# pooling_2d

Fig. 1: pooling_2d, congestion heat map
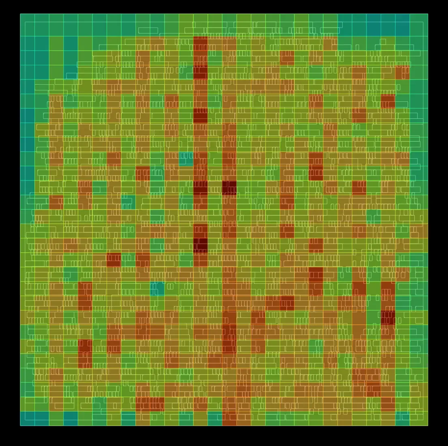

**config.mk**
```make
export PLATFORM = sky130hd
export DESIGN_NAME = pooling_2d
export DESIGN_NICKNAME = d
export VERILOG_FILES = /design/src/rtl/cnn_pkg.sv /design/src/rtl/pool_line_buffer.sv /design/src/rtl/pooling_2d.sv
export SDC_FILE = /design/constraint.sdc
export NUM_CORES = 1
export LEC_CHECK = 0
export ABC_AREA = 1
export CAP_MARGIN = 20
export CORE_AREA = 2 2 193 195
export DETAILED_ROUTE_END_ITERATION = 10
export DIE_AREA = 0 0 195 197
export PLACE_DENSITY_LB_ADDON = 0.2
export SKIP_LAST_GASP = 1
export SYNTH_ARGS = -nofsm -noshare
export SYNTH_HDL_FRONTEND = slang
export SYNTH_HIERARCHICAL = 1
export SYNTH_SLANG_ARGS = --single-unit
```
**constraint.sdc**
```tcl
create_clock -name clk -period 3.1 [get_ports clk]
set_input_delay 0.93 -clock clk [delete_from_list [all_inputs] [get_ports clk]]
set_output_delay 0.93 -clock clk [all_outputs]
set_load 0.01 [all_outputs]
```
**src/rtl/cnn_pkg.sv**
```systemverilog
// -----------------------------------------------------------------------------
// cnn_pkg
// Shared definitions for the CNN feature-map datapath.
//   POOL_AVG / POOL_MAX : pooling-mode encodings for pooling_2d.POOL_MODE
//   clog2()             : ceiling log2, usable in parameter expressions
//   pool_params_ok()    : legality check for pooling_2d parameters, evaluated
//                         at elaboration by the pooling stage
// -----------------------------------------------------------------------------
package cnn_pkg;

    localparam int POOL_AVG = 0;
    localparam int POOL_MAX = 1;

    // Ceiling log2; returns 0 for value <= 1.
    function automatic int clog2(input int value);
        int result;
        result = 0;
        while ((1 << result) < value) begin
            result = result + 1;
        end
        return result;
    endfunction

    // Window must be 2 or 4, stride 1..K, frame at least one window in size.
    function automatic bit pool_params_ok(input int k, input int s,
                                          input int w, input int h);
        return ((k == 2) || (k == 4)) && (s >= 1) && (s <= k) &&
               (w >= k) && (h >= k);
    endfunction

endpackage

```
**src/rtl/pool_line_buffer.sv**
```systemverilog
// -----------------------------------------------------------------------------
// pool_line_buffer
// Chain of DEPTH_ROWS row-delay lines, each INPUT_WIDTH samples deep, built
// as shift registers that advance only when ce is high.
//   clk   : clock
//   rst_n : asynchronous active-low reset, clears every stored sample
//   ce    : shift enable (one accepted sample)
//   din   : incoming sample of the current row
//   taps  : flattened outputs; slice j holds the same column from row r-1-j
// -----------------------------------------------------------------------------
module pool_line_buffer #(
    parameter int DATA_SIZE   = 16,
    parameter int INPUT_WIDTH = 28,
    parameter int DEPTH_ROWS  = 1
) (
    input  logic                            clk,
    input  logic                            rst_n,
    input  logic                            ce,
    input  logic [DATA_SIZE-1:0]            din,
    output logic [DEPTH_ROWS*DATA_SIZE-1:0] taps
);

    logic [DATA_SIZE-1:0] line_q [DEPTH_ROWS][INPUT_WIDTH];

    // Each line is exactly one row long, so its last stage holds the sample
    // accepted INPUT_WIDTH beats ago: the same column one row earlier. The
    // last stage of line j feeds the first stage of line j+1.
    always_ff @(posedge clk or negedge rst_n) begin
        if (!rst_n) begin
            for (int r = 0; r < DEPTH_ROWS; r++) begin
                for (int c = 0; c < INPUT_WIDTH; c++) begin
                    line_q[r][c] <= '0;
                end
            end
        end else if (ce) begin
            for (int r = 0; r < DEPTH_ROWS; r++) begin
                for (int c = INPUT_WIDTH - 1; c > 0; c--) begin
                    line_q[r][c] <= line_q[r][c-1];
                end
            end
            line_q[0][0] <= din;
            for (int r = 1; r < DEPTH_ROWS; r++) begin
                line_q[r][0] <= line_q[r-1][INPUT_WIDTH-1];
            end
        end
    end

    for (genvar gi = 0; gi < DEPTH_ROWS; gi++) begin : g_taps
        assign taps[gi*DATA_SIZE +: DATA_SIZE] = line_q[gi][INPUT_WIDTH-1];
    end

endmodule

```
**src/rtl/pooling_2d.sv**
```systemverilog
// -----------------------------------------------------------------------------
// pooling_2d
// Streaming K x K pooling over a raster-ordered frame (average or max).
//   clk         : clock, all state on rising edge
//   rst_n       : asynchronous active-low reset
//   input_data  : signed sample, qualified by input_valid
//   input_valid : sample strobe; gaps are allowed
//   out_data    : signed pooled result, 0 whenever out_valid is low
//   out_valid   : one-cycle pulse per completed window, 2 cycles after the
//                 completing sample
//   frame_done  : one-cycle pulse alongside the last out_valid of a frame
// -----------------------------------------------------------------------------
module pooling_2d
    import cnn_pkg::*;
#(
    parameter int INPUT_WIDTH  = 28,
    parameter int INPUT_HEIGHT = 28,
    parameter int WINDOW_SIZE  = 2,
    parameter int STRIDE       = 2,
    parameter int DATA_SIZE    = 16,
    parameter int POOL_MODE    = 0
) (
    input  logic                        clk,
    input  logic                        rst_n,
    input  logic signed [DATA_SIZE-1:0] input_data,
    input  logic                        input_valid,
    output logic signed [DATA_SIZE-1:0] out_data,
    output logic                        out_valid,
    output logic                        frame_done
);

    localparam int K  = WINDOW_SIZE;
    localparam int CW = clog2(INPUT_WIDTH);
    localparam int RW = clog2(INPUT_HEIGHT);
    // Position of the final window of a frame; trailing rows/columns that
    // cannot fill a window never fire.
    localparam int LAST_ROW = INPUT_HEIGHT - 1 - ((INPUT_HEIGHT - K) % STRIDE);
    localparam int LAST_COL = INPUT_WIDTH - 1 - ((INPUT_WIDTH - K) % STRIDE);

    if (!pool_params_ok(WINDOW_SIZE, STRIDE, INPUT_WIDTH, INPUT_HEIGHT)) begin : g_param_error
        $error("pooling_2d: illegal WINDOW_SIZE/STRIDE/INPUT_WIDTH/INPUT_HEIGHT");
    end

    // ---------------------------------------------------------------- counters
    logic [CW-1:0] col_q;
    logic [RW-1:0] row_q;

    always_ff @(posedge clk or negedge rst_n) begin
        if (!rst_n) begin
            col_q <= '0;
            row_q <= '0;
        end else if (input_valid) begin
            if (col_q == CW'(INPUT_WIDTH - 1)) begin
                col_q <= '0;
                row_q <= (row_q == RW'(INPUT_HEIGHT - 1)) ? '0 : row_q + 1'b1;
            end else begin
                col_q <= col_q + 1'b1;
            end
        end
    end

    // ------------------------------------------------------------ line buffer
    logic [(K-1)*DATA_SIZE-1:0] taps;

    pool_line_buffer #(
        .DATA_SIZE   (DATA_SIZE),
        .INPUT_WIDTH (INPUT_WIDTH),
        .DEPTH_ROWS  (K - 1)
    ) u_line_buffer (
        .clk   (clk),
        .rst_n (rst_n),
        .ce    (input_valid),
        .din   (input_data),
        .taps  (taps)
    );

    // ---------------------------------------------------------- window register
    // win_q[row][col]: row K-1 is the current input row, row 0 the oldest;
    // col K-1 is the newest column.
    logic signed [DATA_SIZE-1:0] win_q   [K][K];
    logic signed [DATA_SIZE-1:0] new_col [K];

    assign new_col[K-1] = input_data;
    for (genvar gi = 0; gi < K - 1; gi++) begin : g_new_col
        assign new_col[K-2-gi] = $signed(taps[gi*DATA_SIZE +: DATA_SIZE]);
    end

    always_ff @(posedge clk or negedge rst_n) begin
        if (!rst_n) begin
            for (int i = 0; i < K; i++) begin
                for (int j = 0; j < K; j++) begin
                    win_q[i][j] <= '0;
                end
            end
        end else if (input_valid) begin
            for (int i = 0; i < K; i++) begin
                for (int j = 0; j < K - 1; j++) begin
                    win_q[i][j] <= win_q[i][j+1];
                end
                win_q[i][K-1] <= new_col[i];
            end
        end
    end

    // ----------------------------------------------------- window-complete test
    int   row_int;
    int   col_int;
    logic fire_d;
    logic last_d;

    always_comb begin
        row_int = int'(row_q);
        col_int = int'(col_q);
        fire_d  = input_valid &&
                  (row_int >= K - 1) && (col_int >= K - 1) &&
                  (((row_int - (K - 1)) % STRIDE) == 0) &&
                  (((col_int - (K - 1)) % STRIDE) == 0);
        last_d  = fire_d && (row_int == LAST_ROW) && (col_int == LAST_COL);
    end

    // --------------------------------------------------------------- reduction
    logic signed [DATA_SIZE-1:0] red;

    if (POOL_MODE == POOL_MAX) begin : g_max
        always_comb begin
            red = win_q[0][0];
            for (int i = 0; i < K; i++) begin
                for (int j = 0; j < K; j++) begin
                    if (win_q[i][j] > red) begin
                        red = win_q[i][j];
                    end
                end
            end
        end
    end else begin : g_avg
        // K*K = 2^SHIFT samples; the widened sum cannot overflow and the
        // arithmetic shift floors toward minus infinity.
        localparam int SHIFT = 2 * clog2(K);
        localparam int SUM_W = DATA_SIZE + SHIFT;
        logic signed [SUM_W-1:0] sum;

        always_comb begin
            sum = '0;
            for (int i = 0; i < K; i++) begin
                for (int j = 0; j < K; j++) begin
                    sum = sum + SUM_W'(win_q[i][j]);
                end
            end
            red = DATA_SIZE'(sum >>> SHIFT);
        end
    end

    // ---------------------------------------------------------------- pipeline
    // fire_q/last_q mark that win_q now holds a completed window; the next
    // edge registers its reduction. Advances every cycle, so input gaps
    // cannot hold back a window that has already fired.
    logic                        fire_q;
    logic                        last_q;
    logic signed [DATA_SIZE-1:0] out_data_q;
    logic                        out_valid_q;
    logic                        frame_done_q;

    always_ff @(posedge clk or negedge rst_n) begin
        if (!rst_n) begin
            fire_q       <= 1'b0;
            last_q       <= 1'b0;
            out_data_q   <= '0;
            out_valid_q  <= 1'b0;
            frame_done_q <= 1'b0;
        end else begin
            fire_q       <= fire_d;
            last_q       <= last_d;
            out_valid_q  <= fire_q;
            frame_done_q <= last_q;
            out_data_q   <= fire_q ? red : '0;
        end
    end

    assign out_data   = out_data_q;
    assign out_valid  = out_valid_q;
    assign frame_done = frame_done_q;

endmodule

```
# keypad_scan_fifo

**config.mk**
```make
export PLATFORM = sky130hd
export DESIGN_NAME = keypad_scan_fifo
export DESIGN_NICKNAME = d
export VERILOG_FILES = /design/src/rtl/keypad_scan_fifo.sv
export SDC_FILE = /design/constraint.sdc
export NUM_CORES = 1
export LEC_CHECK = 0
export CAP_MARGIN = 20
export CORE_ASPECT_RATIO = 0.5
export CORE_MARGIN = 5
export CORE_UTILIZATION = 37
export CTS_CLUSTER_SIZE = 8
export DETAILED_ROUTE_END_ITERATION = 12
export PLACE_DENSITY = 0.52
export SLEW_MARGIN = 15
export SYNTH_ARGS = -nofsm -noshare
export SYNTH_HDL_FRONTEND = slang
export SYNTH_SLANG_ARGS = --single-unit
```
**constraint.sdc**
```tcl
create_clock -name clock -period 10.5 [get_ports clock]
set_input_delay 1.05 -clock clock [delete_from_list [all_inputs] [get_ports clock]]
set_output_delay 1.05 -clock clock [all_outputs]
set_load 0.005 [all_outputs]
```
**src/rtl/keypad_scan_fifo.sv**
```systemverilog
// Matrix keypad scanner with per-key debounce and a first-word-fall-through event FIFO.
// Events reach the FIFO on the EMIT cycle of the qualifying sample; when the FIFO is full and not popped, the event is dropped and overflow is set.
module keypad_scan_fifo #(
    parameter int NUM_ROWS       = 4,
    parameter int NUM_COLS       = 3,
    parameter int SCAN_DIV       = 4,
    parameter int DEBOUNCE_SCANS = 3,
    parameter int FIFO_DEPTH     = 4,
    parameter int REPORT_RELEASE = 1
) (
    input  logic                                   clock,
    input  logic                                   reset_n,
    input  logic                                   enable,
    input  logic [NUM_COLS-1:0]                    cols,
    output logic [NUM_ROWS-1:0]                    rows,
    output logic                                   key_valid,
    input  logic                                   key_ready,
    output logic                                   key_release,
    output logic [$clog2(NUM_ROWS)-1:0]            key_row,
    output logic [$clog2(NUM_COLS)-1:0]            key_col,
    output logic [$clog2(NUM_ROWS*NUM_COLS)-1:0]   key_code,
    output logic [$clog2(FIFO_DEPTH):0]            fifo_count,
    output logic                                   overflow,
    input  logic                                   overflow_clr
);
    localparam int RW = $clog2(NUM_ROWS);
    localparam int CW = $clog2(NUM_COLS);
    localparam int NK = NUM_ROWS * NUM_COLS;
    localparam int KW = $clog2(NK);
    localparam int AW = $clog2(FIFO_DEPTH);
    localparam int DW = $clog2(SCAN_DIV);
    localparam int BW = $clog2(DEBOUNCE_SCANS + 1);
    localparam int EW = 1 + RW + CW;

    typedef enum logic [1:0] {S_IDLE, S_DRIVE, S_EMIT} state_t;

    state_t                r_state;
    state_t                w_next;
    logic [DW-1:0]         r_cyc;
    logic [RW-1:0]         r_row;
    logic [CW-1:0]         r_col;
    logic [NUM_COLS-1:0]   r_sync1;
    logic [NUM_COLS-1:0]   r_sync2;
    logic [NUM_COLS-1:0]   r_samp;
    logic [NK-1:0]         r_deb;
    logic [BW-1:0]         r_cnt [NK];
    logic [EW-1:0]         r_mem [FIFO_DEPTH];
    logic [AW-1:0]         r_wptr;
    logic [AW-1:0]         r_rptr;
    logic [AW:0]           r_count;
    logic                  r_ovf;

    logic                  w_last_cyc;
    logic                  w_last_col;
    logic                  w_samp_en;
    logic                  w_emit;
    logic [KW-1:0]         w_key;
    logic                  w_raw;
    logic                  w_diff;
    logic                  w_hit;
    logic                  w_evt;
    logic                  w_pop;
    logic                  w_push;
    logic                  w_drop;
    logic [EW-1:0]         w_head;

    assign w_last_cyc = (r_cyc == DW'(SCAN_DIV - 1));
    assign w_last_col = (r_col == CW'(NUM_COLS - 1));

    always_ff @(posedge clock or negedge reset_n) begin
        if (!reset_n) r_state <= S_IDLE;
        else          r_state <= w_next;
    end

    always_comb begin
        w_next = r_state;
        case (r_state)
            S_IDLE:  if (enable) w_next = S_DRIVE;
            S_DRIVE: if (w_last_cyc) w_next = S_EMIT;
            S_EMIT:  if (w_last_col) w_next = enable ? S_DRIVE : S_IDLE;
            default: w_next = S_IDLE;
        endcase
    end

    always_comb begin
        rows      = '1;
        w_samp_en = 1'b0;
        w_emit    = 1'b0;
        if (r_state != S_IDLE) rows[r_row] = 1'b0;
        if (r_state == S_DRIVE && w_last_cyc) w_samp_en = 1'b1;
        if (r_state == S_EMIT) w_emit = 1'b1;
    end

    always_ff @(posedge clock or negedge reset_n) begin
        if (!reset_n) begin
            r_sync1 <= '1;
            r_sync2 <= '1;
        end else begin
            r_sync1 <= cols;
            r_sync2 <= r_sync1;
        end
    end

    always_ff @(posedge clock or negedge reset_n) begin
        if (!reset_n) begin
            r_cyc  <= '0;
            r_row  <= '0;
            r_col  <= '0;
            r_samp <= '1;
        end else begin
            case (r_state)
                S_IDLE: begin
                    r_cyc <= '0;
                    r_row <= '0;
                    r_col <= '0;
                end
                S_DRIVE: begin
                    if (w_samp_en) begin
                        r_cyc  <= '0;
                        r_col  <= '0;
                        r_samp <= r_sync2;
                    end else begin
                        r_cyc <= r_cyc + 1'b1;
                    end
                end
                S_EMIT: begin
                    if (w_last_col) begin
                        r_col <= '0;
                        if (enable)
                            r_row <= (r_row == RW'(NUM_ROWS - 1)) ? '0 : r_row + 1'b1;
                    end else begin
                        r_col <= r_col + 1'b1;
                    end
                end
                default: r_cyc <= '0;
            endcase
        end
    end

    // cols are active-low: a 0 on the driven row means the key is closed
    assign w_key  = KW'(r_row) * KW'(NUM_COLS) + KW'(r_col);
    assign w_raw  = ~r_samp[r_col];
    assign w_diff = w_emit && (w_raw != r_deb[w_key]);
    assign w_hit  = w_diff && (r_cnt[w_key] == BW'(DEBOUNCE_SCANS - 1));
    assign w_evt  = w_hit && (w_raw || (REPORT_RELEASE != 0));

    always_ff @(posedge clock or negedge reset_n) begin
        if (!reset_n) begin
            r_deb <= '0;
            for (int k = 0; k < NK; k++) r_cnt[k] <= '0;
        end else if (w_emit) begin
            if (w_hit) begin
                r_deb[w_key] <= w_raw;
                r_cnt[w_key] <= '0;
            end else if (w_diff) begin
                r_cnt[w_key] <= r_cnt[w_key] + 1'b1;
            end else begin
                r_cnt[w_key] <= '0;
            end
        end
    end

    // A full FIFO still accepts a push when the head is popped in the same cycle
    assign w_pop  = key_valid && key_ready;
    assign w_push = w_evt && ((r_count < (AW+1)'(FIFO_DEPTH)) || w_pop);
    assign w_drop = w_evt && !w_push;

    always_ff @(posedge clock) begin
        if (w_push) r_mem[r_wptr] <= {~w_raw, r_row, r_col};
    end

    always_ff @(posedge clock or negedge reset_n) begin
        if (!reset_n) begin
            r_wptr  <= '0;
            r_rptr  <= '0;
            r_count <= '0;
            r_ovf   <= 1'b0;
        end else begin
            if (w_push) r_wptr <= r_wptr + 1'b1;
            if (w_pop)  r_rptr <= r_rptr + 1'b1;
            case ({w_push, w_pop})
                2'b10:   r_count <= r_count + 1'b1;
                2'b01:   r_count <= r_count - 1'b1;
                default: r_count <= r_count;
            endcase
            if (w_drop)            r_ovf <= 1'b1;
            else if (overflow_clr) r_ovf <= 1'b0;
        end
    end

    assign w_head      = r_mem[r_rptr];
    assign key_valid   = (r_count != '0);
    assign key_release = key_valid && w_head[EW-1];
    assign key_row     = key_valid ? w_head[CW +: RW] : '0;
    assign key_col     = key_valid ? w_head[CW-1:0] : '0;
    assign key_code    = KW'(key_row) * KW'(NUM_COLS) + KW'(key_col);
    assign fifo_count  = r_count;
    assign overflow    = r_ovf;

endmodule

```

==> gallery <==
Metal layers overlaid.
Two of the layers only.
(a)
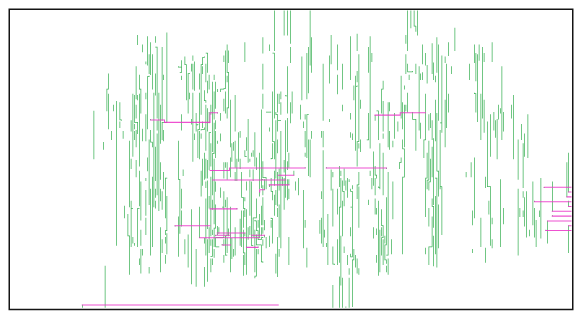
(b)
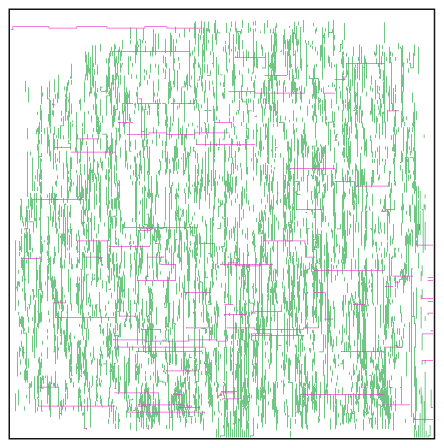
| picture | from |
|---|---|
| (a) | keypad_scan_fifo |
| (b) | pooling_2d |
The one with the most wire is (b).

Key to (a):
[magenta] metal 3 | wire length: 271 µm
[green] metal 2 | wire length: 4010 µm

Fig. 2: keypad_scan_fifo, sequential cells grouped by signal name
The bar under the picture is 50 µm long. Other sequential cells in the stronger gray, the rest of the logic in the fainter gray.
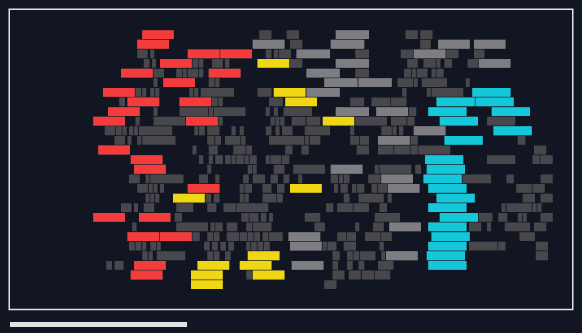
[red] r_cnt | flops: 24
[cyan] r_mem | flops: 20
[yellow] r_deb | flops: 12
not colored: 25

==> qor.yml, keypad_scan_fifo <==
hold_class: "flop to flop"
globalRoute.totalOverflow: 0
holdBufCountCts: 0
synth.yosys.seq_area_share_pct: 52.1
comb_power_share_pct: 35.4
cp-endpoint: "fifo_count[2]"
rsz0062_at_grt: "no"
post-route-worst-setup-slack_ps: 6080
synthMuxAreaShare_pct: 11.0
synth.cell_area_um2: 4110
global_route.peak_usage_layer: "met2"
wl_met2_um: 4000
ys_types: 47
fmaxAchievable_mhz: 226
dieArea_um2: 13400
detail-route-antenna-nets: 0
number_of_logic_gates: 236
route.met3.wl_um: 271
grtUsageMet2_pct: 21.2
ff2ff_setup_slack_ps: 6080
largest_register_ffs: 24
worst_path_maximum_fanout: 20
detailed_place.area_um2: 4450
yosys.area_share.xor_xnor_pct: 2.59
synth.comb.largest_family: "simple AND/OR/NAND/NOR gates"
layout.buffer.nonclock.area_share_pct: 5.35
worst_path_bufs_invs: 2
status: "complete, no violations"
critical_path.max_stage_delay_ps: 800
period_minus_slack_ps: 4420
top_class_by_area: "flip-flops and latches"
synthesis.instances: 351
vias_in_the_first_global_route: 2686
antenna_cells_inserted: 0
timing.rr.end: "fifo_count[2]"
tightestPinTransition_ps: 816
layout-area-overhead-vs-synth_pct: 15.1
yosys-stat-area_um2: 4110
drt-initial-drc-count: 178
cp_startpoint: "r_row[1]"
clk_share_pct: 5.80
fillCellCount: 1001
timing.max_cap.violations: 0
final_area_um2: 4730
maximum_number_of_pins_on_one_net_before_global_route_repair: 62
routed_via_density: 5.00
area.sequential_um2: 2140
finalPower_mw: 1.08
largest_register: "r_cnt"
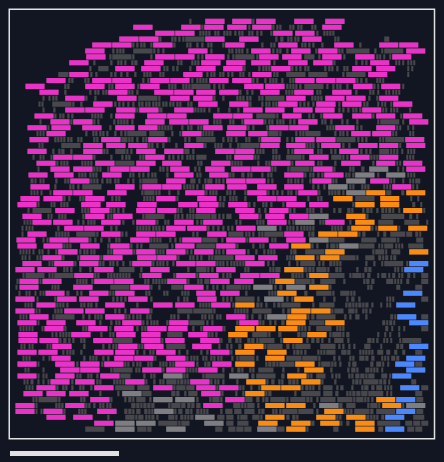
Fig. 3. Sequential cells grouped by signal name (pooling_2d).
The bar under the picture is 50 µm long. Other sequential cells in the stronger gray, the rest of the logic in the fainter gray.
[blue] out_data | flops: 16 | where: bottom right
[magenta] u_line_buffer/line_q | flops: 432 | where: widely spread
[orange] win_q | flops: 64

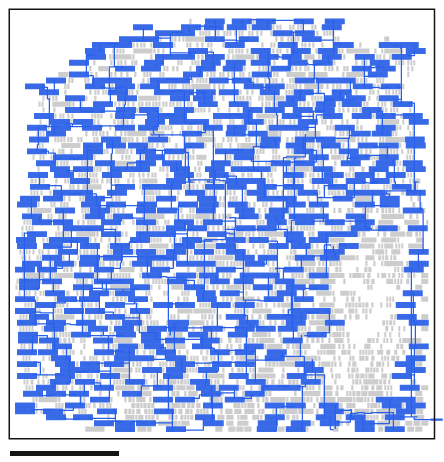
Fig. 4. Nets reached from selected ports (pooling_2d).
The bar under the picture is 50 µm long.
[blue] rst_n | bits: 1 | direction: input | end cells: 542 | buffers: 18 | wire: 3910 µm
count of buffers from port buffering: 36
IO Pins: 37

Notes on Fig. 1 above:
global routing usage on met3: 3.70%
GR Util met2: 35.9%
final routed wire length divided by cell count: 13.0 µm
GR Util All Layers: 22.0%

==> qor.yml, pooling_2d <==
status: "complete, no violations"
static_leakage_power_nw: 13.7
netlist_top_cells_count: "nand2_1 (1475), dfrtp_1 (542), inv_1 (130)"
most_used_cell_along_the_critical_path: "fa_1"
clkTransAtPathRegs_ps: 60
arrival_ps: 3340
syn_area_per_cell_um2: 8.94
fmaxAchievable_mhz: 351
enable_flop_cells: 0
floorplan.nets: 2595
setup.worst_path.class: "flop to flop"
yosys-stat-area_um2: 22600
grt_antenna_before_repair: 0
comb_area_share_pct: 30.2
ff2ff_setup_slack_ps: 250
vias_in_the_first_global_route: 15100
ys_ff: 542
synth.top_cell.area_share_pct: 60.1
pwr-share-clk_pct: 36.0
largest_register: "u_line_buffer/line_q"
nonClockBufferCount: 65
cp-start-kind: "flop"
layout.buffer.nonclock.area_share_pct: 3.09
global_route.peak_usage_layer: "met2"
synthMuxAreaShare_pct: 0
topRoutingLayerUsed: "met4"
clock_skew_after_layout_ps: 14.7
inverters: 137
timing.max_slew.rel_slack_pct: 50.3
finalSetupViolations: 0
mi_logic_area_um2: 7450
fp_util_pct: 62.2
antenna_cells_inserted: 0
instances_no_fill: 3023
pg_seq_mw: 8.77
synth.comb.largest_family: "simple AND/OR/NAND/NOR gates"
routed_via_density: 4.99
worst_path_maximum_fanout: 4
hold_viol: 0
top_class_by_area: "flip-flops and latches"
async_reset_ff_share_pct: 100
worst_r2r_startpoint: "win_q[1]"
holdBufCountCts: 0
timing.max_cap.violations: 0
powerDensity_nw_per_um2: 731
final_layout_top_logic_cells: "nand2_1 (1475), dfrtp_1 (542), inv_1 (130), o21ai_0 (74), clkbuf_16 (55)"
flop_share_of_the_area_pct: 54.9
post-route-worst-setup-slack_ps: 248
whs_ps: 285
required_ps: 3580

# gauss_pwl_interp

`config.mk`:
```
export PLATFORM = sky130hd
export DESIGN_NAME = gauss_pwl_interp
export DESIGN_NICKNAME = d
export VERILOG_FILES = /design/src/rtl/gauss_pwl_interp.sv
export SDC_FILE = /design/constraint.sdc
export NUM_CORES = 1
export LEC_CHECK = 0
export CAP_MARGIN = 25
export CORE_AREA = 2 2 129 131
export CTS_CLUSTER_SIZE = 20
export DETAILED_ROUTE_END_ITERATION = 8
export DIE_AREA = 0 0 131 133
export PLACE_DENSITY = 0.8
export SLEW_MARGIN = 0
export SYNTH_ARGS = -nofsm -noshare
export SYNTH_HDL_FRONTEND = slang
export SYNTH_SLANG_ARGS = --single-unit
export TNS_END_PERCENT = 50
```
`constraint.sdc`:
```
create_clock -name clk -period 5.8 [get_ports clk]
set_clock_uncertainty 0.15 [all_clocks]
set_input_delay 1.16 -clock clk [delete_from_list [all_inputs] [get_ports clk]]
set_output_delay 1.16 -clock clk [all_outputs]
set_load 0.005 [all_outputs]
```
`src/rtl/gauss_pwl_interp.sv`:
```
// Four-stage piecewise-linear evaluator for h(u) = sqrt(-2 ln u) * 2^11 in the Box-Muller datapath.
// The table ROM sits outside this block; one advance signal moves or holds every stage together.
module gauss_pwl_interp #(
    parameter int IN_W   = 16,
    parameter int ADDR_W = 11,
    parameter int OUT_W  = 16
) (
    input  logic              clk,
    input  logic              reset,
    input  logic              in_valid,
    output logic              in_ready,
    input  logic [IN_W-1:0]   in_x,
    output logic              rom_en,
    output logic [ADDR_W-1:0] rom_addr_a,
    output logic [ADDR_W-1:0] rom_addr_b,
    input  logic [OUT_W-1:0]  rom_data_a,
    input  logic [OUT_W-1:0]  rom_data_b,
    output logic              out_valid,
    input  logic              out_ready,
    output logic [OUT_W-1:0]  out_y,
    output logic              out_zero
);

    localparam int FRAC_W = IN_W - ADDR_W;
    localparam int PROD_W = OUT_W + FRAC_W + 2;
    localparam logic [PROD_W-1:0] ROUND_C = PROD_W'(1) << (FRAC_W - 1);

    logic                     w_adv;
    logic [ADDR_W-1:0]        w_addrA;
    logic signed [OUT_W:0]    w_diff;
    logic signed [PROD_W-1:0] w_diffExt;
    logic signed [PROD_W-1:0] w_fracExt;
    logic signed [PROD_W-1:0] w_prod;
    logic signed [OUT_W+1:0]  w_corr;
    logic [FRAC_W-1:0]        w_unusedLo;
    logic signed [OUT_W+1:0]  w_sum;
    logic [OUT_W-1:0]         w_sat;

    logic                     r_s1_v;
    logic [FRAC_W-1:0]        r_s1_frac;
    logic                     r_s1_zero;

    logic                     r_s2_v;
    logic [OUT_W-1:0]         r_s2_h0;
    logic signed [OUT_W:0]    r_s2_diff;
    logic [FRAC_W-1:0]        r_s2_frac;
    logic                     r_s2_zero;

    logic                     r_s3_v;
    logic [OUT_W-1:0]         r_s3_h0;
    logic signed [OUT_W+1:0]  r_s3_corr;
    logic                     r_s3_zero;

    // Global stall: the whole pipe, including the ROM output register, freezes together.
    assign w_adv    = !out_valid || out_ready;
    assign in_ready = w_adv && reset;
    assign rom_en   = in_valid && in_ready;

    // The top entry pairs with itself so the last segment is flat instead of wrapping to entry 0.
    assign w_addrA    = in_x[IN_W-1:FRAC_W];
    assign rom_addr_a = w_addrA;
    assign rom_addr_b = (&w_addrA) ? w_addrA : w_addrA + ADDR_W'(1);

    assign w_diff    = $signed({1'b0, rom_data_b}) - $signed({1'b0, rom_data_a});
    assign w_diffExt = {{(FRAC_W + 1){r_s2_diff[OUT_W]}}, r_s2_diff};
    assign w_fracExt = {{(OUT_W + 2){1'b0}}, r_s2_frac};
    assign w_prod    = w_diffExt * w_fracExt;

    // Adding half an LSB and dropping the fraction bits gives round-half-up on a signed value.
    assign {w_corr, w_unusedLo} = w_prod + ROUND_C;

    assign w_sum = $signed({2'b00, r_s3_h0}) + r_s3_corr;

    always_comb begin
        w_sat = w_sum[OUT_W-1:0];
        if (w_sum[OUT_W+1]) begin
            w_sat = '0;
        end else if (w_sum[OUT_W]) begin
            w_sat = '1;
        end
    end

    always_ff @(posedge clk or negedge reset) begin
        if (!reset) begin
            r_s1_v    <= 1'b0;
            r_s1_frac <= '0;
            r_s1_zero <= 1'b0;
            r_s2_v    <= 1'b0;
            r_s2_h0   <= '0;
            r_s2_diff <= '0;
            r_s2_frac <= '0;
            r_s2_zero <= 1'b0;
            r_s3_v    <= 1'b0;
            r_s3_h0   <= '0;
            r_s3_corr <= '0;
            r_s3_zero <= 1'b0;
            out_valid <= 1'b0;
            out_y     <= '0;
            out_zero  <= 1'b0;
        end else if (w_adv) begin
            r_s1_v    <= in_valid;
            r_s1_frac <= in_x[FRAC_W-1:0];
            r_s1_zero <= (in_x == '0);

            r_s2_v    <= r_s1_v;
            r_s2_h0   <= rom_data_a;
            r_s2_diff <= w_diff;
            r_s2_frac <= r_s1_frac;
            r_s2_zero <= r_s1_zero;

            r_s3_v    <= r_s2_v;
            r_s3_h0   <= r_s2_h0;
            r_s3_corr <= w_corr;
            r_s3_zero <= r_s2_zero;

            out_valid <= r_s3_v;
            out_y     <= r_s3_zero ? '1 : w_sat;
            out_zero  <= r_s3_zero;
        end
    end

endmodule

```
# da_shift_accumulator

File: src/rtl/da_pkg.sv
// rtl/da_pkg.sv - shared DA constants, state encoding and width helpers
package da_pkg;

    localparam int DA_DATA_WIDTH_A = 16;
    localparam int DA_DATA_WIDTH_B = 16;
    localparam int DA_K            = 9;

    typedef enum logic [1:0] {
        ST_IDLE  = 2'd0,
        ST_ACCUM = 2'd1,
        ST_HOLD  = 2'd2
    } da_state_e;

    // LUT partial sums grow by log2(K) bits over the weight width.
    function automatic int da_lut_width(input int wb, input int k);
        return wb + $clog2(k);
    endfunction

    // Shifted LUT terms, the negated MSB term and the offset all fit without wrap.
    function automatic int da_acc_width(input int wa, input int wb, input int k);
        return da_lut_width(wb, k) + wa + 2;
    endfunction

endpackage

File: src/rtl/da_shift_accumulator.sv
// rtl/da_shift_accumulator.sv - bit-serial OBC shift-accumulator with valid/ready result
module da_shift_accumulator
    import da_pkg::*;
#(
    parameter int DATA_WIDTH_A = DA_DATA_WIDTH_A,
    parameter int DATA_WIDTH_B = DA_DATA_WIDTH_B,
    parameter int K            = DA_K,
    parameter int LUT_WIDTH    = da_lut_width(DATA_WIDTH_B, K),
    parameter int ACC_WIDTH    = da_acc_width(DATA_WIDTH_A, DATA_WIDTH_B, K)
) (
    input  logic                        clk,
    input  logic                        rst,
    input  logic                        lut_valid,
    output logic                        lut_ready,
    input  logic signed [LUT_WIDTH:0]   LUT_out,
    input  logic        [7:0]           t,
    input  logic signed [LUT_WIDTH:0]   offset_in,
    output logic signed [ACC_WIDTH-1:0] acc_out,
    output logic                        acc_valid,
    input  logic                        acc_ready,
    output logic                        busy,
    output logic                        err_seq
);

    localparam logic [7:0] T_LAST = 8'(DATA_WIDTH_A - 1);
    localparam int         EXT    = ACC_WIDTH - LUT_WIDTH - 1;

    da_state_e                    state_q, state_d;
    logic signed [ACC_WIDTH-1:0]  acc_q, acc_d;
    logic        [7:0]            exp_t_q, exp_t_d;
    logic signed [ACC_WIDTH-1:0]  acc_out_q, acc_out_d;
    logic                         acc_valid_q, acc_valid_d;
    logic                         err_seq_q, err_seq_d;

    logic                         accept;
    logic                         start;
    logic signed [ACC_WIDTH-1:0]  lut_ext, off_ext, term_shift, term;
    logic signed [ACC_WIDTH-1:0]  start_sum, accum_sum;

    assign lut_ready = (state_q != ST_HOLD) || acc_ready;
    assign accept    = lut_valid && lut_ready;

    assign lut_ext    = {{EXT{LUT_out[LUT_WIDTH]}}, LUT_out};
    assign off_ext    = {{EXT{offset_in[LUT_WIDTH]}}, offset_in};
    assign term_shift = lut_ext <<< t;
    // The MSB slice carries negative weight in two's complement.
    assign term       = (t == T_LAST) ? -term_shift : term_shift;
    assign start_sum  = term - off_ext;
    assign accum_sum  = acc_q + term;

    always_comb begin
        state_d     = state_q;
        acc_d       = acc_q;
        exp_t_d     = exp_t_q;
        acc_out_d   = acc_out_q;
        acc_valid_d = acc_valid_q;
        err_seq_d   = 1'b0;
        start       = 1'b0;

        case (state_q)
            ST_IDLE: begin
                if (accept) begin
                    if (t == 8'd0) start = 1'b1;
                    else           err_seq_d = 1'b1;
                end
            end
            ST_ACCUM: begin
                if (accept) begin
                    if (t == exp_t_q) begin
                        if (t == T_LAST) begin
                            acc_out_d   = accum_sum;
                            acc_valid_d = 1'b1;
                            acc_d       = '0;
                            exp_t_d     = 8'd0;
                            state_d     = ST_HOLD;
                        end else begin
                            acc_d   = accum_sum;
                            exp_t_d = exp_t_q + 8'd1;
                        end
                    end else begin
                        err_seq_d = 1'b1;
                        acc_d     = '0;
                        exp_t_d   = 8'd0;
                        state_d   = ST_IDLE;
                        if (t == 8'd0) start = 1'b1;
                    end
                end
            end
            ST_HOLD: begin
                if (acc_ready) begin
                    acc_valid_d = 1'b0;
                    state_d     = ST_IDLE;
                    if (accept) begin
                        if (t == 8'd0) start = 1'b1;
                        else           err_seq_d = 1'b1;
                    end
                end
            end
            default: state_d = ST_IDLE;
        endcase

        // A t==0 slice opens a result; with a single slice it is also the MSB.
        if (start) begin
            if (DATA_WIDTH_A == 1) begin
                acc_out_d   = start_sum;
                acc_valid_d = 1'b1;
                state_d     = ST_HOLD;
            end else begin
                acc_d   = start_sum;
                exp_t_d = 8'd1;
                state_d = ST_ACCUM;
            end
        end
    end

    always_ff @(posedge clk) begin
        if (rst) begin
            state_q     <= ST_IDLE;
            acc_q       <= '0;
            exp_t_q     <= 8'd0;
            acc_out_q   <= '0;
            acc_valid_q <= 1'b0;
            err_seq_q   <= 1'b0;
        end else begin
            state_q     <= state_d;
            acc_q       <= acc_d;
            exp_t_q     <= exp_t_d;
            acc_out_q   <= acc_out_d;
            acc_valid_q <= acc_valid_d;
            err_seq_q   <= err_seq_d;
        end
    end

    assign acc_out   = acc_out_q;
    assign acc_valid = acc_valid_q;
    assign err_seq   = err_seq_q;
    assign busy      = (state_q == ST_ACCUM);

endmodule

File: config.mk
export PLATFORM = sky130hd
export DESIGN_NAME = da_shift_accumulator
export DESIGN_NICKNAME = d
export VERILOG_FILES = /design/src/rtl/da_pkg.sv /design/src/rtl/da_shift_accumulator.sv
export SDC_FILE = /design/constraint.sdc
export NUM_CORES = 1
export LEC_CHECK = 0
export CAP_MARGIN = 20
export CORE_ASPECT_RATIO = 1.5
export CORE_MARGIN = 2
export CORE_UTILIZATION = 35
export DETAILED_ROUTE_END_ITERATION = 7
export GPL_ROUTABILITY_DRIVEN = 0
export GPL_TIMING_DRIVEN = 1
export PLACE_DENSITY_LB_ADDON = 0.3
export REMOVE_ABC_BUFFERS = 1
export SETUP_SLACK_MARGIN = 0.02
export SYNTH_ARGS = -nofsm -noshare
export SYNTH_HDL_FRONTEND = slang
export SYNTH_SLANG_ARGS = --single-unit
File: constraint.sdc
create_clock -name clk -period 7.5 [get_ports clk]
set_input_delay 1.5 -clock clk [delete_from_list [all_inputs] [get_ports clk]]
set_output_delay 1.5 -clock clk [all_outputs]
set_load 0.01 [all_outputs]
# qvalue_scanner

==> src/rtl/qvalue_scanner.sv <==
// qvalue_scanner: sweeps a table of big-endian 16-bit words and reports the max.
// Define SCAN_WRITEBACK_EN to add a WRITE state that stores best_index at wb_addr.
module qvalue_scanner #(
  parameter int MAX_COUNT = 64,
  parameter int IDX_W     = 6
) (
  input  logic             clock,
  input  logic             reset,
  input  logic             start,
  input  logic [15:0]      base_addr,
  input  logic [6:0]       count,
  input  logic [15:0]      wb_addr,
  output logic             busy,
  output logic             done,
  output logic             found,
  output logic [IDX_W-1:0] best_index,
  output logic [15:0]      best_value,
  output logic [15:0]      mem_address,
  output logic             mem_wr_en,
  output logic [15:0]      mem_data_in,
  input  logic [15:0]      mem_data_out
);

  typedef enum logic [1:0] {
    ST_IDLE  = 2'd0,
    ST_SCAN  = 2'd1,
    ST_DONE  = 2'd2
`ifdef SCAN_WRITEBACK_EN
    , ST_WRITE = 2'd3
`endif
  } state_e;

  localparam logic [6:0] MAX_N = 7'(MAX_COUNT);

  state_e state_q, state_d;

  logic [6:0]       n_q, n_d;
  logic [6:0]       idx_q, idx_d;
  logic [15:0]      addr_q, addr_d;
  logic [15:0]      best_value_q, best_value_d;
  logic [IDX_W-1:0] best_index_q, best_index_d;
  logic             found_q, found_d;
  logic             busy_q, busy_d;
  logic             done_q, done_d;

`ifdef SCAN_WRITEBACK_EN
  logic             wr_en_q, wr_en_d;
  logic [15:0]      wdata_q, wdata_d;
`endif

  logic [6:0] n_clamp;
  logic       take;
  logic       last;

  // Clamp the requested length to the table capacity.
  always_comb begin
    n_clamp = count;
    if (count > MAX_N) begin
      n_clamp = MAX_N;
    end
  end

  // Strict greater-than keeps the lowest index on ties.
  always_comb begin
    take = !found_q || (mem_data_out > best_value_q);
    last = (idx_q == (n_q - 7'd1));
  end

  // Next-state and datapath updates for the scan sequencer.
  always_comb begin
    state_d      = state_q;
    n_d          = n_q;
    idx_d        = idx_q;
    addr_d       = addr_q;
    best_value_d = best_value_q;
    best_index_d = best_index_q;
    found_d      = found_q;
    busy_d       = busy_q;
    done_d       = 1'b0;
`ifdef SCAN_WRITEBACK_EN
    wr_en_d      = 1'b0;
    wdata_d      = wdata_q;
`endif

    unique case (state_q)
      ST_IDLE: begin
        busy_d = 1'b0;
        if (start) begin
          n_d          = n_clamp;
          addr_d       = base_addr;
          idx_d        = 7'd0;
          best_value_d = 16'd0;
          best_index_d = '0;
          found_d      = 1'b0;
          if (n_clamp == 7'd0) begin
            state_d = ST_DONE;
            done_d  = 1'b1;
            busy_d  = 1'b0;
          end else begin
            state_d = ST_SCAN;
            busy_d  = 1'b1;
          end
        end
      end

      ST_SCAN: begin
        if (take) begin
          best_value_d = mem_data_out;
          best_index_d = IDX_W'(idx_q);
          found_d      = 1'b1;
        end
        if (last) begin
`ifdef SCAN_WRITEBACK_EN
          state_d = ST_WRITE;
          addr_d  = wb_addr;
          wr_en_d = 1'b1;
          wdata_d = 16'(best_index_d);
`else
          state_d = ST_DONE;
          done_d  = 1'b1;
          busy_d  = 1'b0;
`endif
        end else begin
          addr_d = addr_q + 16'd2;
          idx_d  = idx_q + 7'd1;
        end
      end

`ifdef SCAN_WRITEBACK_EN
      ST_WRITE: begin
        state_d = ST_DONE;
        done_d  = 1'b1;
        busy_d  = 1'b0;
      end
`endif

      ST_DONE: begin
        state_d = ST_IDLE;
        busy_d  = 1'b0;
      end

      default: begin
        state_d = ST_IDLE;
        busy_d  = 1'b0;
      end
    endcase
  end

  // State and result registers with synchronous reset.
  always_ff @(posedge clock) begin
    if (reset) begin
      state_q      <= ST_IDLE;
      n_q          <= 7'd0;
      idx_q        <= 7'd0;
      addr_q       <= 16'd0;
      best_value_q <= 16'd0;
      best_index_q <= '0;
      found_q      <= 1'b0;
      busy_q       <= 1'b0;
      done_q       <= 1'b0;
    end else begin
      state_q      <= state_d;
      n_q          <= n_d;
      idx_q        <= idx_d;
      addr_q       <= addr_d;
      best_value_q <= best_value_d;
      best_index_q <= best_index_d;
      found_q      <= found_d;
      busy_q       <= busy_d;
      done_q       <= done_d;
    end
  end

`ifdef SCAN_WRITEBACK_EN
  // Write-back strobe and data, live only in WRITE.
  always_ff @(posedge clock) begin
    if (reset) begin
      wr_en_q <= 1'b0;
      wdata_q <= 16'd0;
    end else begin
      wr_en_q <= wr_en_d;
      wdata_q <= wdata_d;
    end
  end

  assign mem_wr_en   = wr_en_q;
  assign mem_data_in = wdata_q;
`else
  logic unused_wb_addr;

  assign unused_wb_addr = ^wb_addr;
  assign mem_wr_en      = 1'b0;
  assign mem_data_in    = 16'd0;
`endif

  assign busy        = busy_q;
  assign done        = done_q;
  assign found       = found_q;
  assign best_index  = best_index_q;
  assign best_value  = best_value_q;
  assign mem_address = addr_q;

endmodule
==> config.mk <==
export PLATFORM = sky130hd
export DESIGN_NAME = qvalue_scanner
export DESIGN_NICKNAME = d
export VERILOG_FILES = /design/src/rtl/qvalue_scanner.sv
export SDC_FILE = /design/constraint.sdc
export NUM_CORES = 1
export LEC_CHECK = 0
export CAP_MARGIN = 5
export CORE_MARGIN = 2
export CORE_UTILIZATION = 50
export DETAILED_ROUTE_END_ITERATION = 10
export HOLD_SLACK_MARGIN = 0.1
export PLACE_DENSITY = 0.95
export SLEW_MARGIN = 0
export SYNTH_ARGS = -nofsm -noshare
export SYNTH_HDL_FRONTEND = slang
export SYNTH_SLANG_ARGS = --single-unit
==> constraint.sdc <==
create_clock -name clock -period 5.7 [get_ports clock]
set_input_delay 1.14 -clock clock [delete_from_list [all_inputs] [get_ports clock]]
set_output_delay 1.14 -clock clock [all_outputs]
set_load 0.005 [all_outputs]
# iir_sample_sink_flat

## config.mk

```make
export PLATFORM = sky130hd
export DESIGN_NAME = iir_sample_sink_flat
export DESIGN_NICKNAME = d
export VERILOG_FILES = /design/src/rtl/iir_sample_sink_if.sv /design/src/rtl/iir_sample_sink.sv /design/src/flat_wrapper.sv
export SDC_FILE = /design/constraint.sdc
export NUM_CORES = 1
export LEC_CHECK = 0
export CAP_MARGIN = 20
export CORE_MARGIN = 2
export CORE_UTILIZATION = 50
export DETAILED_ROUTE_END_ITERATION = 10
export GPL_TIMING_DRIVEN = 0
export MAX_ROUTING_LAYER = met4
export PLACE_DENSITY = 0.76
export SLEW_MARGIN = 40
export SYNTH_ARGS = -nofsm -noshare
export SYNTH_HDL_FRONTEND = slang
export SYNTH_SLANG_ARGS = --single-unit
```

## constraint.sdc

```tcl
create_clock -name clk -period 4 [get_ports clk]
set_clock_uncertainty 0.15 [all_clocks]
set_input_delay 0.4 -clock clk [delete_from_list [all_inputs] [get_ports clk]]
set_output_delay 0.4 -clock clk [all_outputs]
set_load 0.01 [all_outputs]
```

## src/rtl/iir_sample_sink_if.sv

```systemverilog
// Sample stream bundle between iir_filter output, the sink FIFO and its downstream consumer.
// master drives the valid-only input stream and the consumer ready; slave is the sink.
interface iir_sample_sink_if #(
    parameter int NB = 12
);
    logic          vIn;
    logic [NB-1:0] dIn;
    logic          rdy;
    logic          vOut;
    logic [NB-1:0] dOut;

    modport master (output vIn, dIn, rdy, input vOut, dOut);
    modport slave  (input vIn, dIn, rdy, output vOut, dOut);
endinterface

```

## src/rtl/iir_sample_sink.sv

```systemverilog
// First-word-fall-through sample FIFO after iir_filter: valid-only input, valid/ready output,
// accepted-sample counter and sticky overflow. Define IIR_SINK_MINMAX_EN for signed smin/smax tracking.
module iir_sample_sink #(
    parameter int NB    = 12,
    parameter int DEPTH = 8,
    parameter int CNT_W = 16
) (
    input  logic                     clk,
    input  logic                     rst,
    iir_sample_sink_if.slave         bus,
    input  logic                     clr,
    output logic [$clog2(DEPTH):0]   level,
    output logic [CNT_W-1:0]         cnt,
    output logic                     ovf
`ifdef IIR_SINK_MINMAX_EN
    ,
    output logic [NB-1:0]            smin,
    output logic [NB-1:0]            smax
`endif
);

    localparam int AW = $clog2(DEPTH);
    localparam int PW = AW + 1;

    logic [NB-1:0] mem [DEPTH];
    logic [PW-1:0] wr_ptr;
    logic [PW-1:0] rd_ptr;
    logic [NB-1:0] dout_q;
    logic [NB-1:0] dout_next;
    logic [AW-1:0] rd_next_idx;
    logic          empty;
    logic          full;
    logic          push;
    logic          pop;
    logic          drop;

    // The extra pointer bit distinguishes full from empty when the low bits match.
    assign empty = (wr_ptr == rd_ptr);
    assign full  = (wr_ptr[AW] != rd_ptr[AW]) && (wr_ptr[AW-1:0] == rd_ptr[AW-1:0]);
    assign level = wr_ptr - rd_ptr;

    assign pop  = bus.vOut && bus.rdy;
    assign push = bus.vIn && (!full || pop);
    assign drop = bus.vIn && full && !pop;

    assign bus.vOut = !empty;
    assign bus.dOut = dout_q;

    assign rd_next_idx = rd_ptr[AW-1:0] + 1'b1;

    // Next head of FIFO: the new sample when it lands in an empty FIFO (or replaces the
    // last entry being popped), otherwise the entry behind the current head.
    always_comb begin
        // NOTE: default assignment first so no path leaves dout_next unassigned (no latch).
        dout_next = dout_q;
        if (push && empty) begin
            dout_next = bus.dIn;
        end else if (pop) begin
            if (level > PW'(1)) begin
                dout_next = mem[rd_next_idx];
            end else if (push) begin
                dout_next = bus.dIn;
            end
        end
    end

    // NOTE: storage has no reset; its contents are only read behind a valid pointer range.
    always_ff @(posedge clk) begin
        if (push) begin
            mem[wr_ptr[AW-1:0]] <= bus.dIn;
        end
    end

    // NOTE: non-blocking assignments for all state so every register samples pre-edge values.
    always_ff @(posedge clk or posedge rst) begin
        if (rst) begin
            wr_ptr <= '0;
            rd_ptr <= '0;
            dout_q <= '0;
            cnt    <= '0;
            ovf    <= 1'b0;
        end else if (clr) begin
            // Clear wins over a same-cycle push or pop; that sample is neither stored nor counted.
            wr_ptr <= '0;
            rd_ptr <= '0;
            cnt    <= '0;
            ovf    <= 1'b0;
        end else begin
            if (push) begin
                wr_ptr <= wr_ptr + 1'b1;
                cnt    <= cnt + 1'b1;
            end
            if (pop) begin
                rd_ptr <= rd_ptr + 1'b1;
            end
            if (drop) begin
                ovf <= 1'b1;
            end
            dout_q <= dout_next;
        end
    end

`ifdef IIR_SINK_MINMAX_EN
    localparam logic [NB-1:0] MOST_POS = {1'b0, {(NB-1){1'b1}}};
    localparam logic [NB-1:0] MOST_NEG = {1'b1, {(NB-1){1'b0}}};

    always_ff @(posedge clk or posedge rst) begin
        if (rst) begin
            smin <= MOST_POS;
            smax <= MOST_NEG;
        end else if (clr) begin
            smin <= MOST_POS;
            smax <= MOST_NEG;
        end else if (push) begin
            if ($signed(bus.dIn) < $signed(smin)) begin
                smin <= bus.dIn;
            end
            if ($signed(bus.dIn) > $signed(smax)) begin
                smax <= bus.dIn;
            end
        end
    end
`endif

endmodule

```

## src/flat_wrapper.sv

```systemverilog
// flat-port wrapper written by rule: the top's interface ports become plain ports
module iir_sample_sink_flat 
#(
    parameter int NB    = 12,
    parameter int DEPTH = 8,
    parameter int CNT_W = 16
)
  (clk, rst, clr, level, cnt, ovf, bus_vIn, bus_dIn, bus_rdy, bus_vOut, bus_dOut);
  iir_sample_sink_if #(.NB(NB)) bus_i ();
  input  logic clk;
  input  logic rst;
  input  logic clr;
  output logic [$clog2(DEPTH):0] level;
  output logic [CNT_W-1:0] cnt;
  output logic ovf;
  input wire logic [$bits(bus_i.vIn)-1:0] bus_vIn;
  input wire logic [$bits(bus_i.dIn)-1:0] bus_dIn;
  input wire logic [$bits(bus_i.rdy)-1:0] bus_rdy;
  output wire logic [$bits(bus_i.vOut)-1:0] bus_vOut;
  output wire logic [$bits(bus_i.dOut)-1:0] bus_dOut;
  assign bus_i.vIn = bus_vIn;
  assign bus_i.dIn = bus_dIn;
  assign bus_i.rdy = bus_rdy;
  assign bus_vOut = bus_i.vOut;
  assign bus_dOut = bus_i.dOut;
  iir_sample_sink #(.NB(NB), .DEPTH(DEPTH), .CNT_W(CNT_W)) u_core (.clk(clk), .rst(rst), .bus(bus_i), .clr(clr), .level(level), .cnt(cnt), .ovf(ovf));
endmodule
```

# cic_decim

**src/rtl/cic_decim.sv**
```systemverilog
// -----------------------------------------------------------------------------
// cic_decim -- 3rd-order CIC decimator (rate 8, differential delay 1) for a
// 1-bit sigma-delta bitstream, with a valid/ready output handshake.
//
// Ports
//   clock    in   1   system clock, all state updates on rising edge
//   reset    in   1   asynchronous active-high reset
//   bit_in   in   1   modulator bit: 1 -> +1, 0 -> -1
//   bit_en   in   1   bit_in is accepted on an edge only while bit_en = 1
//   v_out    out  15  signed decimated sample, full scale +/-16384
//   v_valid  out  1   v_out holds a sample not yet consumed
//   v_ready  in   1   consumer takes v_out on an edge with v_valid & v_ready
//   overrun  out  1   sticky: an unconsumed sample was overwritten
//
// Configuration
//   CIC_DECIM_SAT_EN  when defined, a scaled result of +16384 clamps to
//                     +16383; otherwise the result is truncated to 15 bits
//                     and +16384 wraps to -16384.
//
// All datapath registers are 11-bit two's complement and wrap freely; the CIC
// structure guarantees the comb output is correct modulo 2^11, and the true
// result (-512..+512) fits in that width.
// -----------------------------------------------------------------------------
module cic_decim (
    input  logic        clock,
    input  logic        reset,
    input  logic        bit_in,
    input  logic        bit_en,
    output logic [14:0] v_out,
    output logic        v_valid,
    input  logic        v_ready,
    output logic        overrun
);
    localparam int W      = 11;
    localparam int STAGES = 3;

    // +1 for a one, -1 (all ones) for a zero.
    logic signed [W-1:0] x;
    assign x = {{(W-1){~bit_in}}, 1'b1};

    // -------------------------------------------------------------------------
    // Integrators. Every stage adds the previous stage's registered value, so
    // the cascade is fully pipelined (i2 and i3 lag by one and two bits); the
    // lag is constant and well inside one decimation period.
    // -------------------------------------------------------------------------
    genvar gi;
    generate
        for (gi = 0; gi < STAGES; gi++) begin : g_integ
            logic signed [W-1:0] acc_reg;
            logic signed [W-1:0] add_in;

            if (gi == 0) begin : g_first
                assign add_in = x;
            end else begin : g_rest
                assign add_in = g_integ[gi-1].acc_reg;
            end

            always_ff @(posedge clock or posedge reset) begin
                if (reset) begin
                    acc_reg <= '0;
                end else if (bit_en) begin
                    acc_reg <= acc_reg + add_in;
                end
            end
        end
    endgenerate

    // -------------------------------------------------------------------------
    // Phase counter and decimation tick. The tick is registered, so it is high
    // in the cycle after the 8th bit of a group was accepted.
    // -------------------------------------------------------------------------
    logic [2:0] phase_reg;
    logic       tick_reg;

    always_ff @(posedge clock or posedge reset) begin
        if (reset) begin
            phase_reg <= 3'd0;
            tick_reg  <= 1'b0;
        end else begin
            tick_reg <= bit_en && (phase_reg == 3'd7);
            if (bit_en) begin
                phase_reg <= phase_reg + 3'd1;
            end
        end
    end

    // -------------------------------------------------------------------------
    // Combs. The subtractions are combinational from the (stable) i3 value in
    // the tick cycle; each delay register captures its stage input only on a
    // tick, which is what makes them run at the decimated rate.
    // -------------------------------------------------------------------------
    generate
        for (gi = 0; gi < STAGES; gi++) begin : g_comb
            logic signed [W-1:0] dly_reg;
            logic signed [W-1:0] comb_in;
            logic signed [W-1:0] diff;

            if (gi == 0) begin : g_first
                assign comb_in = g_integ[STAGES-1].acc_reg;
            end else begin : g_rest
                assign comb_in = g_comb[gi-1].diff;
            end

            assign diff = comb_in - dly_reg;

            always_ff @(posedge clock or posedge reset) begin
                if (reset) begin
                    dly_reg <= '0;
                end else if (tick_reg) begin
                    dly_reg <= comb_in;
                end
            end
        end
    endgenerate

    logic signed [W-1:0] c3;
    assign c3 = g_comb[STAGES-1].diff;

    // -------------------------------------------------------------------------
    // Output scaling: c3 * 32. Only +512 (all-ones density) overflows 15 bits.
    // -------------------------------------------------------------------------
    logic [14:0] sample_next;

`ifdef CIC_DECIM_SAT_EN
    logic signed [15:0] scaled;
    assign scaled = {c3, 5'b00000};

    always_comb begin
        sample_next = scaled[14:0];
        if (scaled > 16'sd16383) begin
            sample_next = 15'h3FFF;
        end else if (scaled < -16'sd16384) begin
            sample_next = 15'h4000;
        end
    end
`else
    // Plain truncation: +16384 wraps to -16384.
    assign sample_next = 15'({c3, 5'b00000});
`endif

    // -------------------------------------------------------------------------
    // Output register and handshake. A load always wins over a consume, so a
    // sample taken on the same edge as a new load leaves v_valid set; only a
    // load over a sample nobody took marks an overrun.
    // -------------------------------------------------------------------------
    always_ff @(posedge clock or posedge reset) begin
        if (reset) begin
            v_out   <= 15'd0;
            v_valid <= 1'b0;
            overrun <= 1'b0;
        end else begin
            if (tick_reg) begin
                v_out   <= sample_next;
                v_valid <= 1'b1;
                if (v_valid && !v_ready) begin
                    overrun <= 1'b1;
                end
            end else if (v_valid && v_ready) begin
                v_valid <= 1'b0;
            end
        end
    end

endmodule

```
**config.mk**
```make
export PLATFORM = sky130hd
export DESIGN_NAME = cic_decim
export DESIGN_NICKNAME = d
export VERILOG_FILES = /design/src/rtl/cic_decim.sv
export SDC_FILE = /design/constraint.sdc
export NUM_CORES = 1
export LEC_CHECK = 0
export CORE_UTILIZATION = 55
export CTS_BUF_LIST = sky130_fd_sc_hd__clkbuf_2 sky130_fd_sc_hd__clkbuf_4 sky130_fd_sc_hd__clkbuf_8
export DETAILED_ROUTE_END_ITERATION = 10
export HOLD_SLACK_MARGIN = 0.1
export PLACE_DENSITY = 0.74
export SLEW_MARGIN = 20
export SYNTH_ARGS = -nofsm -noshare
export SYNTH_HDL_FRONTEND = slang
export SYNTH_SLANG_ARGS = --single-unit
```
**constraint.sdc**
```tcl
create_clock -name clock -period 4.4 [get_ports clock]
set_clock_uncertainty 0.1 [all_clocks]
set_input_delay 0.88 -clock clock [delete_from_list [all_inputs] [get_ports clock]]
set_output_delay 0.88 -clock clock [all_outputs]
set_load 0.02 [all_outputs]
```
Fig. 5: qvalue_scanner, nets reached from selected ports
The bar under the picture is 20 µm long.
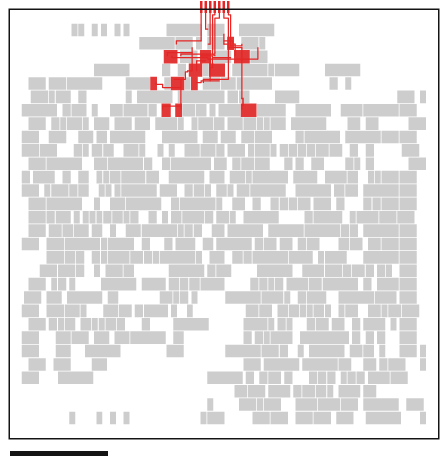
[red] count | bits: 7 | direction: input | end cells: 12 | buffers: 7 | wire: 181 µm

==> qor.yml, qvalue_scanner <==
compound_area_share_pct: 27.2
worst_r2r_path_depth: 9
whs_ps: 461
ctsHtreeMaxLevel: 3
cts.root.buffer_cell: "clkbuf_8"
netlist_top_cells_count: "dfxtp_1 (57), a21oi_1 (39), nand2_1 (30)"
layout-drive-gt1-share_pct: 5.49
status: "complete, no violations"
fp_util_pct: 51.3
rsz0062_at_grt: "no"
timing.hold.worst_endpoint: "busy"
fin_util_pct: 65.2
global_route.peak_usage_layer: "met2"
drt_pass1_iterations: 4
io_pins: 116
period_used_pct: 65.0
synth_warnings: 0
wl_met2_um: 4460
synth_stat.cells: 422
grtUsageMet2_pct: 41.8
synth_top_cell_by_area: "dfxtp_1"
die_width_um: 87.0
design.final.nets: 564
n_clock_buffer: 13
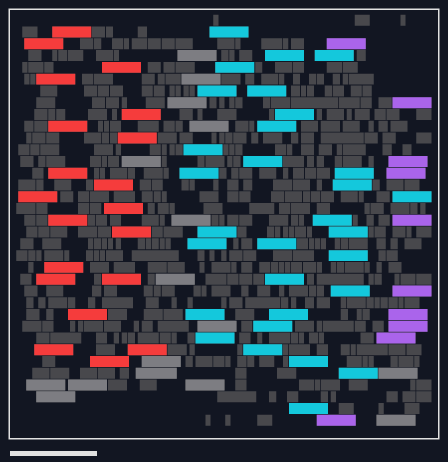
Fig. 6. Sequential cells grouped by signal name (cic_decim).
The bar under the picture is 20 µm long. Other sequential cells in the stronger gray, the rest of the logic in the fainter gray.
[cyan] g_comb.dly_reg | flops: 30
[purple] v_out | flops: 10
[red] g_integ.acc_reg | flops: 20
flip-flop and latch area: 1900 µm²
utilization after layout: 64.1%
flop share of the area: 32.4%

==> qor.yml, cic_decim <==
status: "complete, no violations"
timing.critical_path.max_delay_family: "AND-OR/OR-AND gates"
syn_area_per_cell_um2: 9.55
maximum_number_of_pins_on_one_net_before_global_route_repair: 50
design.final.nets: 637
enable_flop_cells: 0
min_path_cells: 1
ff2ff_setup_slack_ps: 160
grt_util_all_layers_pct: 20.7
n_clock_buffer: 11
fin_tns_setup_ps: 0
arrival_ps: 4370
dp.cells: 669
async_reset_ff_share_pct: 100
ys_ff: 76
fmaxAchievable_mhz: 236
hold_class: "flop to flop"
critical_path.max_stage_delay_ps: 390
synth.cell_area_um2: 5170
critical_path.endpoint_type: "flop"
worst_r2r_path_depth: 20
dieArea_um2: 9790
synthesis.instances: 541
final_common_cell: "dfrtp_1"
layout.buffer.nonclock.area_share_pct: 4.88
die_width_um: 98.9
nonClockBufferCount: 33
hold_viol: 0
route.met3.wl_um: 159
detail_route.wirelength_um: 9240
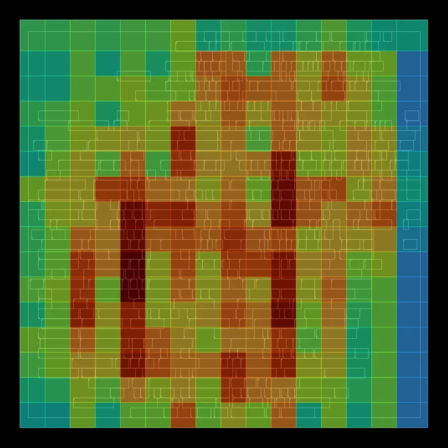
Fig. 7. Congestion heat map (iir_sample_sink_flat).
GR Util All Layers: 25.7%
final routed wire length divided by cell count: 22.2 µm

==> qor.yml, iir_sample_sink_flat <==
status: "complete, no violations"
design.final.nets: 547
critical_path.endpoint_type: "flop"
worst_r2r_path_depth: 9
final_layout_top_logic_cells: "edfxtp_1 (96), clkdlybuf4s50_1 (49), dfrtp_1 (37), a31oi_1 (36), mux2i_1 (25)"
clock_sink_count: 133
hold_path.startpoint: "clr"
clk_share_pct: 8.38
yosys-stat-area_um2: 5830
fmaxAchievable_mhz: 308
met1_wl_um: 6340
cts.root.buffer_cell: "clkbuf_16"
hold_viol: 0
tightestPinTransition_ps: 724
timing.critical_path.max_delay_family: "buffers and inverters"
hpwl_um: 9600
largest_register_ffs: 96
fin_util_pct: 63.3
timing.critical_path.depth: 9
synth_stat.cells: 441
instances_no_fill: 679
floorplan.nets: 465
synthesis.instances: 441
cp-start-kind: "flop"
globalplace.congestion: 0.838
setup.worst_path.class: "flop to flop"
clkTransAtPathRegs_ps: 60
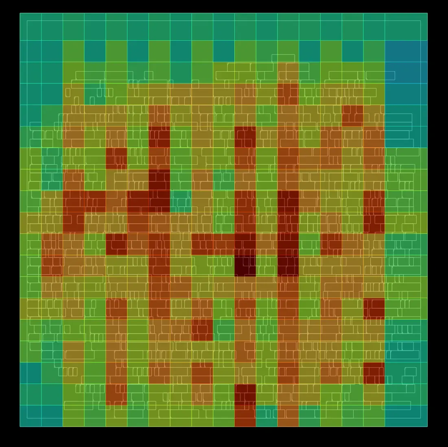
Fig. 8. Congestion heat map (gauss_pwl_interp).
global routing usage on met3: 4.00%
GR Util All Layers: 23.7%
met1 Use GR: 30.4%

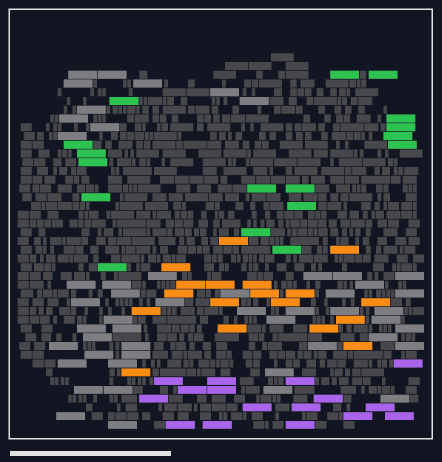
Fig. 9. Sequential cells grouped by signal name (gauss_pwl_interp).
The bar under the picture is 50 µm long. Other sequential cells in the stronger gray, the rest of the logic in the fainter gray.
[green] r_s2_diff | flops: 17
[purple] out_y | flops: 16
[orange] r_s3_corr | flops: 18

==> qor.yml, gauss_pwl_interp <==
drt-initial-drc-count: 326
synth_top_cell_by_area: "dfrtp_1"
yosys-stat-area_um2: 8660
fmaxAchievable_mhz: 199
route.detailed.drc: 0
slew_viol_final: 0
design.final.nets: 1219
grt_first_pass_wirelength_um: 32800
netlist_top_cells_count: "nand2_1 (171), dfrtp_1 (101), ha_1 (88)"
synth.top_cell.area_share_pct: 29.2
max-clock-path-buffers: 2
dp.cells: 1233
largest_register_ffs: 18
tightestPinTransition_ps: 952
layout-area-overhead-vs-synth_pct: 15.7
hpwl_um: 14900
cp-endpoint: "r_s3_corr[17]"
route.met3.wl_um: 891
post-route-worst-setup-slack_ps: 775
enable_flop_cells: 0
timing.critical_path.max_delay_family: "adder cells"
synth.top_cells.by_area: "dfrtp_1 (29%), fa_1 (13%), ha_1 (13%), nand2_1 (7.4%), and2_1 (5.6%)"
final_area_um2: 10000
layout_top_registers: "r_s3_corr (18), r_s2_diff (17)"
timing.max_slew.rel_slack_pct: 36.4
synthAdderAreaFrac_pct: 25.4
synth.yosys.seq_area_share_pct: 29.2
vias: 6911
maximum_number_of_pins_on_one_net_before_global_route_repair: 82
core-area_um2: 16200
final_layout_top_logic_cells: "nand2_1 (171), dfrtp_1 (101), clkdlybuf4s50_1 (92), ha_1 (88), and2_1 (77)"
ff2ff_setup_slack_ps: 770
timing.hold.worst_endpoint: "r_s3_v"
fin_util_pct: 62.0
crit_slowest_cell: "dfrtp_1"
ctsResizeCount: 0
status: "complete, no violations"
timing.max_cap.violations: 0
flop_share_of_the_area_pct: 25.2
synth_stat.cells: 952
detailed_place.area_um2: 9740
hold_class: "flop to flop"
min_path_cells: 2
grt_antenna_before_repair: 0
cts_setup_buffers: 0
die_width_um: 131
clkTransAtPathRegs_ps: 70
detail_route.wirelength_um: 19400
synth.cell_area_um2: 8660
worst_r2r_startpoint: "r_s2_frac[3]"
n_tap_cell: 220
warnings: 27
critical_path.endpoint_type: "flop"
arrival_ps: 5110
n_clock_buffer: 9
synthesis.instances: 952
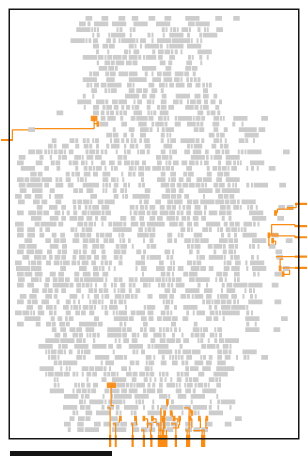
Fig. 10. Nets reached from selected ports (da_shift_accumulator).
The bar under the picture is 50 µm long.
[orange] offset_in | bits: 21 | direction: input | end cells: 22 | buffers: 21 | wire: 345 µm

==> qor.yml, da_shift_accumulator <==
synth.top_cell.area_share_pct: 17.9
seq_cells: 88
async_reset_ff_share_pct: 0
status: "complete, no violations"
hold_class: "flop to flop"
grt_antenna_before_repair: 0
syn_area_per_cell_um2: 7.40
min_path_cells: 2
clock_sink_count: 88
finalSetupViolations: 0
yosys-stat-area_um2: 9850
ys_types: 89
nonClockBufferCount: 236
core-area_um2: 27900
ctsResizeCount: 0
global_route.peak_usage_layer: "met2"
route.detailed.wl_per_inst_um: 18.1
final_area_um2: 12400
top_cell: "nand2_1"
timing.max_cap.violations: 0
die_width_um: 141
inverters: 44
worst_r2r_path_depth: 17
worst_r2r_startpoint: "acc_q[0]"
detail-route-antenna-nets: 0
hold_path.startpoint: "acc_out[10]"
ctsHtreeMaxLevel: 3
cts_tree: "yes"
comb_area_share_pct: 62.2
synth.yosys.seq_area_share_pct: 17.9
use_met1_pct: 26.3
dp.cells: 1840
io_pins: 96
antenna_cells_inserted: 0
n_clock_buffer: 13
whs_ps: 450
synth_stat.cells: 1331
compound_area_share_pct: 30.6
worst_path_bufs_invs: 3
ys_ff: 88
clock_skew_after_layout_ps: 10.7
tightestPinTransition_ps: 966
critical_path.max_stage_delay_ps: 700
maximum_number_of_pins_on_one_net_before_global_route_repair: 84
synthMuxAreaShare_pct: 5.11

# ucsbece154b_victim_cache_wb

Fig. 11: ucsbece154b_victim_cache_wb, nets reached from selected ports
The bar under the picture is 100 µm long.
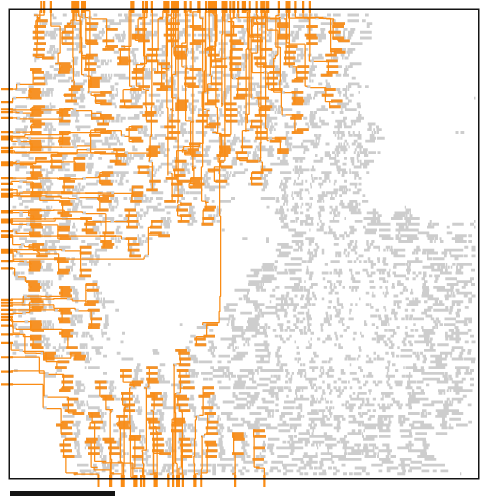

**src/rtl/ucsbece154b_victim_cache_wb.sv**
```systemverilog
// Write-back set-associative victim cache between the L1 D$ and the L2/memory port.
// Zero-latency lookup; dirty victims leave through a one-entry valid/ready writeback buffer.
module ucsbece154b_victim_cache_wb #(
  parameter int ADDR_WIDTH = 56,
  parameter int LINE_WIDTH = 128,
  parameter int NR_SETS    = 1,
  parameter int NR_WAYS    = 4,
  parameter int REPL_FIFO  = 0
) (
  input  logic                  clk_i,
  input  logic                  rst_ni,
  input  logic                  en_i,
  input  logic                  flush_i,
  output logic                  flush_done_o,
  input  logic [ADDR_WIDTH-1:0] raddr_i,
  input  logic                  take_i,
  output logic                  hit_o,
  output logic [LINE_WIDTH-1:0] rdata_o,
  output logic                  rdirty_o,
  input  logic                  we_i,
  output logic                  wready_o,
  input  logic [ADDR_WIDTH-1:0] waddr_i,
  input  logic [LINE_WIDTH-1:0] wdata_i,
  input  logic                  wdirty_i,
  output logic                  evict_valid_o,
  input  logic                  evict_ready_i,
  output logic [ADDR_WIDTH-1:0] evict_addr_o,
  output logic [LINE_WIDTH-1:0] evict_data_o
);
  localparam int OFF  = $clog2(LINE_WIDTH / 8);
  localparam int IDX  = (NR_SETS > 1) ? $clog2(NR_SETS) : 0;
  localparam int TAGW = ADDR_WIDTH - OFF - IDX;
  localparam int SW   = (NR_SETS > 1) ? IDX : 1;
  localparam int AW   = (NR_WAYS > 1) ? $clog2(NR_WAYS) : 1;
  localparam int NE   = NR_SETS * NR_WAYS;
  localparam int PW   = (NE > 1) ? $clog2(NE) : 1;

  typedef enum logic [1:0] {S_IDLE, S_WALK, S_DRAIN, S_DONE} state_t;

  state_t                r_state, w_state_n;
  logic [PW-1:0]         r_ptr, w_ptr_n;
  logic                  r_valid [0:NE-1];
  logic                  r_dirty [0:NE-1];
  logic [AW-1:0]         r_age   [0:NE-1];
  logic [TAGW-1:0]       r_tag   [0:NE-1];
  logic [LINE_WIDTH-1:0] r_data  [0:NE-1];
  logic                  w_valid_n [0:NE-1];
  logic                  w_dirty_n [0:NE-1];
  logic [AW-1:0]         w_age_n   [0:NE-1];
  logic                  r_ev_vld;
  logic [ADDR_WIDTH-1:0] r_ev_addr, w_ld_addr, w_vaddr;
  logic [LINE_WIDTH-1:0] r_ev_data, w_ld_data, w_vdata;

  logic [SW-1:0]   w_rset, w_wset;
  logic [TAGW-1:0] w_rtag, w_wtag;
  logic [NE-1:0]   w_rsel, w_wsel, w_vinv_sel, w_vage_sel, w_vsel, w_wtgt, w_wr;
  logic [AW-1:0]   w_vbest, w_rold, w_wold;
  logic            w_idle, w_rmatch, w_wmatch, w_vinv, w_vhave, w_vd, w_acc, w_ld, w_adv;

  function automatic logic [ADDR_WIDTH-1:0] f_line_addr(input logic [TAGW-1:0] tag, input int set);
    return (ADDR_WIDTH'(tag) << (OFF + IDX)) | (ADDR_WIDTH'(set) << OFF);
  endfunction

  assign w_rset = (NR_SETS > 1) ? SW'(raddr_i >> OFF) : '0;
  assign w_wset = (NR_SETS > 1) ? SW'(waddr_i >> OFF) : '0;
  assign w_rtag = TAGW'(raddr_i >> (OFF + IDX));
  assign w_wtag = TAGW'(waddr_i >> (OFF + IDX));

  assign w_idle        = (r_state == S_IDLE);
  assign hit_o         = en_i && w_idle && w_rmatch;
  assign wready_o      = en_i && w_idle && !r_ev_vld;
  assign w_acc         = we_i && wready_o;
  assign flush_done_o  = (r_state == S_DONE);
  assign evict_valid_o = r_ev_vld;
  assign evict_addr_o  = r_ev_addr;
  assign evict_data_o  = r_ev_data;

  always_comb begin
    w_rmatch = 1'b0;
    w_rsel   = '0;
    rdata_o  = '0;
    rdirty_o = 1'b0;
    for (int e = 0; e < NE; e++) begin
      if (!w_rmatch && (e / NR_WAYS) == int'(w_rset) && r_valid[e] && r_tag[e] == w_rtag) begin
        w_rmatch  = 1'b1;
        w_rsel[e] = 1'b1;
        rdata_o   = r_data[e];
        rdirty_o  = r_dirty[e];
      end
    end
  end

  // Write hit and victim selection both look only at pre-cycle state.
  always_comb begin
    w_wmatch   = 1'b0;
    w_wsel     = '0;
    w_vinv     = 1'b0;
    w_vinv_sel = '0;
    w_vhave    = 1'b0;
    w_vbest    = '0;
    w_vage_sel = '0;
    for (int e = 0; e < NE; e++) begin
      if ((e / NR_WAYS) == int'(w_wset)) begin
        if (!w_wmatch && r_valid[e] && r_tag[e] == w_wtag) begin
          w_wmatch  = 1'b1;
          w_wsel[e] = 1'b1;
        end
        if (!w_vinv && !r_valid[e]) begin
          w_vinv        = 1'b1;
          w_vinv_sel[e] = 1'b1;
        end
        if (!w_vhave || r_age[e] > w_vbest) begin
          w_vhave       = 1'b1;
          w_vbest       = r_age[e];
          w_vage_sel    = '0;
          w_vage_sel[e] = 1'b1;
        end
      end
    end
    w_vsel  = w_vinv ? w_vinv_sel : w_vage_sel;
    w_wtgt  = w_wmatch ? w_wsel : w_vsel;
    w_vd    = 1'b0;
    w_vaddr = '0;
    w_vdata = '0;
    for (int e = 0; e < NE; e++) begin
      if (w_vsel[e]) begin
        w_vd    = r_valid[e] && r_dirty[e];
        w_vaddr = f_line_addr(r_tag[e], e / NR_WAYS);
        w_vdata = r_data[e];
      end
    end
  end

  always_comb begin
    w_state_n = r_state;
    w_ptr_n   = r_ptr;
    w_valid_n = r_valid;
    w_dirty_n = r_dirty;
    w_age_n   = r_age;
    w_wr      = '0;
    w_ld      = 1'b0;
    w_ld_addr = '0;
    w_ld_data = '0;
    w_rold    = '0;
    w_wold    = '0;
    w_adv     = 1'b0;
    unique case (r_state)
      S_IDLE: begin
        if (hit_o) begin
          for (int e = 0; e < NE; e++) begin
            if (w_rsel[e]) begin
              w_rold = r_age[e];
              if (take_i) begin
                w_valid_n[e] = 1'b0;
                w_dirty_n[e] = 1'b0;
              end
            end
          end
          if (!take_i && REPL_FIFO == 0) begin
            for (int e = 0; e < NE; e++) begin
              if ((e / NR_WAYS) == int'(w_rset)) begin
                if (w_rsel[e]) w_age_n[e] = '0;
                else if (r_age[e] < w_rold) w_age_n[e] = r_age[e] + 1'b1;
              end
            end
          end
        end
        // The write is layered on top of the read update so it always wins.
        if (w_acc) begin
          if (!w_wmatch && w_vd) begin
            w_ld      = 1'b1;
            w_ld_addr = w_vaddr;
            w_ld_data = w_vdata;
          end
          for (int e = 0; e < NE; e++) begin
            if (w_wtgt[e]) begin
              w_wold       = w_age_n[e];
              w_valid_n[e] = 1'b1;
              w_dirty_n[e] = (w_wmatch && r_dirty[e]) || wdirty_i;
              w_wr[e]      = 1'b1;
            end
          end
          if (!w_wmatch || REPL_FIFO == 0) begin
            for (int e = 0; e < NE; e++) begin
              if ((e / NR_WAYS) == int'(w_wset)) begin
                if (w_wtgt[e]) w_age_n[e] = '0;
                else if (w_age_n[e] < w_wold) w_age_n[e] = w_age_n[e] + 1'b1;
              end
            end
          end
        end
        if (flush_i && en_i) begin
          w_state_n = S_WALK;
          w_ptr_n   = '0;
        end
      end
      S_WALK: begin
        for (int e = 0; e < NE; e++) begin
          if (e == int'(r_ptr)) begin
            if (r_valid[e] && r_dirty[e]) begin
              if (!r_ev_vld) begin
                w_ld         = 1'b1;
                w_ld_addr    = f_line_addr(r_tag[e], e / NR_WAYS);
                w_ld_data    = r_data[e];
                w_valid_n[e] = 1'b0;
                w_dirty_n[e] = 1'b0;
                w_adv        = 1'b1;
              end
            end else begin
              w_valid_n[e] = 1'b0;
              w_dirty_n[e] = 1'b0;
              w_adv        = 1'b1;
            end
          end
        end
        if (w_adv) begin
          if (r_ptr == PW'(NE - 1)) w_state_n = S_DRAIN;
          else w_ptr_n = r_ptr + 1'b1;
        end
      end
      S_DRAIN: begin
        if (!r_ev_vld) w_state_n = S_DONE;
      end
      S_DONE: begin
        w_state_n = S_IDLE;
        for (int e = 0; e < NE; e++) w_age_n[e] = AW'(e % NR_WAYS);
      end
      default: w_state_n = S_IDLE;
    endcase
  end

  always_ff @(posedge clk_i) begin
    if (!rst_ni) begin
      r_state <= S_IDLE;
      r_ptr   <= '0;
      for (int e = 0; e < NE; e++) begin
        r_valid[e] <= 1'b0;
        r_dirty[e] <= 1'b0;
        r_age[e]   <= AW'(e % NR_WAYS);
      end
    end else begin
      r_state <= w_state_n;
      r_ptr   <= w_ptr_n;
      r_valid <= w_valid_n;
      r_dirty <= w_dirty_n;
      r_age   <= w_age_n;
    end
  end

  always_ff @(posedge clk_i) begin
    for (int e = 0; e < NE; e++) begin
      if (w_wr[e]) begin
        r_tag[e]  <= w_wtag;
        r_data[e] <= wdata_i;
      end
    end
  end

  // Loads only happen while the buffer is empty, so load and drain never collide.
  always_ff @(posedge clk_i) begin
    if (!rst_ni) begin
      r_ev_vld <= 1'b0;
    end else if (w_ld) begin
      r_ev_vld  <= 1'b1;
      r_ev_addr <= w_ld_addr;
      r_ev_data <= w_ld_data;
    end else if (r_ev_vld && evict_ready_i) begin
      r_ev_vld <= 1'b0;
    end
  end
endmodule

```
**config.mk**
```make
export PLATFORM = sky130hd
export DESIGN_NAME = ucsbece154b_victim_cache_wb
export DESIGN_NICKNAME = d
export VERILOG_FILES = /design/src/rtl/ucsbece154b_victim_cache_wb.sv
export SDC_FILE = /design/constraint.sdc
export NUM_CORES = 2
export LEC_CHECK = 0
export CAP_MARGIN = 20
export CORE_MARGIN = 2
export CORE_UTILIZATION = 25
export CTS_BUF_LIST = sky130_fd_sc_hd__clkbuf_2 sky130_fd_sc_hd__clkbuf_4 sky130_fd_sc_hd__clkbuf_8
export DETAILED_ROUTE_END_ITERATION = 10
export PLACE_DENSITY_LB_ADDON = 0.12
export SLEW_MARGIN = 20
export SYNTH_ARGS = -nofsm -noshare
export SYNTH_HDL_FRONTEND = slang
export SYNTH_SLANG_ARGS = --single-unit
```
**constraint.sdc**
```tcl
create_clock -name clk_i -period 31.4 [get_ports clk_i]
set_clock_uncertainty 0.2 [all_clocks]
set_input_delay 9.42 -clock clk_i [delete_from_list [all_inputs] [get_ports clk_i]]
set_output_delay 9.42 -clock clk_i [all_outputs]
set_load 0.02 [all_outputs]
```
# branch_predictor

$ cat src/rtl/branch_predictor_pkg.sv
// Shared types and helpers for the BTB/BHT branch predictor.
// Holds the counter encodings, the table entry layout and the PC index/tag split.
package branch_predictor_pkg;

    localparam int unsigned ENTRIES = 16;
    localparam int unsigned IDX_W   = 4;
    localparam int unsigned XLEN    = 32;
    localparam int unsigned TAG_W   = XLEN - IDX_W - 2;

    localparam logic [6:0] B_TYPE = 7'b1100011;

    typedef enum logic [1:0] {
        SNT = 2'b00,
        WNT = 2'b01,
        WT  = 2'b10,
        ST  = 2'b11
    } ctr_t;

    typedef struct packed {
        logic             valid;
        logic [TAG_W-1:0] tag;
        logic [XLEN-1:0]  target;
        ctr_t             cnt;
    } btb_entry_t;

    typedef struct packed {
        logic [TAG_W-1:0] tag;
        logic [IDX_W-1:0] idx;
    } pc_fields_t;

    // Caller passes pc[XLEN-1:2]; the byte offset never takes part in lookup.
    function automatic pc_fields_t pc_split(input logic [XLEN-3:0] pc_word);
        return pc_pkg_cast(pc_word);
    endfunction

    function automatic pc_fields_t pc_pkg_cast(input logic [XLEN-3:0] pc_word);
        pc_fields_t f;
        f.idx = pc_word[IDX_W-1:0];
        f.tag = pc_word[XLEN-3:IDX_W];
        return f;
    endfunction

endpackage

$ cat src/rtl/sat_counter2.sv
// Two-bit saturating counter next-state function.
module sat_counter2
    import branch_predictor_pkg::*;
(
    input  logic [1:0] cnt,
    input  logic       taken,
    output logic [1:0] cnt_next
);

    always_comb begin
        cnt_next = cnt;
        if (taken) begin
            if (cnt != ST) cnt_next = cnt + 2'd1;
        end else begin
            if (cnt != SNT) cnt_next = cnt - 2'd1;
        end
    end

endmodule

$ cat src/rtl/branch_predictor.sv
// Direct-mapped BTB/BHT: zero-latency IF lookup, EX-stage training and
// mispredict/redirect generation, plus branch and mispredict counters.
module branch_predictor
    import branch_predictor_pkg::*;
(
    input  logic            clk,
    input  logic            rst,
    input  logic [XLEN-1:0] pc_if,
    output logic            pred_taken_if,
    output logic [XLEN-1:0] pred_target_if,
    input  logic            ex_valid,
    input  logic            ex_is_branch,
    input  logic            ex_taken,
    input  logic [XLEN-1:0] ex_pc,
    input  logic [XLEN-1:0] ex_target,
    input  logic            ex_pred_taken,
    input  logic [XLEN-1:0] ex_pred_target,
    output logic            mispredict,
    output logic [XLEN-1:0] redirect_pc,
    output logic [31:0]     br_cnt,
    output logic [31:0]     miss_cnt
);

    btb_entry_t btb_q [ENTRIES];

    pc_fields_t f_if;
    pc_fields_t f_ex;
    btb_entry_t e_if;
    logic       hit_if;
    logic       hit_ex;
    logic       res;
    logic [1:0] cnt_upd;

    // IF lookup sees only the registered table, so same-cycle training is not bypassed.
    always_comb begin
        f_if           = pc_split(pc_if[XLEN-1:2]);
        e_if           = btb_q[f_if.idx];
        hit_if         = e_if.valid && (e_if.tag == f_if.tag);
        pred_taken_if  = hit_if && e_if.cnt[1];
        pred_target_if = pred_taken_if ? e_if.target : pc_if + XLEN'(4);
    end

    always_comb begin
        f_ex        = pc_split(ex_pc[XLEN-1:2]);
        hit_ex      = btb_q[f_ex.idx].valid && (btb_q[f_ex.idx].tag == f_ex.tag);
        res         = ex_valid && ex_is_branch;
        mispredict  = res && ((ex_taken != ex_pred_taken) ||
                              (ex_taken && (ex_pred_target != ex_target)));
        redirect_pc = ex_taken ? ex_target : ex_pc + XLEN'(4);
    end

    sat_counter2 u_sat (
        .cnt      (btb_q[f_ex.idx].cnt),
        .taken    (ex_taken),
        .cnt_next (cnt_upd)
    );

    // Training and statistics; a not-taken miss leaves the table alone.
    always_ff @(posedge clk or posedge rst) begin
        if (rst) begin
            for (int unsigned i = 0; i < ENTRIES; i++) begin
                btb_q[i] <= '{valid: 1'b0, tag: '0, target: '0, cnt: WNT};
            end
            br_cnt   <= '0;
            miss_cnt <= '0;
        end else begin
            if (res) begin
                br_cnt <= br_cnt + 32'd1;
                if (hit_ex) begin
                    btb_q[f_ex.idx].cnt <= ctr_t'(cnt_upd);
                    if (ex_taken) btb_q[f_ex.idx].target <= ex_target;
                end else if (ex_taken) begin
                    btb_q[f_ex.idx] <= '{valid: 1'b1, tag: f_ex.tag, target: ex_target, cnt: WT};
                end
            end
            if (mispredict) miss_cnt <= miss_cnt + 32'd1;
        end
    end

endmodule

$ cat config.mk
export PLATFORM = sky130hd
export DESIGN_NAME = branch_predictor
export DESIGN_NICKNAME = d
export VERILOG_FILES = /design/src/rtl/branch_predictor_pkg.sv /design/src/rtl/sat_counter2.sv /design/src/rtl/branch_predictor.sv
export SDC_FILE = /design/constraint.sdc
export NUM_CORES = 2
export LEC_CHECK = 0
export CAP_MARGIN = 20
export CORE_AREA = 4 4 424 426
export CTS_BUF_LIST = sky130_fd_sc_hd__clkbuf_16
export DETAILED_ROUTE_END_ITERATION = 6
export DIE_AREA = 0 0 428 430
export GPL_TIMING_DRIVEN = 0
export PLACE_DENSITY = 0.55
export SLEW_MARGIN = 15
export SYNTH_ARGS = -nofsm -noshare
export SYNTH_HDL_FRONTEND = slang
export SYNTH_HIERARCHICAL = 1
export SYNTH_SLANG_ARGS = --single-unit
$ cat constraint.sdc
create_clock -name clk -period 95.3 [get_ports clk]
set_clock_uncertainty 0.2 [all_clocks]
set_input_delay 19.06 -clock clk [delete_from_list [all_inputs] [get_ports clk]]
set_output_delay 19.06 -clock clk [all_outputs]
set_load 0.02 [all_outputs]
# reservation_station

File: src/rtl/reservation_station.sv
// reservation_station: unified issue queue sitting after Rename.
// Holds renamed ops until both operands are present (captured at dispatch,
// via dispatch-time snoop, or from the wakeup broadcast), then issues the
// lowest-index ready op. Entries are freed on issue.
// Optional feature macro: RS_WAKEUP_ISSUE_BYPASS_EN -- lets an op issue in
// the same cycle its last operand appears on the wakeup bus.
module reservation_station #(
   parameter int DEPTH = 16,
   parameter int OP_W  = 8,
   parameter int TAG_W = 6
) (
   input  logic                   clk,
   input  logic                   reset,
   input  logic                   flush,
   input  logic                   dispatch_valid,
   output logic                   dispatch_ready,
   input  logic [OP_W-1:0]        dispatch_op,
   input  logic [31:0]            dispatch_imm,
   input  logic [TAG_W-1:0]       physical_rd,
   input  logic [TAG_W-1:0]       physical_rs1,
   input  logic [TAG_W-1:0]       physical_rs2,
   input  logic                   rs1_ready,
   input  logic                   rs2_ready,
   input  logic [31:0]            rs1_value,
   input  logic [31:0]            rs2_value,
   input  logic                   wakeup_active,
   input  logic [TAG_W-1:0]       wakeup_tag,
   input  logic [31:0]            wakeup_value,
   output logic                   issue_valid,
   input  logic                   issue_ready,
   output logic [OP_W-1:0]        issue_op,
   output logic [31:0]            issue_imm,
   output logic [TAG_W-1:0]       issue_rd,
   output logic [31:0]            issue_rs1_value,
   output logic [31:0]            issue_rs2_value,
   output logic [$clog2(DEPTH):0] occupancy
);

   localparam int IDX_W = $clog2(DEPTH);
   localparam int OCC_W = IDX_W + 1;

   // Control state (reset/flush cleared)
   logic [DEPTH-1:0] valid_q, valid_d;
   logic [OCC_W-1:0] occ_q, occ_d;

   // Entry payload (qualified by valid_q, never reset)
   logic [DEPTH-1:0] rdy1_q, rdy1_d, rdy2_q, rdy2_d;
   logic [OP_W-1:0]  op_q   [DEPTH];
   logic [OP_W-1:0]  op_d   [DEPTH];
   logic [31:0]      imm_q  [DEPTH];
   logic [31:0]      imm_d  [DEPTH];
   logic [TAG_W-1:0] rd_q   [DEPTH];
   logic [TAG_W-1:0] rd_d   [DEPTH];
   logic [TAG_W-1:0] tag1_q [DEPTH];
   logic [TAG_W-1:0] tag1_d [DEPTH];
   logic [TAG_W-1:0] tag2_q [DEPTH];
   logic [TAG_W-1:0] tag2_d [DEPTH];
   logic [31:0]      val1_q [DEPTH];
   logic [31:0]      val1_d [DEPTH];
   logic [31:0]      val2_q [DEPTH];
   logic [31:0]      val2_d [DEPTH];

   logic [DEPTH-1:0] wake1, wake2;
   logic [DEPTH-1:0] src1_ok, src2_ok, elig;
   logic [IDX_W-1:0] sel_idx, free_idx;
   logic             sel_found;
   logic             disp_fire, issue_fire;
   logic             snoop1, snoop2;

   // Per-entry match of a not-yet-ready source against the wakeup broadcast
   always_comb begin
      wake1 = '0;
      wake2 = '0;
      for (int i = 0; i < DEPTH; i++) begin
         wake1[i] = wakeup_active && !rdy1_q[i] && (tag1_q[i] == wakeup_tag);
         wake2[i] = wakeup_active && !rdy2_q[i] && (tag2_q[i] == wakeup_tag);
      end
   end

`ifdef RS_WAKEUP_ISSUE_BYPASS_EN
   assign src1_ok = rdy1_q | wake1;
   assign src2_ok = rdy2_q | wake2;
`else
   assign src1_ok = rdy1_q;
   assign src2_ok = rdy2_q;
`endif

   assign elig = valid_q & src1_ok & src2_ok;

   // Lowest-index eligible entry is the issue candidate
   always_comb begin
      sel_found = 1'b0;
      sel_idx   = '0;
      for (int i = DEPTH - 1; i >= 0; i--) begin
         if (elig[i]) begin
            sel_found = 1'b1;
            sel_idx   = IDX_W'(i);
         end
      end
   end

   // Lowest-index free entry receives the next dispatch
   always_comb begin
      free_idx = '0;
      for (int i = DEPTH - 1; i >= 0; i--) begin
         if (!valid_q[i]) free_idx = IDX_W'(i);
      end
   end

   assign dispatch_ready = (occ_q != OCC_W'(DEPTH));
   assign disp_fire      = dispatch_valid && dispatch_ready;
   assign issue_valid    = sel_found;
   assign issue_fire     = sel_found && issue_ready;
   assign occupancy      = occ_q;

   // Catch a value completing in the same cycle Rename hands us the tag as not-ready
   assign snoop1 = wakeup_active && !rs1_ready && (physical_rs1 == wakeup_tag);
   assign snoop2 = wakeup_active && !rs2_ready && (physical_rs2 == wakeup_tag);

   // Issue outputs, forced to zero when nothing is selected
   always_comb begin
      issue_op        = '0;
      issue_imm       = '0;
      issue_rd        = '0;
      issue_rs1_value = '0;
      issue_rs2_value = '0;
      if (sel_found) begin
         issue_op  = op_q[sel_idx];
         issue_imm = imm_q[sel_idx];
         issue_rd  = rd_q[sel_idx];
`ifdef RS_WAKEUP_ISSUE_BYPASS_EN
         issue_rs1_value = rdy1_q[sel_idx] ? val1_q[sel_idx] : wakeup_value;
         issue_rs2_value = rdy2_q[sel_idx] ? val2_q[sel_idx] : wakeup_value;
`else
         issue_rs1_value = val1_q[sel_idx];
         issue_rs2_value = val2_q[sel_idx];
`endif
      end
   end

   // Next state: wakeup capture, issue release, dispatch write, occupancy
   always_comb begin
      valid_d = valid_q;
      rdy1_d  = rdy1_q;
      rdy2_d  = rdy2_q;
      op_d    = op_q;
      imm_d   = imm_q;
      rd_d    = rd_q;
      tag1_d  = tag1_q;
      tag2_d  = tag2_q;
      val1_d  = val1_q;
      val2_d  = val2_q;

      for (int i = 0; i < DEPTH; i++) begin
         if (valid_q[i] && wake1[i]) begin
            rdy1_d[i] = 1'b1;
            val1_d[i] = wakeup_value;
         end
         if (valid_q[i] && wake2[i]) begin
            rdy2_d[i] = 1'b1;
            val2_d[i] = wakeup_value;
         end
      end

      if (issue_fire) valid_d[sel_idx] = 1'b0;

      // free_idx comes from valid_q, so a slot freed this cycle is not reused
      if (disp_fire) begin
         valid_d[free_idx] = 1'b1;
         op_d[free_idx]    = dispatch_op;
         imm_d[free_idx]   = dispatch_imm;
         rd_d[free_idx]    = physical_rd;
         tag1_d[free_idx]  = physical_rs1;
         tag2_d[free_idx]  = physical_rs2;
         rdy1_d[free_idx]  = rs1_ready || snoop1;
         rdy2_d[free_idx]  = rs2_ready || snoop2;
         val1_d[free_idx]  = rs1_ready ? rs1_value : wakeup_value;
         val2_d[free_idx]  = rs2_ready ? rs2_value : wakeup_value;
      end

      occ_d = occ_q + OCC_W'(disp_fire) - OCC_W'(issue_fire);
   end

   // Control registers: reset dominates flush, flush drops all traffic
   always_ff @(posedge clk) begin
      if (reset) begin
         valid_q <= '0;
         occ_q   <= '0;
      end else if (flush) begin
         valid_q <= '0;
         occ_q   <= '0;
      end else begin
         valid_q <= valid_d;
         occ_q   <= occ_d;
      end
   end

   // Payload registers: always loaded, meaningful only under valid_q
   always_ff @(posedge clk) begin
      rdy1_q <= rdy1_d;
      rdy2_q <= rdy2_d;
      op_q   <= op_d;
      imm_q  <= imm_d;
      rd_q   <= rd_d;
      tag1_q <= tag1_d;
      tag2_q <= tag2_d;
      val1_q <= val1_d;
      val2_q <= val2_d;
   end

endmodule

File: config.mk
export PLATFORM = sky130hd
export DESIGN_NAME = reservation_station
export DESIGN_NICKNAME = d
export VERILOG_FILES = /design/src/rtl/reservation_station.sv
export SDC_FILE = /design/constraint.sdc
export NUM_CORES = 2
export LEC_CHECK = 0
export ABC_CLOCK_PERIOD_IN_PS = 5500
export CAP_MARGIN = 20
export CORE_MARGIN = 5
export CORE_UTILIZATION = 60
export DETAILED_ROUTE_END_ITERATION = 8
export PLACE_DENSITY = 0.78
export SLEW_MARGIN = 0
export SYNTH_ARGS = -nofsm -noshare
export SYNTH_HDL_FRONTEND = slang
export SYNTH_SLANG_ARGS = --single-unit
File: constraint.sdc
create_clock -name clk -period 5.5 [get_ports clk]
set_input_delay 0.825 -clock clk [delete_from_list [all_inputs] [get_ports clk]]
set_output_delay 0.825 -clock clk [all_outputs]
set_load 0.01 [all_outputs]
# hex_scan_mux

[config.mk]
export PLATFORM = sky130hd
export DESIGN_NAME = hex_scan_mux
export DESIGN_NICKNAME = d
export VERILOG_FILES = /design/src/rtl/hex_scan_mux.sv
export SDC_FILE = /design/constraint.sdc
export NUM_CORES = 1
export LEC_CHECK = 0
export CAP_MARGIN = 40
export CORE_ASPECT_RATIO = 1.1
export CORE_MARGIN = 2
export CORE_UTILIZATION = 47
export DETAILED_ROUTE_END_ITERATION = 8
export PLACE_DENSITY = 0.79
export SLEW_MARGIN = 25
export SYNTH_ARGS = -nofsm -noshare
export SYNTH_HDL_FRONTEND = slang
export SYNTH_SLANG_ARGS = --single-unit
[constraint.sdc]
create_clock -name clk -period 5.9 [get_ports clk]
set_input_delay 0.885 -clock clk [delete_from_list [all_inputs] [get_ports clk]]
set_output_delay 0.885 -clock clk [all_outputs]
set_load 0.01 [all_outputs]
[src/rtl/hex_scan_mux.sv]
// Digit scan multiplexer for a 4-digit common-anode display, with frame-synchronous value swap.
// Optional leading-zero suppression is enabled by defining LZS_EN.
module hex_scan_mux #(
    parameter int DIGIT_CYCLES = 50000,
    parameter int BLANK_CYCLES = 500,
    parameter int CNT_W        = 16
) (
    input  logic        clk,
    input  logic        rst_n,
    input  logic [15:0] DATA,
    input  logic [3:0]  DP_MASK,
    input  logic        LOAD,
    input  logic        EN,
    output logic [3:0]  HEX,
    output logic [3:0]  AN,
    output logic        DP,
    output logic        FRAME,
    output logic        PENDING
);

    typedef enum logic {
        ST_BLANK = 1'b0,
        ST_ON    = 1'b1
    } state_t;

    localparam logic [CNT_W-1:0] BLANK_LAST = CNT_W'(BLANK_CYCLES - 1);
    localparam logic [CNT_W-1:0] DIGIT_LAST = CNT_W'(DIGIT_CYCLES - 1);

    state_t            state_q, state_d;
    logic [CNT_W-1:0]  cnt_q, cnt_d;
    logic [1:0]        idx_q, idx_d;
    logic [15:0]       pend_q, pend_d;
    logic [3:0]        pend_dp_q, pend_dp_d;
    logic              pending_q, pending_d;
    logic [15:0]       act_q, act_d;
    logic [3:0]        act_dp_q, act_dp_d;
    logic [3:0]        hex_q, hex_d;
    logic [3:0]        an_q, an_d;
    logic              dp_q, dp_d;
    logic              frame_q, frame_d;
    logic              boundary;
    logic              lit;
`ifdef LZS_EN
    logic              zero_above;
`endif

    always_comb begin
        state_d   = state_q;
        cnt_d     = cnt_q;
        idx_d     = idx_q;
        pend_d    = pend_q;
        pend_dp_d = pend_dp_q;
        pending_d = pending_q;
        act_d     = act_q;
        act_dp_d  = act_dp_q;
        hex_d     = hex_q;
        an_d      = '1;
        dp_d      = 1'b1;
        frame_d   = 1'b0;
        lit       = 1'b1;
        boundary  = EN && (state_q == ST_BLANK) && (cnt_q == BLANK_LAST) && (idx_q == 2'd0);

        if (!EN) begin
            state_d = ST_BLANK;
            cnt_d   = '0;
            idx_d   = 2'd0;
        end else begin
            case (state_q)
                ST_BLANK: begin
                    if (cnt_q == BLANK_LAST) begin
                        cnt_d   = '0;
                        state_d = ST_ON;
                    end else begin
                        cnt_d = cnt_q + CNT_W'(1);
                    end
                end
                ST_ON: begin
                    if (cnt_q == DIGIT_LAST) begin
                        cnt_d   = '0;
                        idx_d   = idx_q + 2'd1;
                        state_d = ST_BLANK;
                    end else begin
                        cnt_d = cnt_q + CNT_W'(1);
                    end
                end
                default: begin
                    state_d = ST_BLANK;
                    cnt_d   = '0;
                end
            endcase
        end

        // Transfer first, then capture: a LOAD on the boundary edge stays pending.
        if (boundary) begin
            frame_d = 1'b1;
            if (pending_q) begin
                act_d     = pend_q;
                act_dp_d  = pend_dp_q;
                pending_d = 1'b0;
            end
        end
        if (LOAD) begin
            pend_d    = DATA;
            pend_dp_d = DP_MASK;
            pending_d = 1'b1;
        end

`ifdef LZS_EN
        zero_above = 1'b1;
        for (int unsigned j = 0; j < 4; j++) begin
            if ((j >= 32'(idx_d)) && ((act_d[4*j +: 4] != 4'd0) || act_dp_d[j]))
                zero_above = 1'b0;
        end
        lit = (idx_d == 2'd0) || !zero_above;
`endif

        // Outputs are derived from next-state so they register on the same edge as the FSM.
        if (state_d == ST_ON) begin
            hex_d = act_d[4*idx_d +: 4];
            if (lit) begin
                an_d[idx_d] = 1'b0;
                dp_d        = ~act_dp_d[idx_d];
            end
        end
    end

    always_ff @(posedge clk or negedge rst_n) begin
        if (!rst_n) begin
            state_q   <= ST_BLANK;
            cnt_q     <= '0;
            idx_q     <= 2'd0;
            pend_q    <= '0;
            pend_dp_q <= '0;
            pending_q <= 1'b0;
            act_q     <= '0;
            act_dp_q  <= '0;
            hex_q     <= '0;
            an_q      <= '1;
            dp_q      <= 1'b1;
            frame_q   <= 1'b0;
        end else begin
            state_q   <= state_d;
            cnt_q     <= cnt_d;
            idx_q     <= idx_d;
            pend_q    <= pend_d;
            pend_dp_q <= pend_dp_d;
            pending_q <= pending_d;
            act_q     <= act_d;
            act_dp_q  <= act_dp_d;
            hex_q     <= hex_d;
            an_q      <= an_d;
            dp_q      <= dp_d;
            frame_q   <= frame_d;
        end
    end

    assign HEX     = hex_q;
    assign AN      = an_q;
    assign DP      = dp_q;
    assign FRAME   = frame_q;
    assign PENDING = pending_q;

endmodule
Fig. 12: branch_predictor, metal layers overlaid
Two of the layers only.
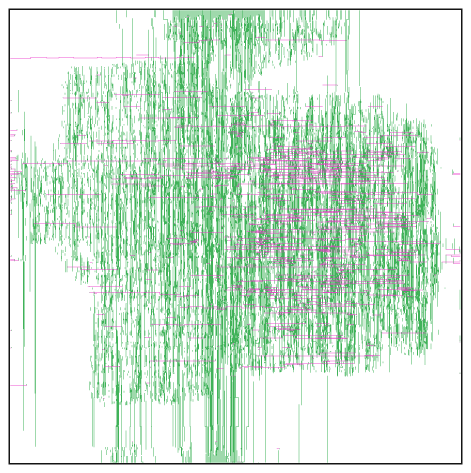
[magenta] metal 3 | wire length: 11700 µm
[green] metal 2 | wire length: 96.7 mm

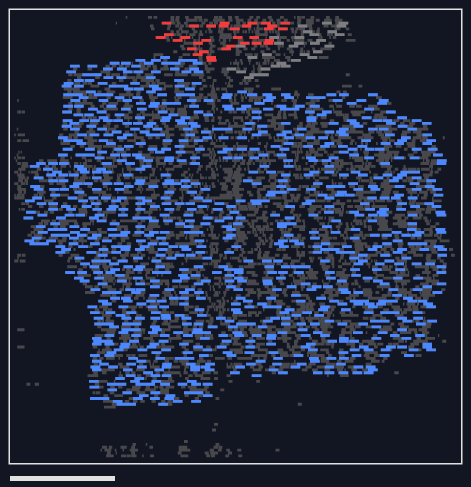
Fig. 13. Sequential cells grouped by signal name (branch_predictor).
The bar under the picture is 100 µm long. Other sequential cells in the stronger gray, the rest of the logic in the fainter gray.
[blue] btb_q | flops: 976
[red] miss_cnt | flops: 32 | where: top middle
not colored: 32
utilization after layout: 36.3%
flop share of the area: 40.8%
power in sequential cells: 534 µW

==> qor.yml, branch_predictor <==
powerDensity_nw_per_um2: 19.0
largest_register_ffs: 976
design.final.nets: 4127
dieArea_um2: 184000
placement.setup.worst_slack_ps: 49830
grt_util_met3_pct: 3.76
vias_in_the_first_global_route: 36200
yosys-stat-area_um2: 54300
worst_path_bufs_invs: 9
seq_cells: 1040
cts_tree: "yes"
top_class_by_area: "multi-input combinational cells"
timing.critical_path.max_delay_family: "buffers and inverters"
post-route-worst-setup-slack_ps: 49770
synth_top_cell_by_area: "dfrtp_1"
timing.max_slew.rel_slack_pct: 19.9
n_clock_buffer: 120
timing.critical_path.depth: 16
layout-area-overhead-vs-synth_pct: 17.5
crit_slowest_cell: "clkbuf_1"
die_width_um: 428
worst_r2r_path_depth: 12
std_cell_rows: 154
hpwl_um: 145000
worst_ir_drop_on_vdd_uv: 14.7
status: "complete, no violations"
final_common_cell: "dfrtp_1"
power.share.switching_pct: 27.9
tightestPinTransition_ps: 1200
drt_pass1_iterations: 5
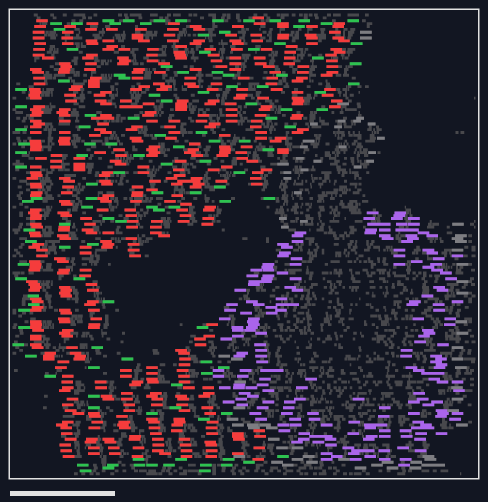
Fig. 14. Sequential cells grouped by signal name (ucsbece154b_victim_cache_wb).
The bar under the picture is 100 µm long. Other sequential cells in the stronger gray, the rest of the logic in the fainter gray.
[red] r_data | flops: 512
[green] evict_data_o | flops: 128
[purple] r_tag | flops: 208
power in sequential cells: 1.46 mW
flip-flop and latch area: 27400 µm²
flop share of the area: 45.6%

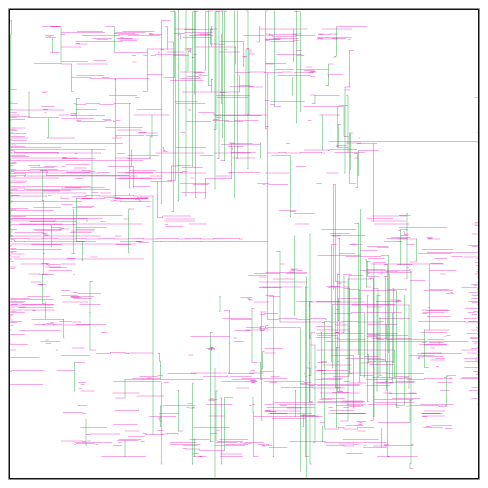
Fig. 15. Metal layers overlaid (ucsbece154b_victim_cache_wb).
Two of the layers only.
[green] metal 4 | wire length: 11900 µm
[magenta] metal 3 | wire length: 17700 µm
final routed wire length divided by cell count: 33.0 µm
overall via count from detail_route: 41300

## Picture notes: Fig. 11
[orange] wdata_i | bits: 128 | direction: input | end cells: 512 | buffers: 128 | wire: 12100 µm

==> qor.yml, ucsbece154b_victim_cache_wb <==
met1_wl_um: 97800
top_power_group: "sequential cells"
pwr-share-clk_pct: 39.9
max-clock-path-buffers: 3
seq_power_share_pct: 45.7
compound_area_share_pct: 22.6
timing.hold.worst_endpoint: "r_ptr[1]"
total_switching_power_uw: 945
top_class_by_area: "flip-flops and latches"
die_height_um: 444
status: "complete, no violations"
hpwl_um: 153000
placement.setup.worst_slack_ps: 6160
route.detailed.drc: 0
synth.top_cell.area_share_pct: 55.8
synth_warnings: 0
cts_setup_buffers: 0
globalRoute.totalOverflow: 0
whs_ps: 334
top_cell: "edfxtp_1"
timing.rr.end: "r_tag[0][10]"
final_common_cell: "edfxtp_1"
comb_area_share_pct: 32.3
crit_slowest_cell: "buf_4"
period_minus_slack_ps: 25300
yosys.area_share.xor_xnor_pct: 6.21
cp_startpoint: "raddr_i[36]"
cts.root.buffer_cell: "clkbuf_8"
synthesis.instances: 4274
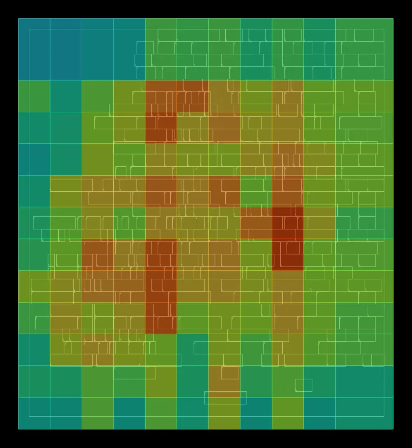
Fig. 16. Congestion heat map (hex_scan_mux).
met1 Use GR: 22.9%
busiest metal layer after global routing: met2

==> qor.yml, hex_scan_mux <==
status: "complete, no violations"
top_class_by_area: "flip-flops and latches"
period_used_pct: 53.2
die_width_um: 81.6
route.detailed.wl_per_inst_um: 15.4
fmaxAchievable_mhz: 319
drt_pass1_iterations: 4
worst_r2r_startpoint: "cnt_q[10]"
detailed_place.area_um2: 3490
grt_util_all_layers_pct: 17.5
comb-power_uw: 53.2
cp_startpoint: "EN"
period_minus_slack_ps: 3140
rsz0062_at_grt: "no"
syn_area_per_cell_um2: 12.4
core-area_um2: 6520
synth.yosys.seq_area_share_pct: 56.5
number_of_logic_gates: 166
warnings: 26
die_height_um: 89.3
synthAdderAreaFrac_pct: 0.804
timing.max_cap.violations: 0
critical_path.max_stage_delay_ps: 750
timing.critical_path.depth: 7
dominantRegCellSynth: "dfrtp_1"
holdBufCountCts: 0
pwr-share-clk_pct: 42.7
port_buffers: 34
detail_route.wirelength_um: 5780
slew_viol_final: 0
routed_via_density: 5.39
final_area_um2: 3730
whs_ps: 469
comb_area_share_pct: 33.7
ff2ff_setup_slack_ps: 3060
worst_path_bufs_invs: 1
timing.critical_path.max_delay_family: "simple AND/OR/NAND/NOR gates"
hpwl_um: 3920
route.met3.wl_um: 294
timing.hold.worst_endpoint: "act_dp_q[1]"
critical_path.endpoint_type: "flop"
synth.cell_area_um2: 3110
vias: 2025
yosys-stat-area_um2: 3110
top_cell: "dfrtp_1"
std_cell_rows: 31
worst_path_maximum_fanout: 16
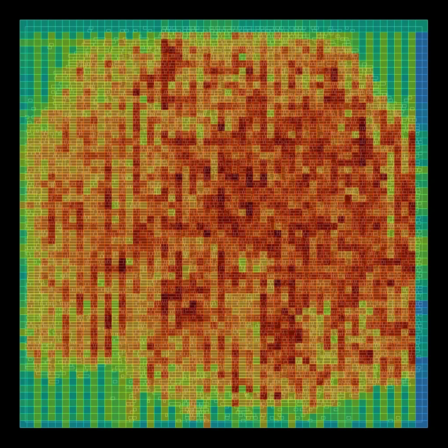
Fig. 17. Congestion heat map (reservation_station).
busiest metal layer after global routing: met2
GR Util met2: 57.9%
met1 Use GR: 48.7%
GR Util All Layers: 38.1%
global routing usage on met3: 11.2%

==> qor.yml, reservation_station <==
status: "finished, violations left"
drt-initial-drc-count: 11200
hold_class: "flop to flop"
fin_tns_setup_ps: -131
post-route-worst-setup-slack_ps: -93.3
fillCellCount: 10700
grt_antenna_before_repair: 19
timing.max_slew.rel_slack_pct: 17.1
finalSetupViolations: 2
vias: 74400
path_cells: "nand3_1, and2_1, buf_4, nand3_1, buf_4, nor2_1, nand2_1, o22ai_1, nor4_2, buf_4, clkdlybuf4s50_1"
synth.yosys.seq_area_share_pct: 54.7
seq_cells: 2005
flop_share_of_the_area_pct: 48.2
synthesis.instances: 8855
detailed_place.area_um2: 95100
critical_path.endpoint_type: "output pin"
seq_power_share_pct: 50.3
floorplan.nets: 9030
slew_viol_final: 0
timing.rr.end: "occupancy[4]"
dp.cells: 10600
fin_util_pct: 68.4
mi_logic_area_um2: 37800
clock_sink_count: 2005
die_height_um: 398
timing.critical_path.max_delay_family: "simple AND/OR/NAND/NOR gates"
min_path_cells: 2
globalplace.congestion: 0.926
failed_checks: "setup timing"
yosys.area_share.xor_xnor_pct: 2.01
antenna_cells_inserted: 15
critical_path.max_stage_delay_ps: 500
grt_first_pass_wirelength_um: 456000
worst_ir_drop_on_vdd_uv: 303
detail_route.wirelength_um: 318000
netlist_top_cells_count: "nand2_1 (1805), mux2i_1 (1211), dfxtp_1 (1077)"
timing.critical_path.depth: 11
comb_power_share_pct: 5.4
layout-area-overhead-vs-synth_pct: 13.4
pg_clk_mw: 14.1
route.detailed.wl_per_inst_um: 29.0

# timer_dev

--- src/rtl/timer_dev.sv ---
// timer_dev: programmable down-counting timer on the I/O bridge.
//
// Ports:
//   clk       system clock, all state changes on the rising edge
//   rst       asynchronous active-low reset
//   addr      word select: 0=CTRL, 1=PRESET, 2=COUNT (read-only), 3=reserved
//   we        write strobe from the bridge
//   be        byte enables for the write
//   din       write data
//   dout      combinational read data for addr (no read side effects)
//   irq       interrupt request = pending flag gated by CTRL.IM
//   dbg_state current FSM state, for observation only
//
// Register map:
//   CTRL[0]   En   : run enable; cleared by hardware when a one-shot expires
//   CTRL[2:1] Mode : 01 auto-reload, anything else one-shot
//   CTRL[3]   IM   : interrupt mask (1 = irq allowed out)
//
// Handshake: there is no ready; a write with we=1 is accepted on the rising
// edge it is sampled on, and dout is valid in the same cycle addr is driven.
module timer_dev #(
  parameter int WIDTH = 32
) (
  input  logic               clk,
  input  logic               rst,
  input  logic [1:0]         addr,
  input  logic               we,
  input  logic [WIDTH/8-1:0] be,
  input  logic [WIDTH-1:0]   din,
  output logic [WIDTH-1:0]   dout,
  output logic               irq,
  output logic [1:0]         dbg_state
);

  localparam int NB = WIDTH / 8;

  typedef enum logic [1:0] {
    IDLE = 2'd0,
    LOAD = 2'd1,
    CNT  = 2'd2,
    INT  = 2'd3
  } state_t;

  state_t             state, state_n;
  logic               ctrl_en;
  logic [1:0]         ctrl_mode;
  logic               ctrl_im;
  logic [WIDTH-1:0]   preset;
  logic [WIDTH-1:0]   count, count_n;
  logic               irq_pend;

  logic               set_pend;
  logic               clr_pend;
  logic               clr_en;
  logic               wr_ctrl;
  logic               wr_preset;
  logic               auto_mode;

  assign wr_ctrl   = we && (addr == 2'd0) && be[0];
  assign wr_preset = we && (addr == 2'd1);
  // Mode 1x is treated as one-shot.
  assign auto_mode = (ctrl_mode == 2'b01);

  // Next-state and counter datapath.
  always_comb begin
    state_n  = state;
    count_n  = count;
    set_pend = 1'b0;
    clr_pend = 1'b0;
    clr_en   = 1'b0;
    case (state)
      IDLE: begin
        if (ctrl_en) state_n = LOAD;
      end
      LOAD: begin
        count_n = preset;
        state_n = CNT;
      end
      CNT: begin
        if (!ctrl_en) begin
          state_n = IDLE;
        end else if (count != '0) begin
          count_n = count - {{(WIDTH-1){1'b0}}, 1'b1};
        end else begin
          state_n  = INT;
          set_pend = 1'b1;
        end
      end
      INT: begin
        if (auto_mode) begin
          // Dropping the pending flag here makes the auto-reload irq a
          // single-cycle pulse.
          state_n  = LOAD;
          clr_pend = 1'b1;
        end else begin
          state_n = IDLE;
          clr_en  = 1'b1;
        end
      end
      default: state_n = IDLE;
    endcase
  end

  always_ff @(posedge clk or negedge rst) begin
    if (!rst) begin
      state     <= IDLE;
      count     <= '0;
      ctrl_en   <= 1'b0;
      ctrl_mode <= 2'b00;
      ctrl_im   <= 1'b0;
      preset    <= '0;
      irq_pend  <= 1'b0;
    end else begin
      state <= state_n;
      count <= count_n;

      // A CPU write to CTRL takes precedence over the hardware En clear.
      if (wr_ctrl) begin
        ctrl_en   <= din[0];
        ctrl_mode <= din[2:1];
        ctrl_im   <= din[3];
      end else if (clr_en) begin
        ctrl_en <= 1'b0;
      end

      for (int i = 0; i < NB; i++) begin
        if (wr_preset && be[i]) preset[8*i +: 8] <= din[8*i +: 8];
      end

      // A new expiry is never lost to a simultaneous acknowledge; otherwise
      // any CTRL write acknowledges the pending interrupt.
      if (set_pend) begin
        irq_pend <= 1'b1;
      end else if (wr_ctrl || clr_pend) begin
        irq_pend <= 1'b0;
      end
    end
  end

  always_comb begin
    dout = '0;
    case (addr)
      2'd0:    dout[3:0] = {ctrl_im, ctrl_mode, ctrl_en};
      2'd1:    dout      = preset;
      2'd2:    dout      = count;
      default: dout      = '0;
    endcase
  end

  assign irq       = irq_pend & ctrl_im;
  assign dbg_state = state;

endmodule

--- config.mk ---
export PLATFORM = sky130hd
export DESIGN_NAME = timer_dev
export DESIGN_NICKNAME = d
export VERILOG_FILES = /design/src/rtl/timer_dev.sv
export SDC_FILE = /design/constraint.sdc
export NUM_CORES = 1
export LEC_CHECK = 0
export CAP_MARGIN = 15
export CORE_AREA = 2 2 100 102
export DETAILED_ROUTE_END_ITERATION = 16
export DIE_AREA = 0 0 102 104
export PLACE_DENSITY = 0.8
export SYNTH_ARGS = -nofsm -noshare
export SYNTH_HDL_FRONTEND = slang
export SYNTH_SLANG_ARGS = --single-unit
--- constraint.sdc ---
create_clock -name clk -period 6.76 [get_ports clk]
set_input_delay 1.352 -clock clk [delete_from_list [all_inputs] [get_ports clk]]
set_output_delay 1.352 -clock clk [all_outputs]
set_load 0.02 [all_outputs]
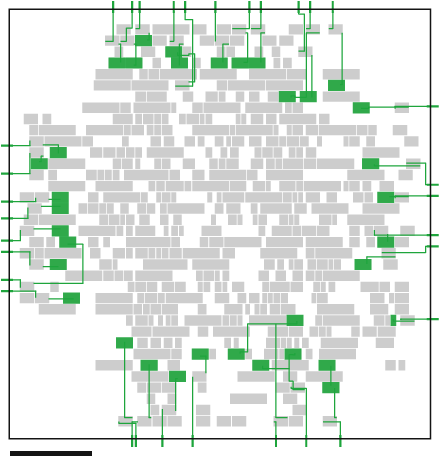
Fig. 18. Nets reached from selected ports (timer_dev).
The bar under the picture is 20 µm long.
[green] din | bits: 32 | direction: input | end cells: 35 | buffers: 32 | wire: 606 µm

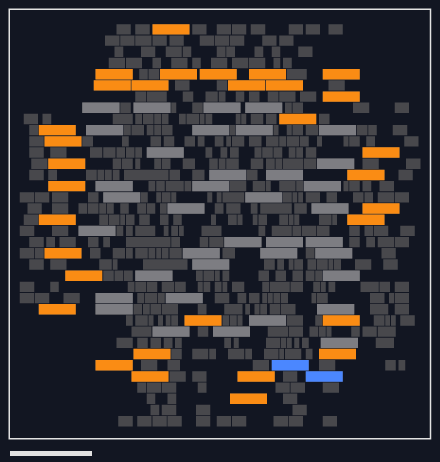
Fig. 19. Sequential cells grouped by signal name (timer_dev).
The bar under the picture is 20 µm long. Other sequential cells in the stronger gray, the rest of the logic in the fainter gray.
[blue] ctrl_mode | flops: 2
[orange] preset | flops: 32 | where: widely spread
not colored: 37

==> qor.yml <==
status: "complete, no violations"
maximum_number_of_pins_on_one_net_before_global_route_repair: 72
globalplace.congestion: 0.830
pg_seq_uw: 757
worst_path_bufs_invs: 3
comb_area_share_pct: 42.4
std_cell_rows: 36
hold_viol: 0
critical_path.max_stage_delay_ps: 810
hold_class: "flop to flop"
die_height_um: 104
synth.top_cells.by_area: "dfrtp_1 (43%), mux2_2 (9.2%), a22oi_1 (5.6%), nor2b_1 (4.6%), o21ai_0 (3.1%)"
seq_cells: 71
whs_ps: 529
synth_top_cell_by_area: "dfrtp_1"
globalRoute.totalOverflow: 0
placement.setup.worst_slack_ps: 1760
arrival_ps: 3640
syn_area_per_cell_um2: 9.69
fillCellCount: 834
drt_pass1_iterations: 6
mi_logic_area_um2: 2220
tightestPinTransition_ps: 903
insertion_delay_ps: 360
finalSetupViolations: 0
comb_power_share_pct: 37.6
top_power_group: "sequential cells"
instances_no_fill: 628
crit_slowest_cell: "ha_1"
clock_skew_after_layout_ps: 7.91
comb-power_uw: 711
compound_area_share_pct: 23.1
synthAdderAreaFrac_pct: 1.50
n_tap_cell: 133
async_reset_ff_share_pct: 100
cp-endpoint: "dout[11]"
grt_first_pass_wirelength_um: 18400
synth_warnings: 0
grt_util_all_layers_pct: 21.8
grt_antenna_before_repair: 0
timing.max_cap.violations: 0
ys_ff: 71
final_layout_top_logic_cells: "clkdlybuf4s50_1 (74), dfrtp_1 (71), mux2_2 (34), a22oi_1 (31), nor2b_1 (30)"
design.final.nets: 536
setup.worst_path.class: "primary input to output pin"
period_minus_slack_ps: 4990
port_buffers: 75
area.sequential_um2: 1780
global_route.peak_usage_layer: "met2"
yosys.area_share.xor_xnor_pct: 0
drt-initial-drc-count: 247
floorplan.nets: 477
dominantRegCellSynth: "dfrtp_1"
worst_path_maximum_fanout: 28
synthMuxAreaShare_pct: 9.16
top_cell: "dfrtp_1"
pwr-share-clk_pct: 22.4
final_area_um2: 5230
worst_r2r_startpoint: "count[0]"
seq_power_share_pct: 40.0
worst_ir_drop_on_vdd_uv: 159
cts_buffer_count: 9
core-area_um2: 9550
worst_r2r_path_depth: 7
nonClockBufferCount: 81


==> screenshots <==
Metal layers overlaid.
Two of the layers only.
shot_01.png
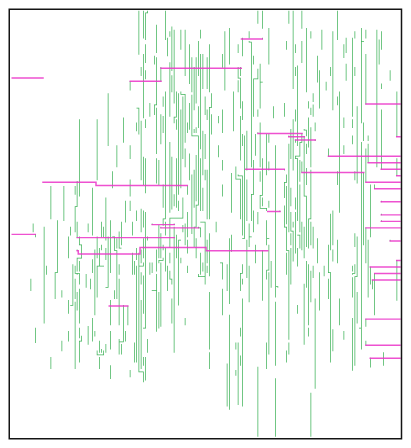
shot_02.png
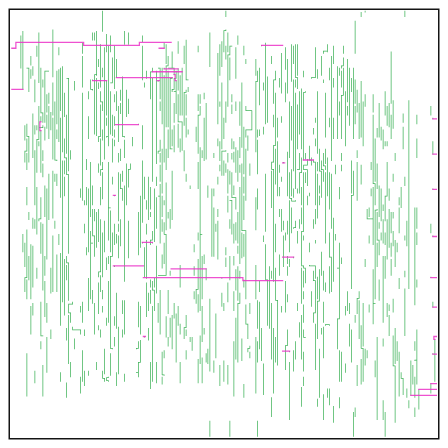
shot_03.png
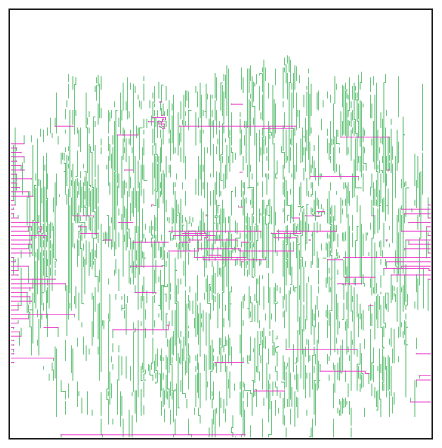
shot_04.png
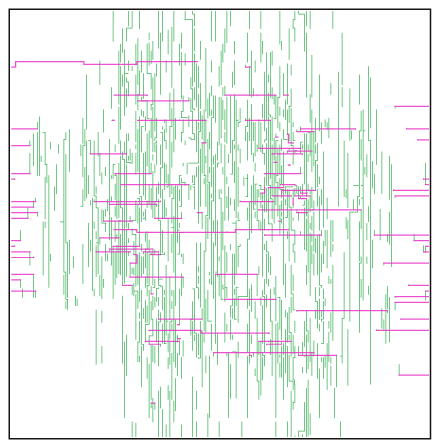
shot_05.png
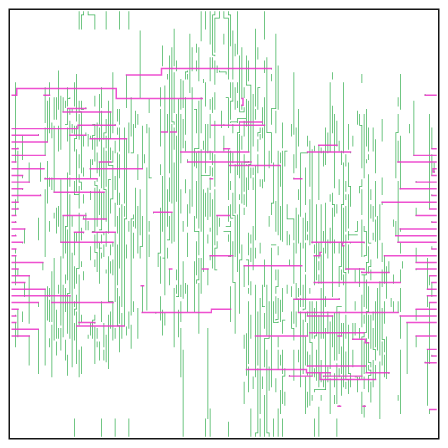
shot_06.png
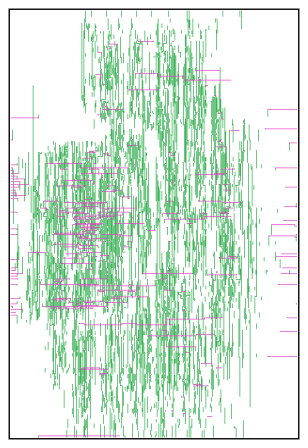
- shot_05.png = qvalue_scanner
- shot_03.png = gauss_pwl_interp
- shot_06.png = da_shift_accumulator
- shot_01.png = hex_scan_mux
- shot_04.png = timer_dev
- shot_02.png = cic_decim


==> screenshots <==
Congestion heat map.
picture 1
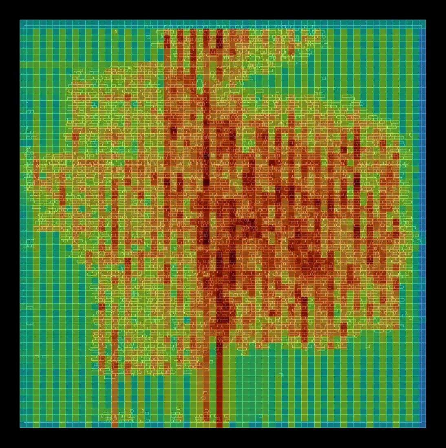
picture 2
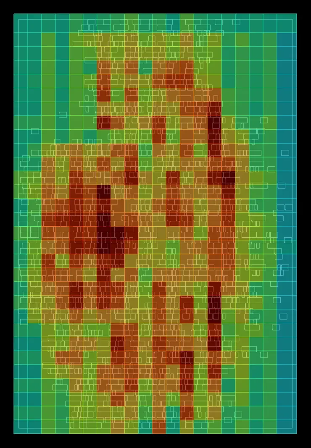
picture 3
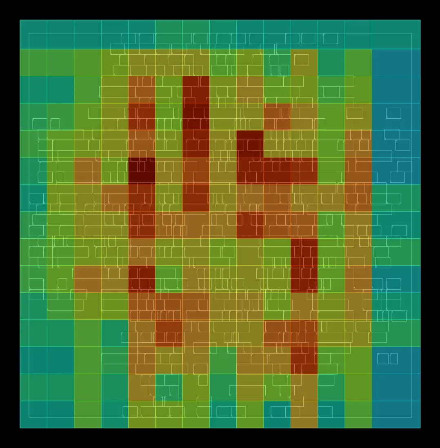
picture 4
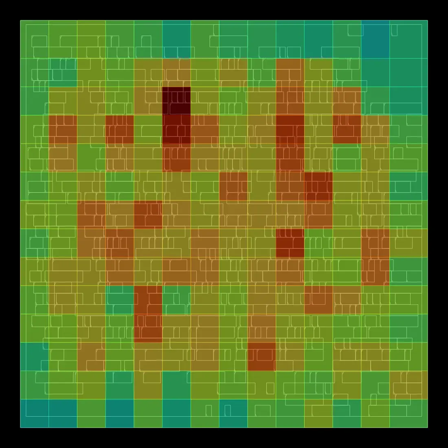
picture 5
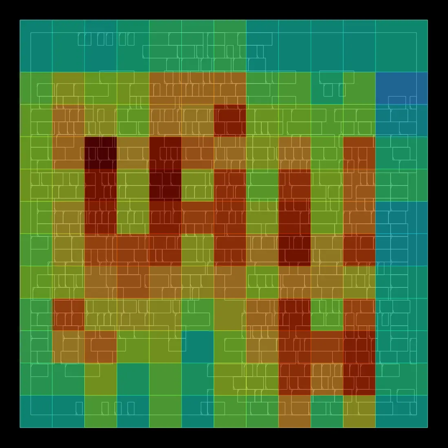
picture 6
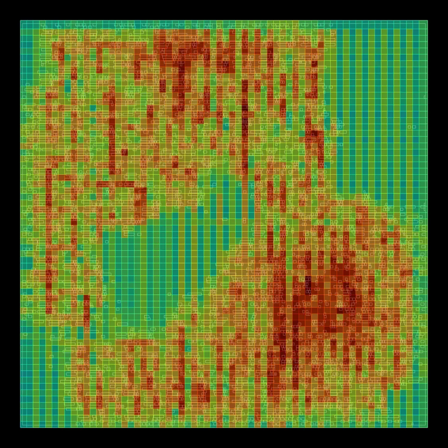
| picture | from |
|---|---|
| picture 6 | ucsbece154b_victim_cache_wb |
| picture 5 | qvalue_scanner |
| picture 1 | branch_predictor |
| picture 3 | timer_dev |
| picture 4 | cic_decim |
| picture 2 | da_shift_accumulator |
The one with the lowest utilization is picture 6.
The one with the least wire per cell is picture 4.

Power is estimated from default activity; no workload was simulated.
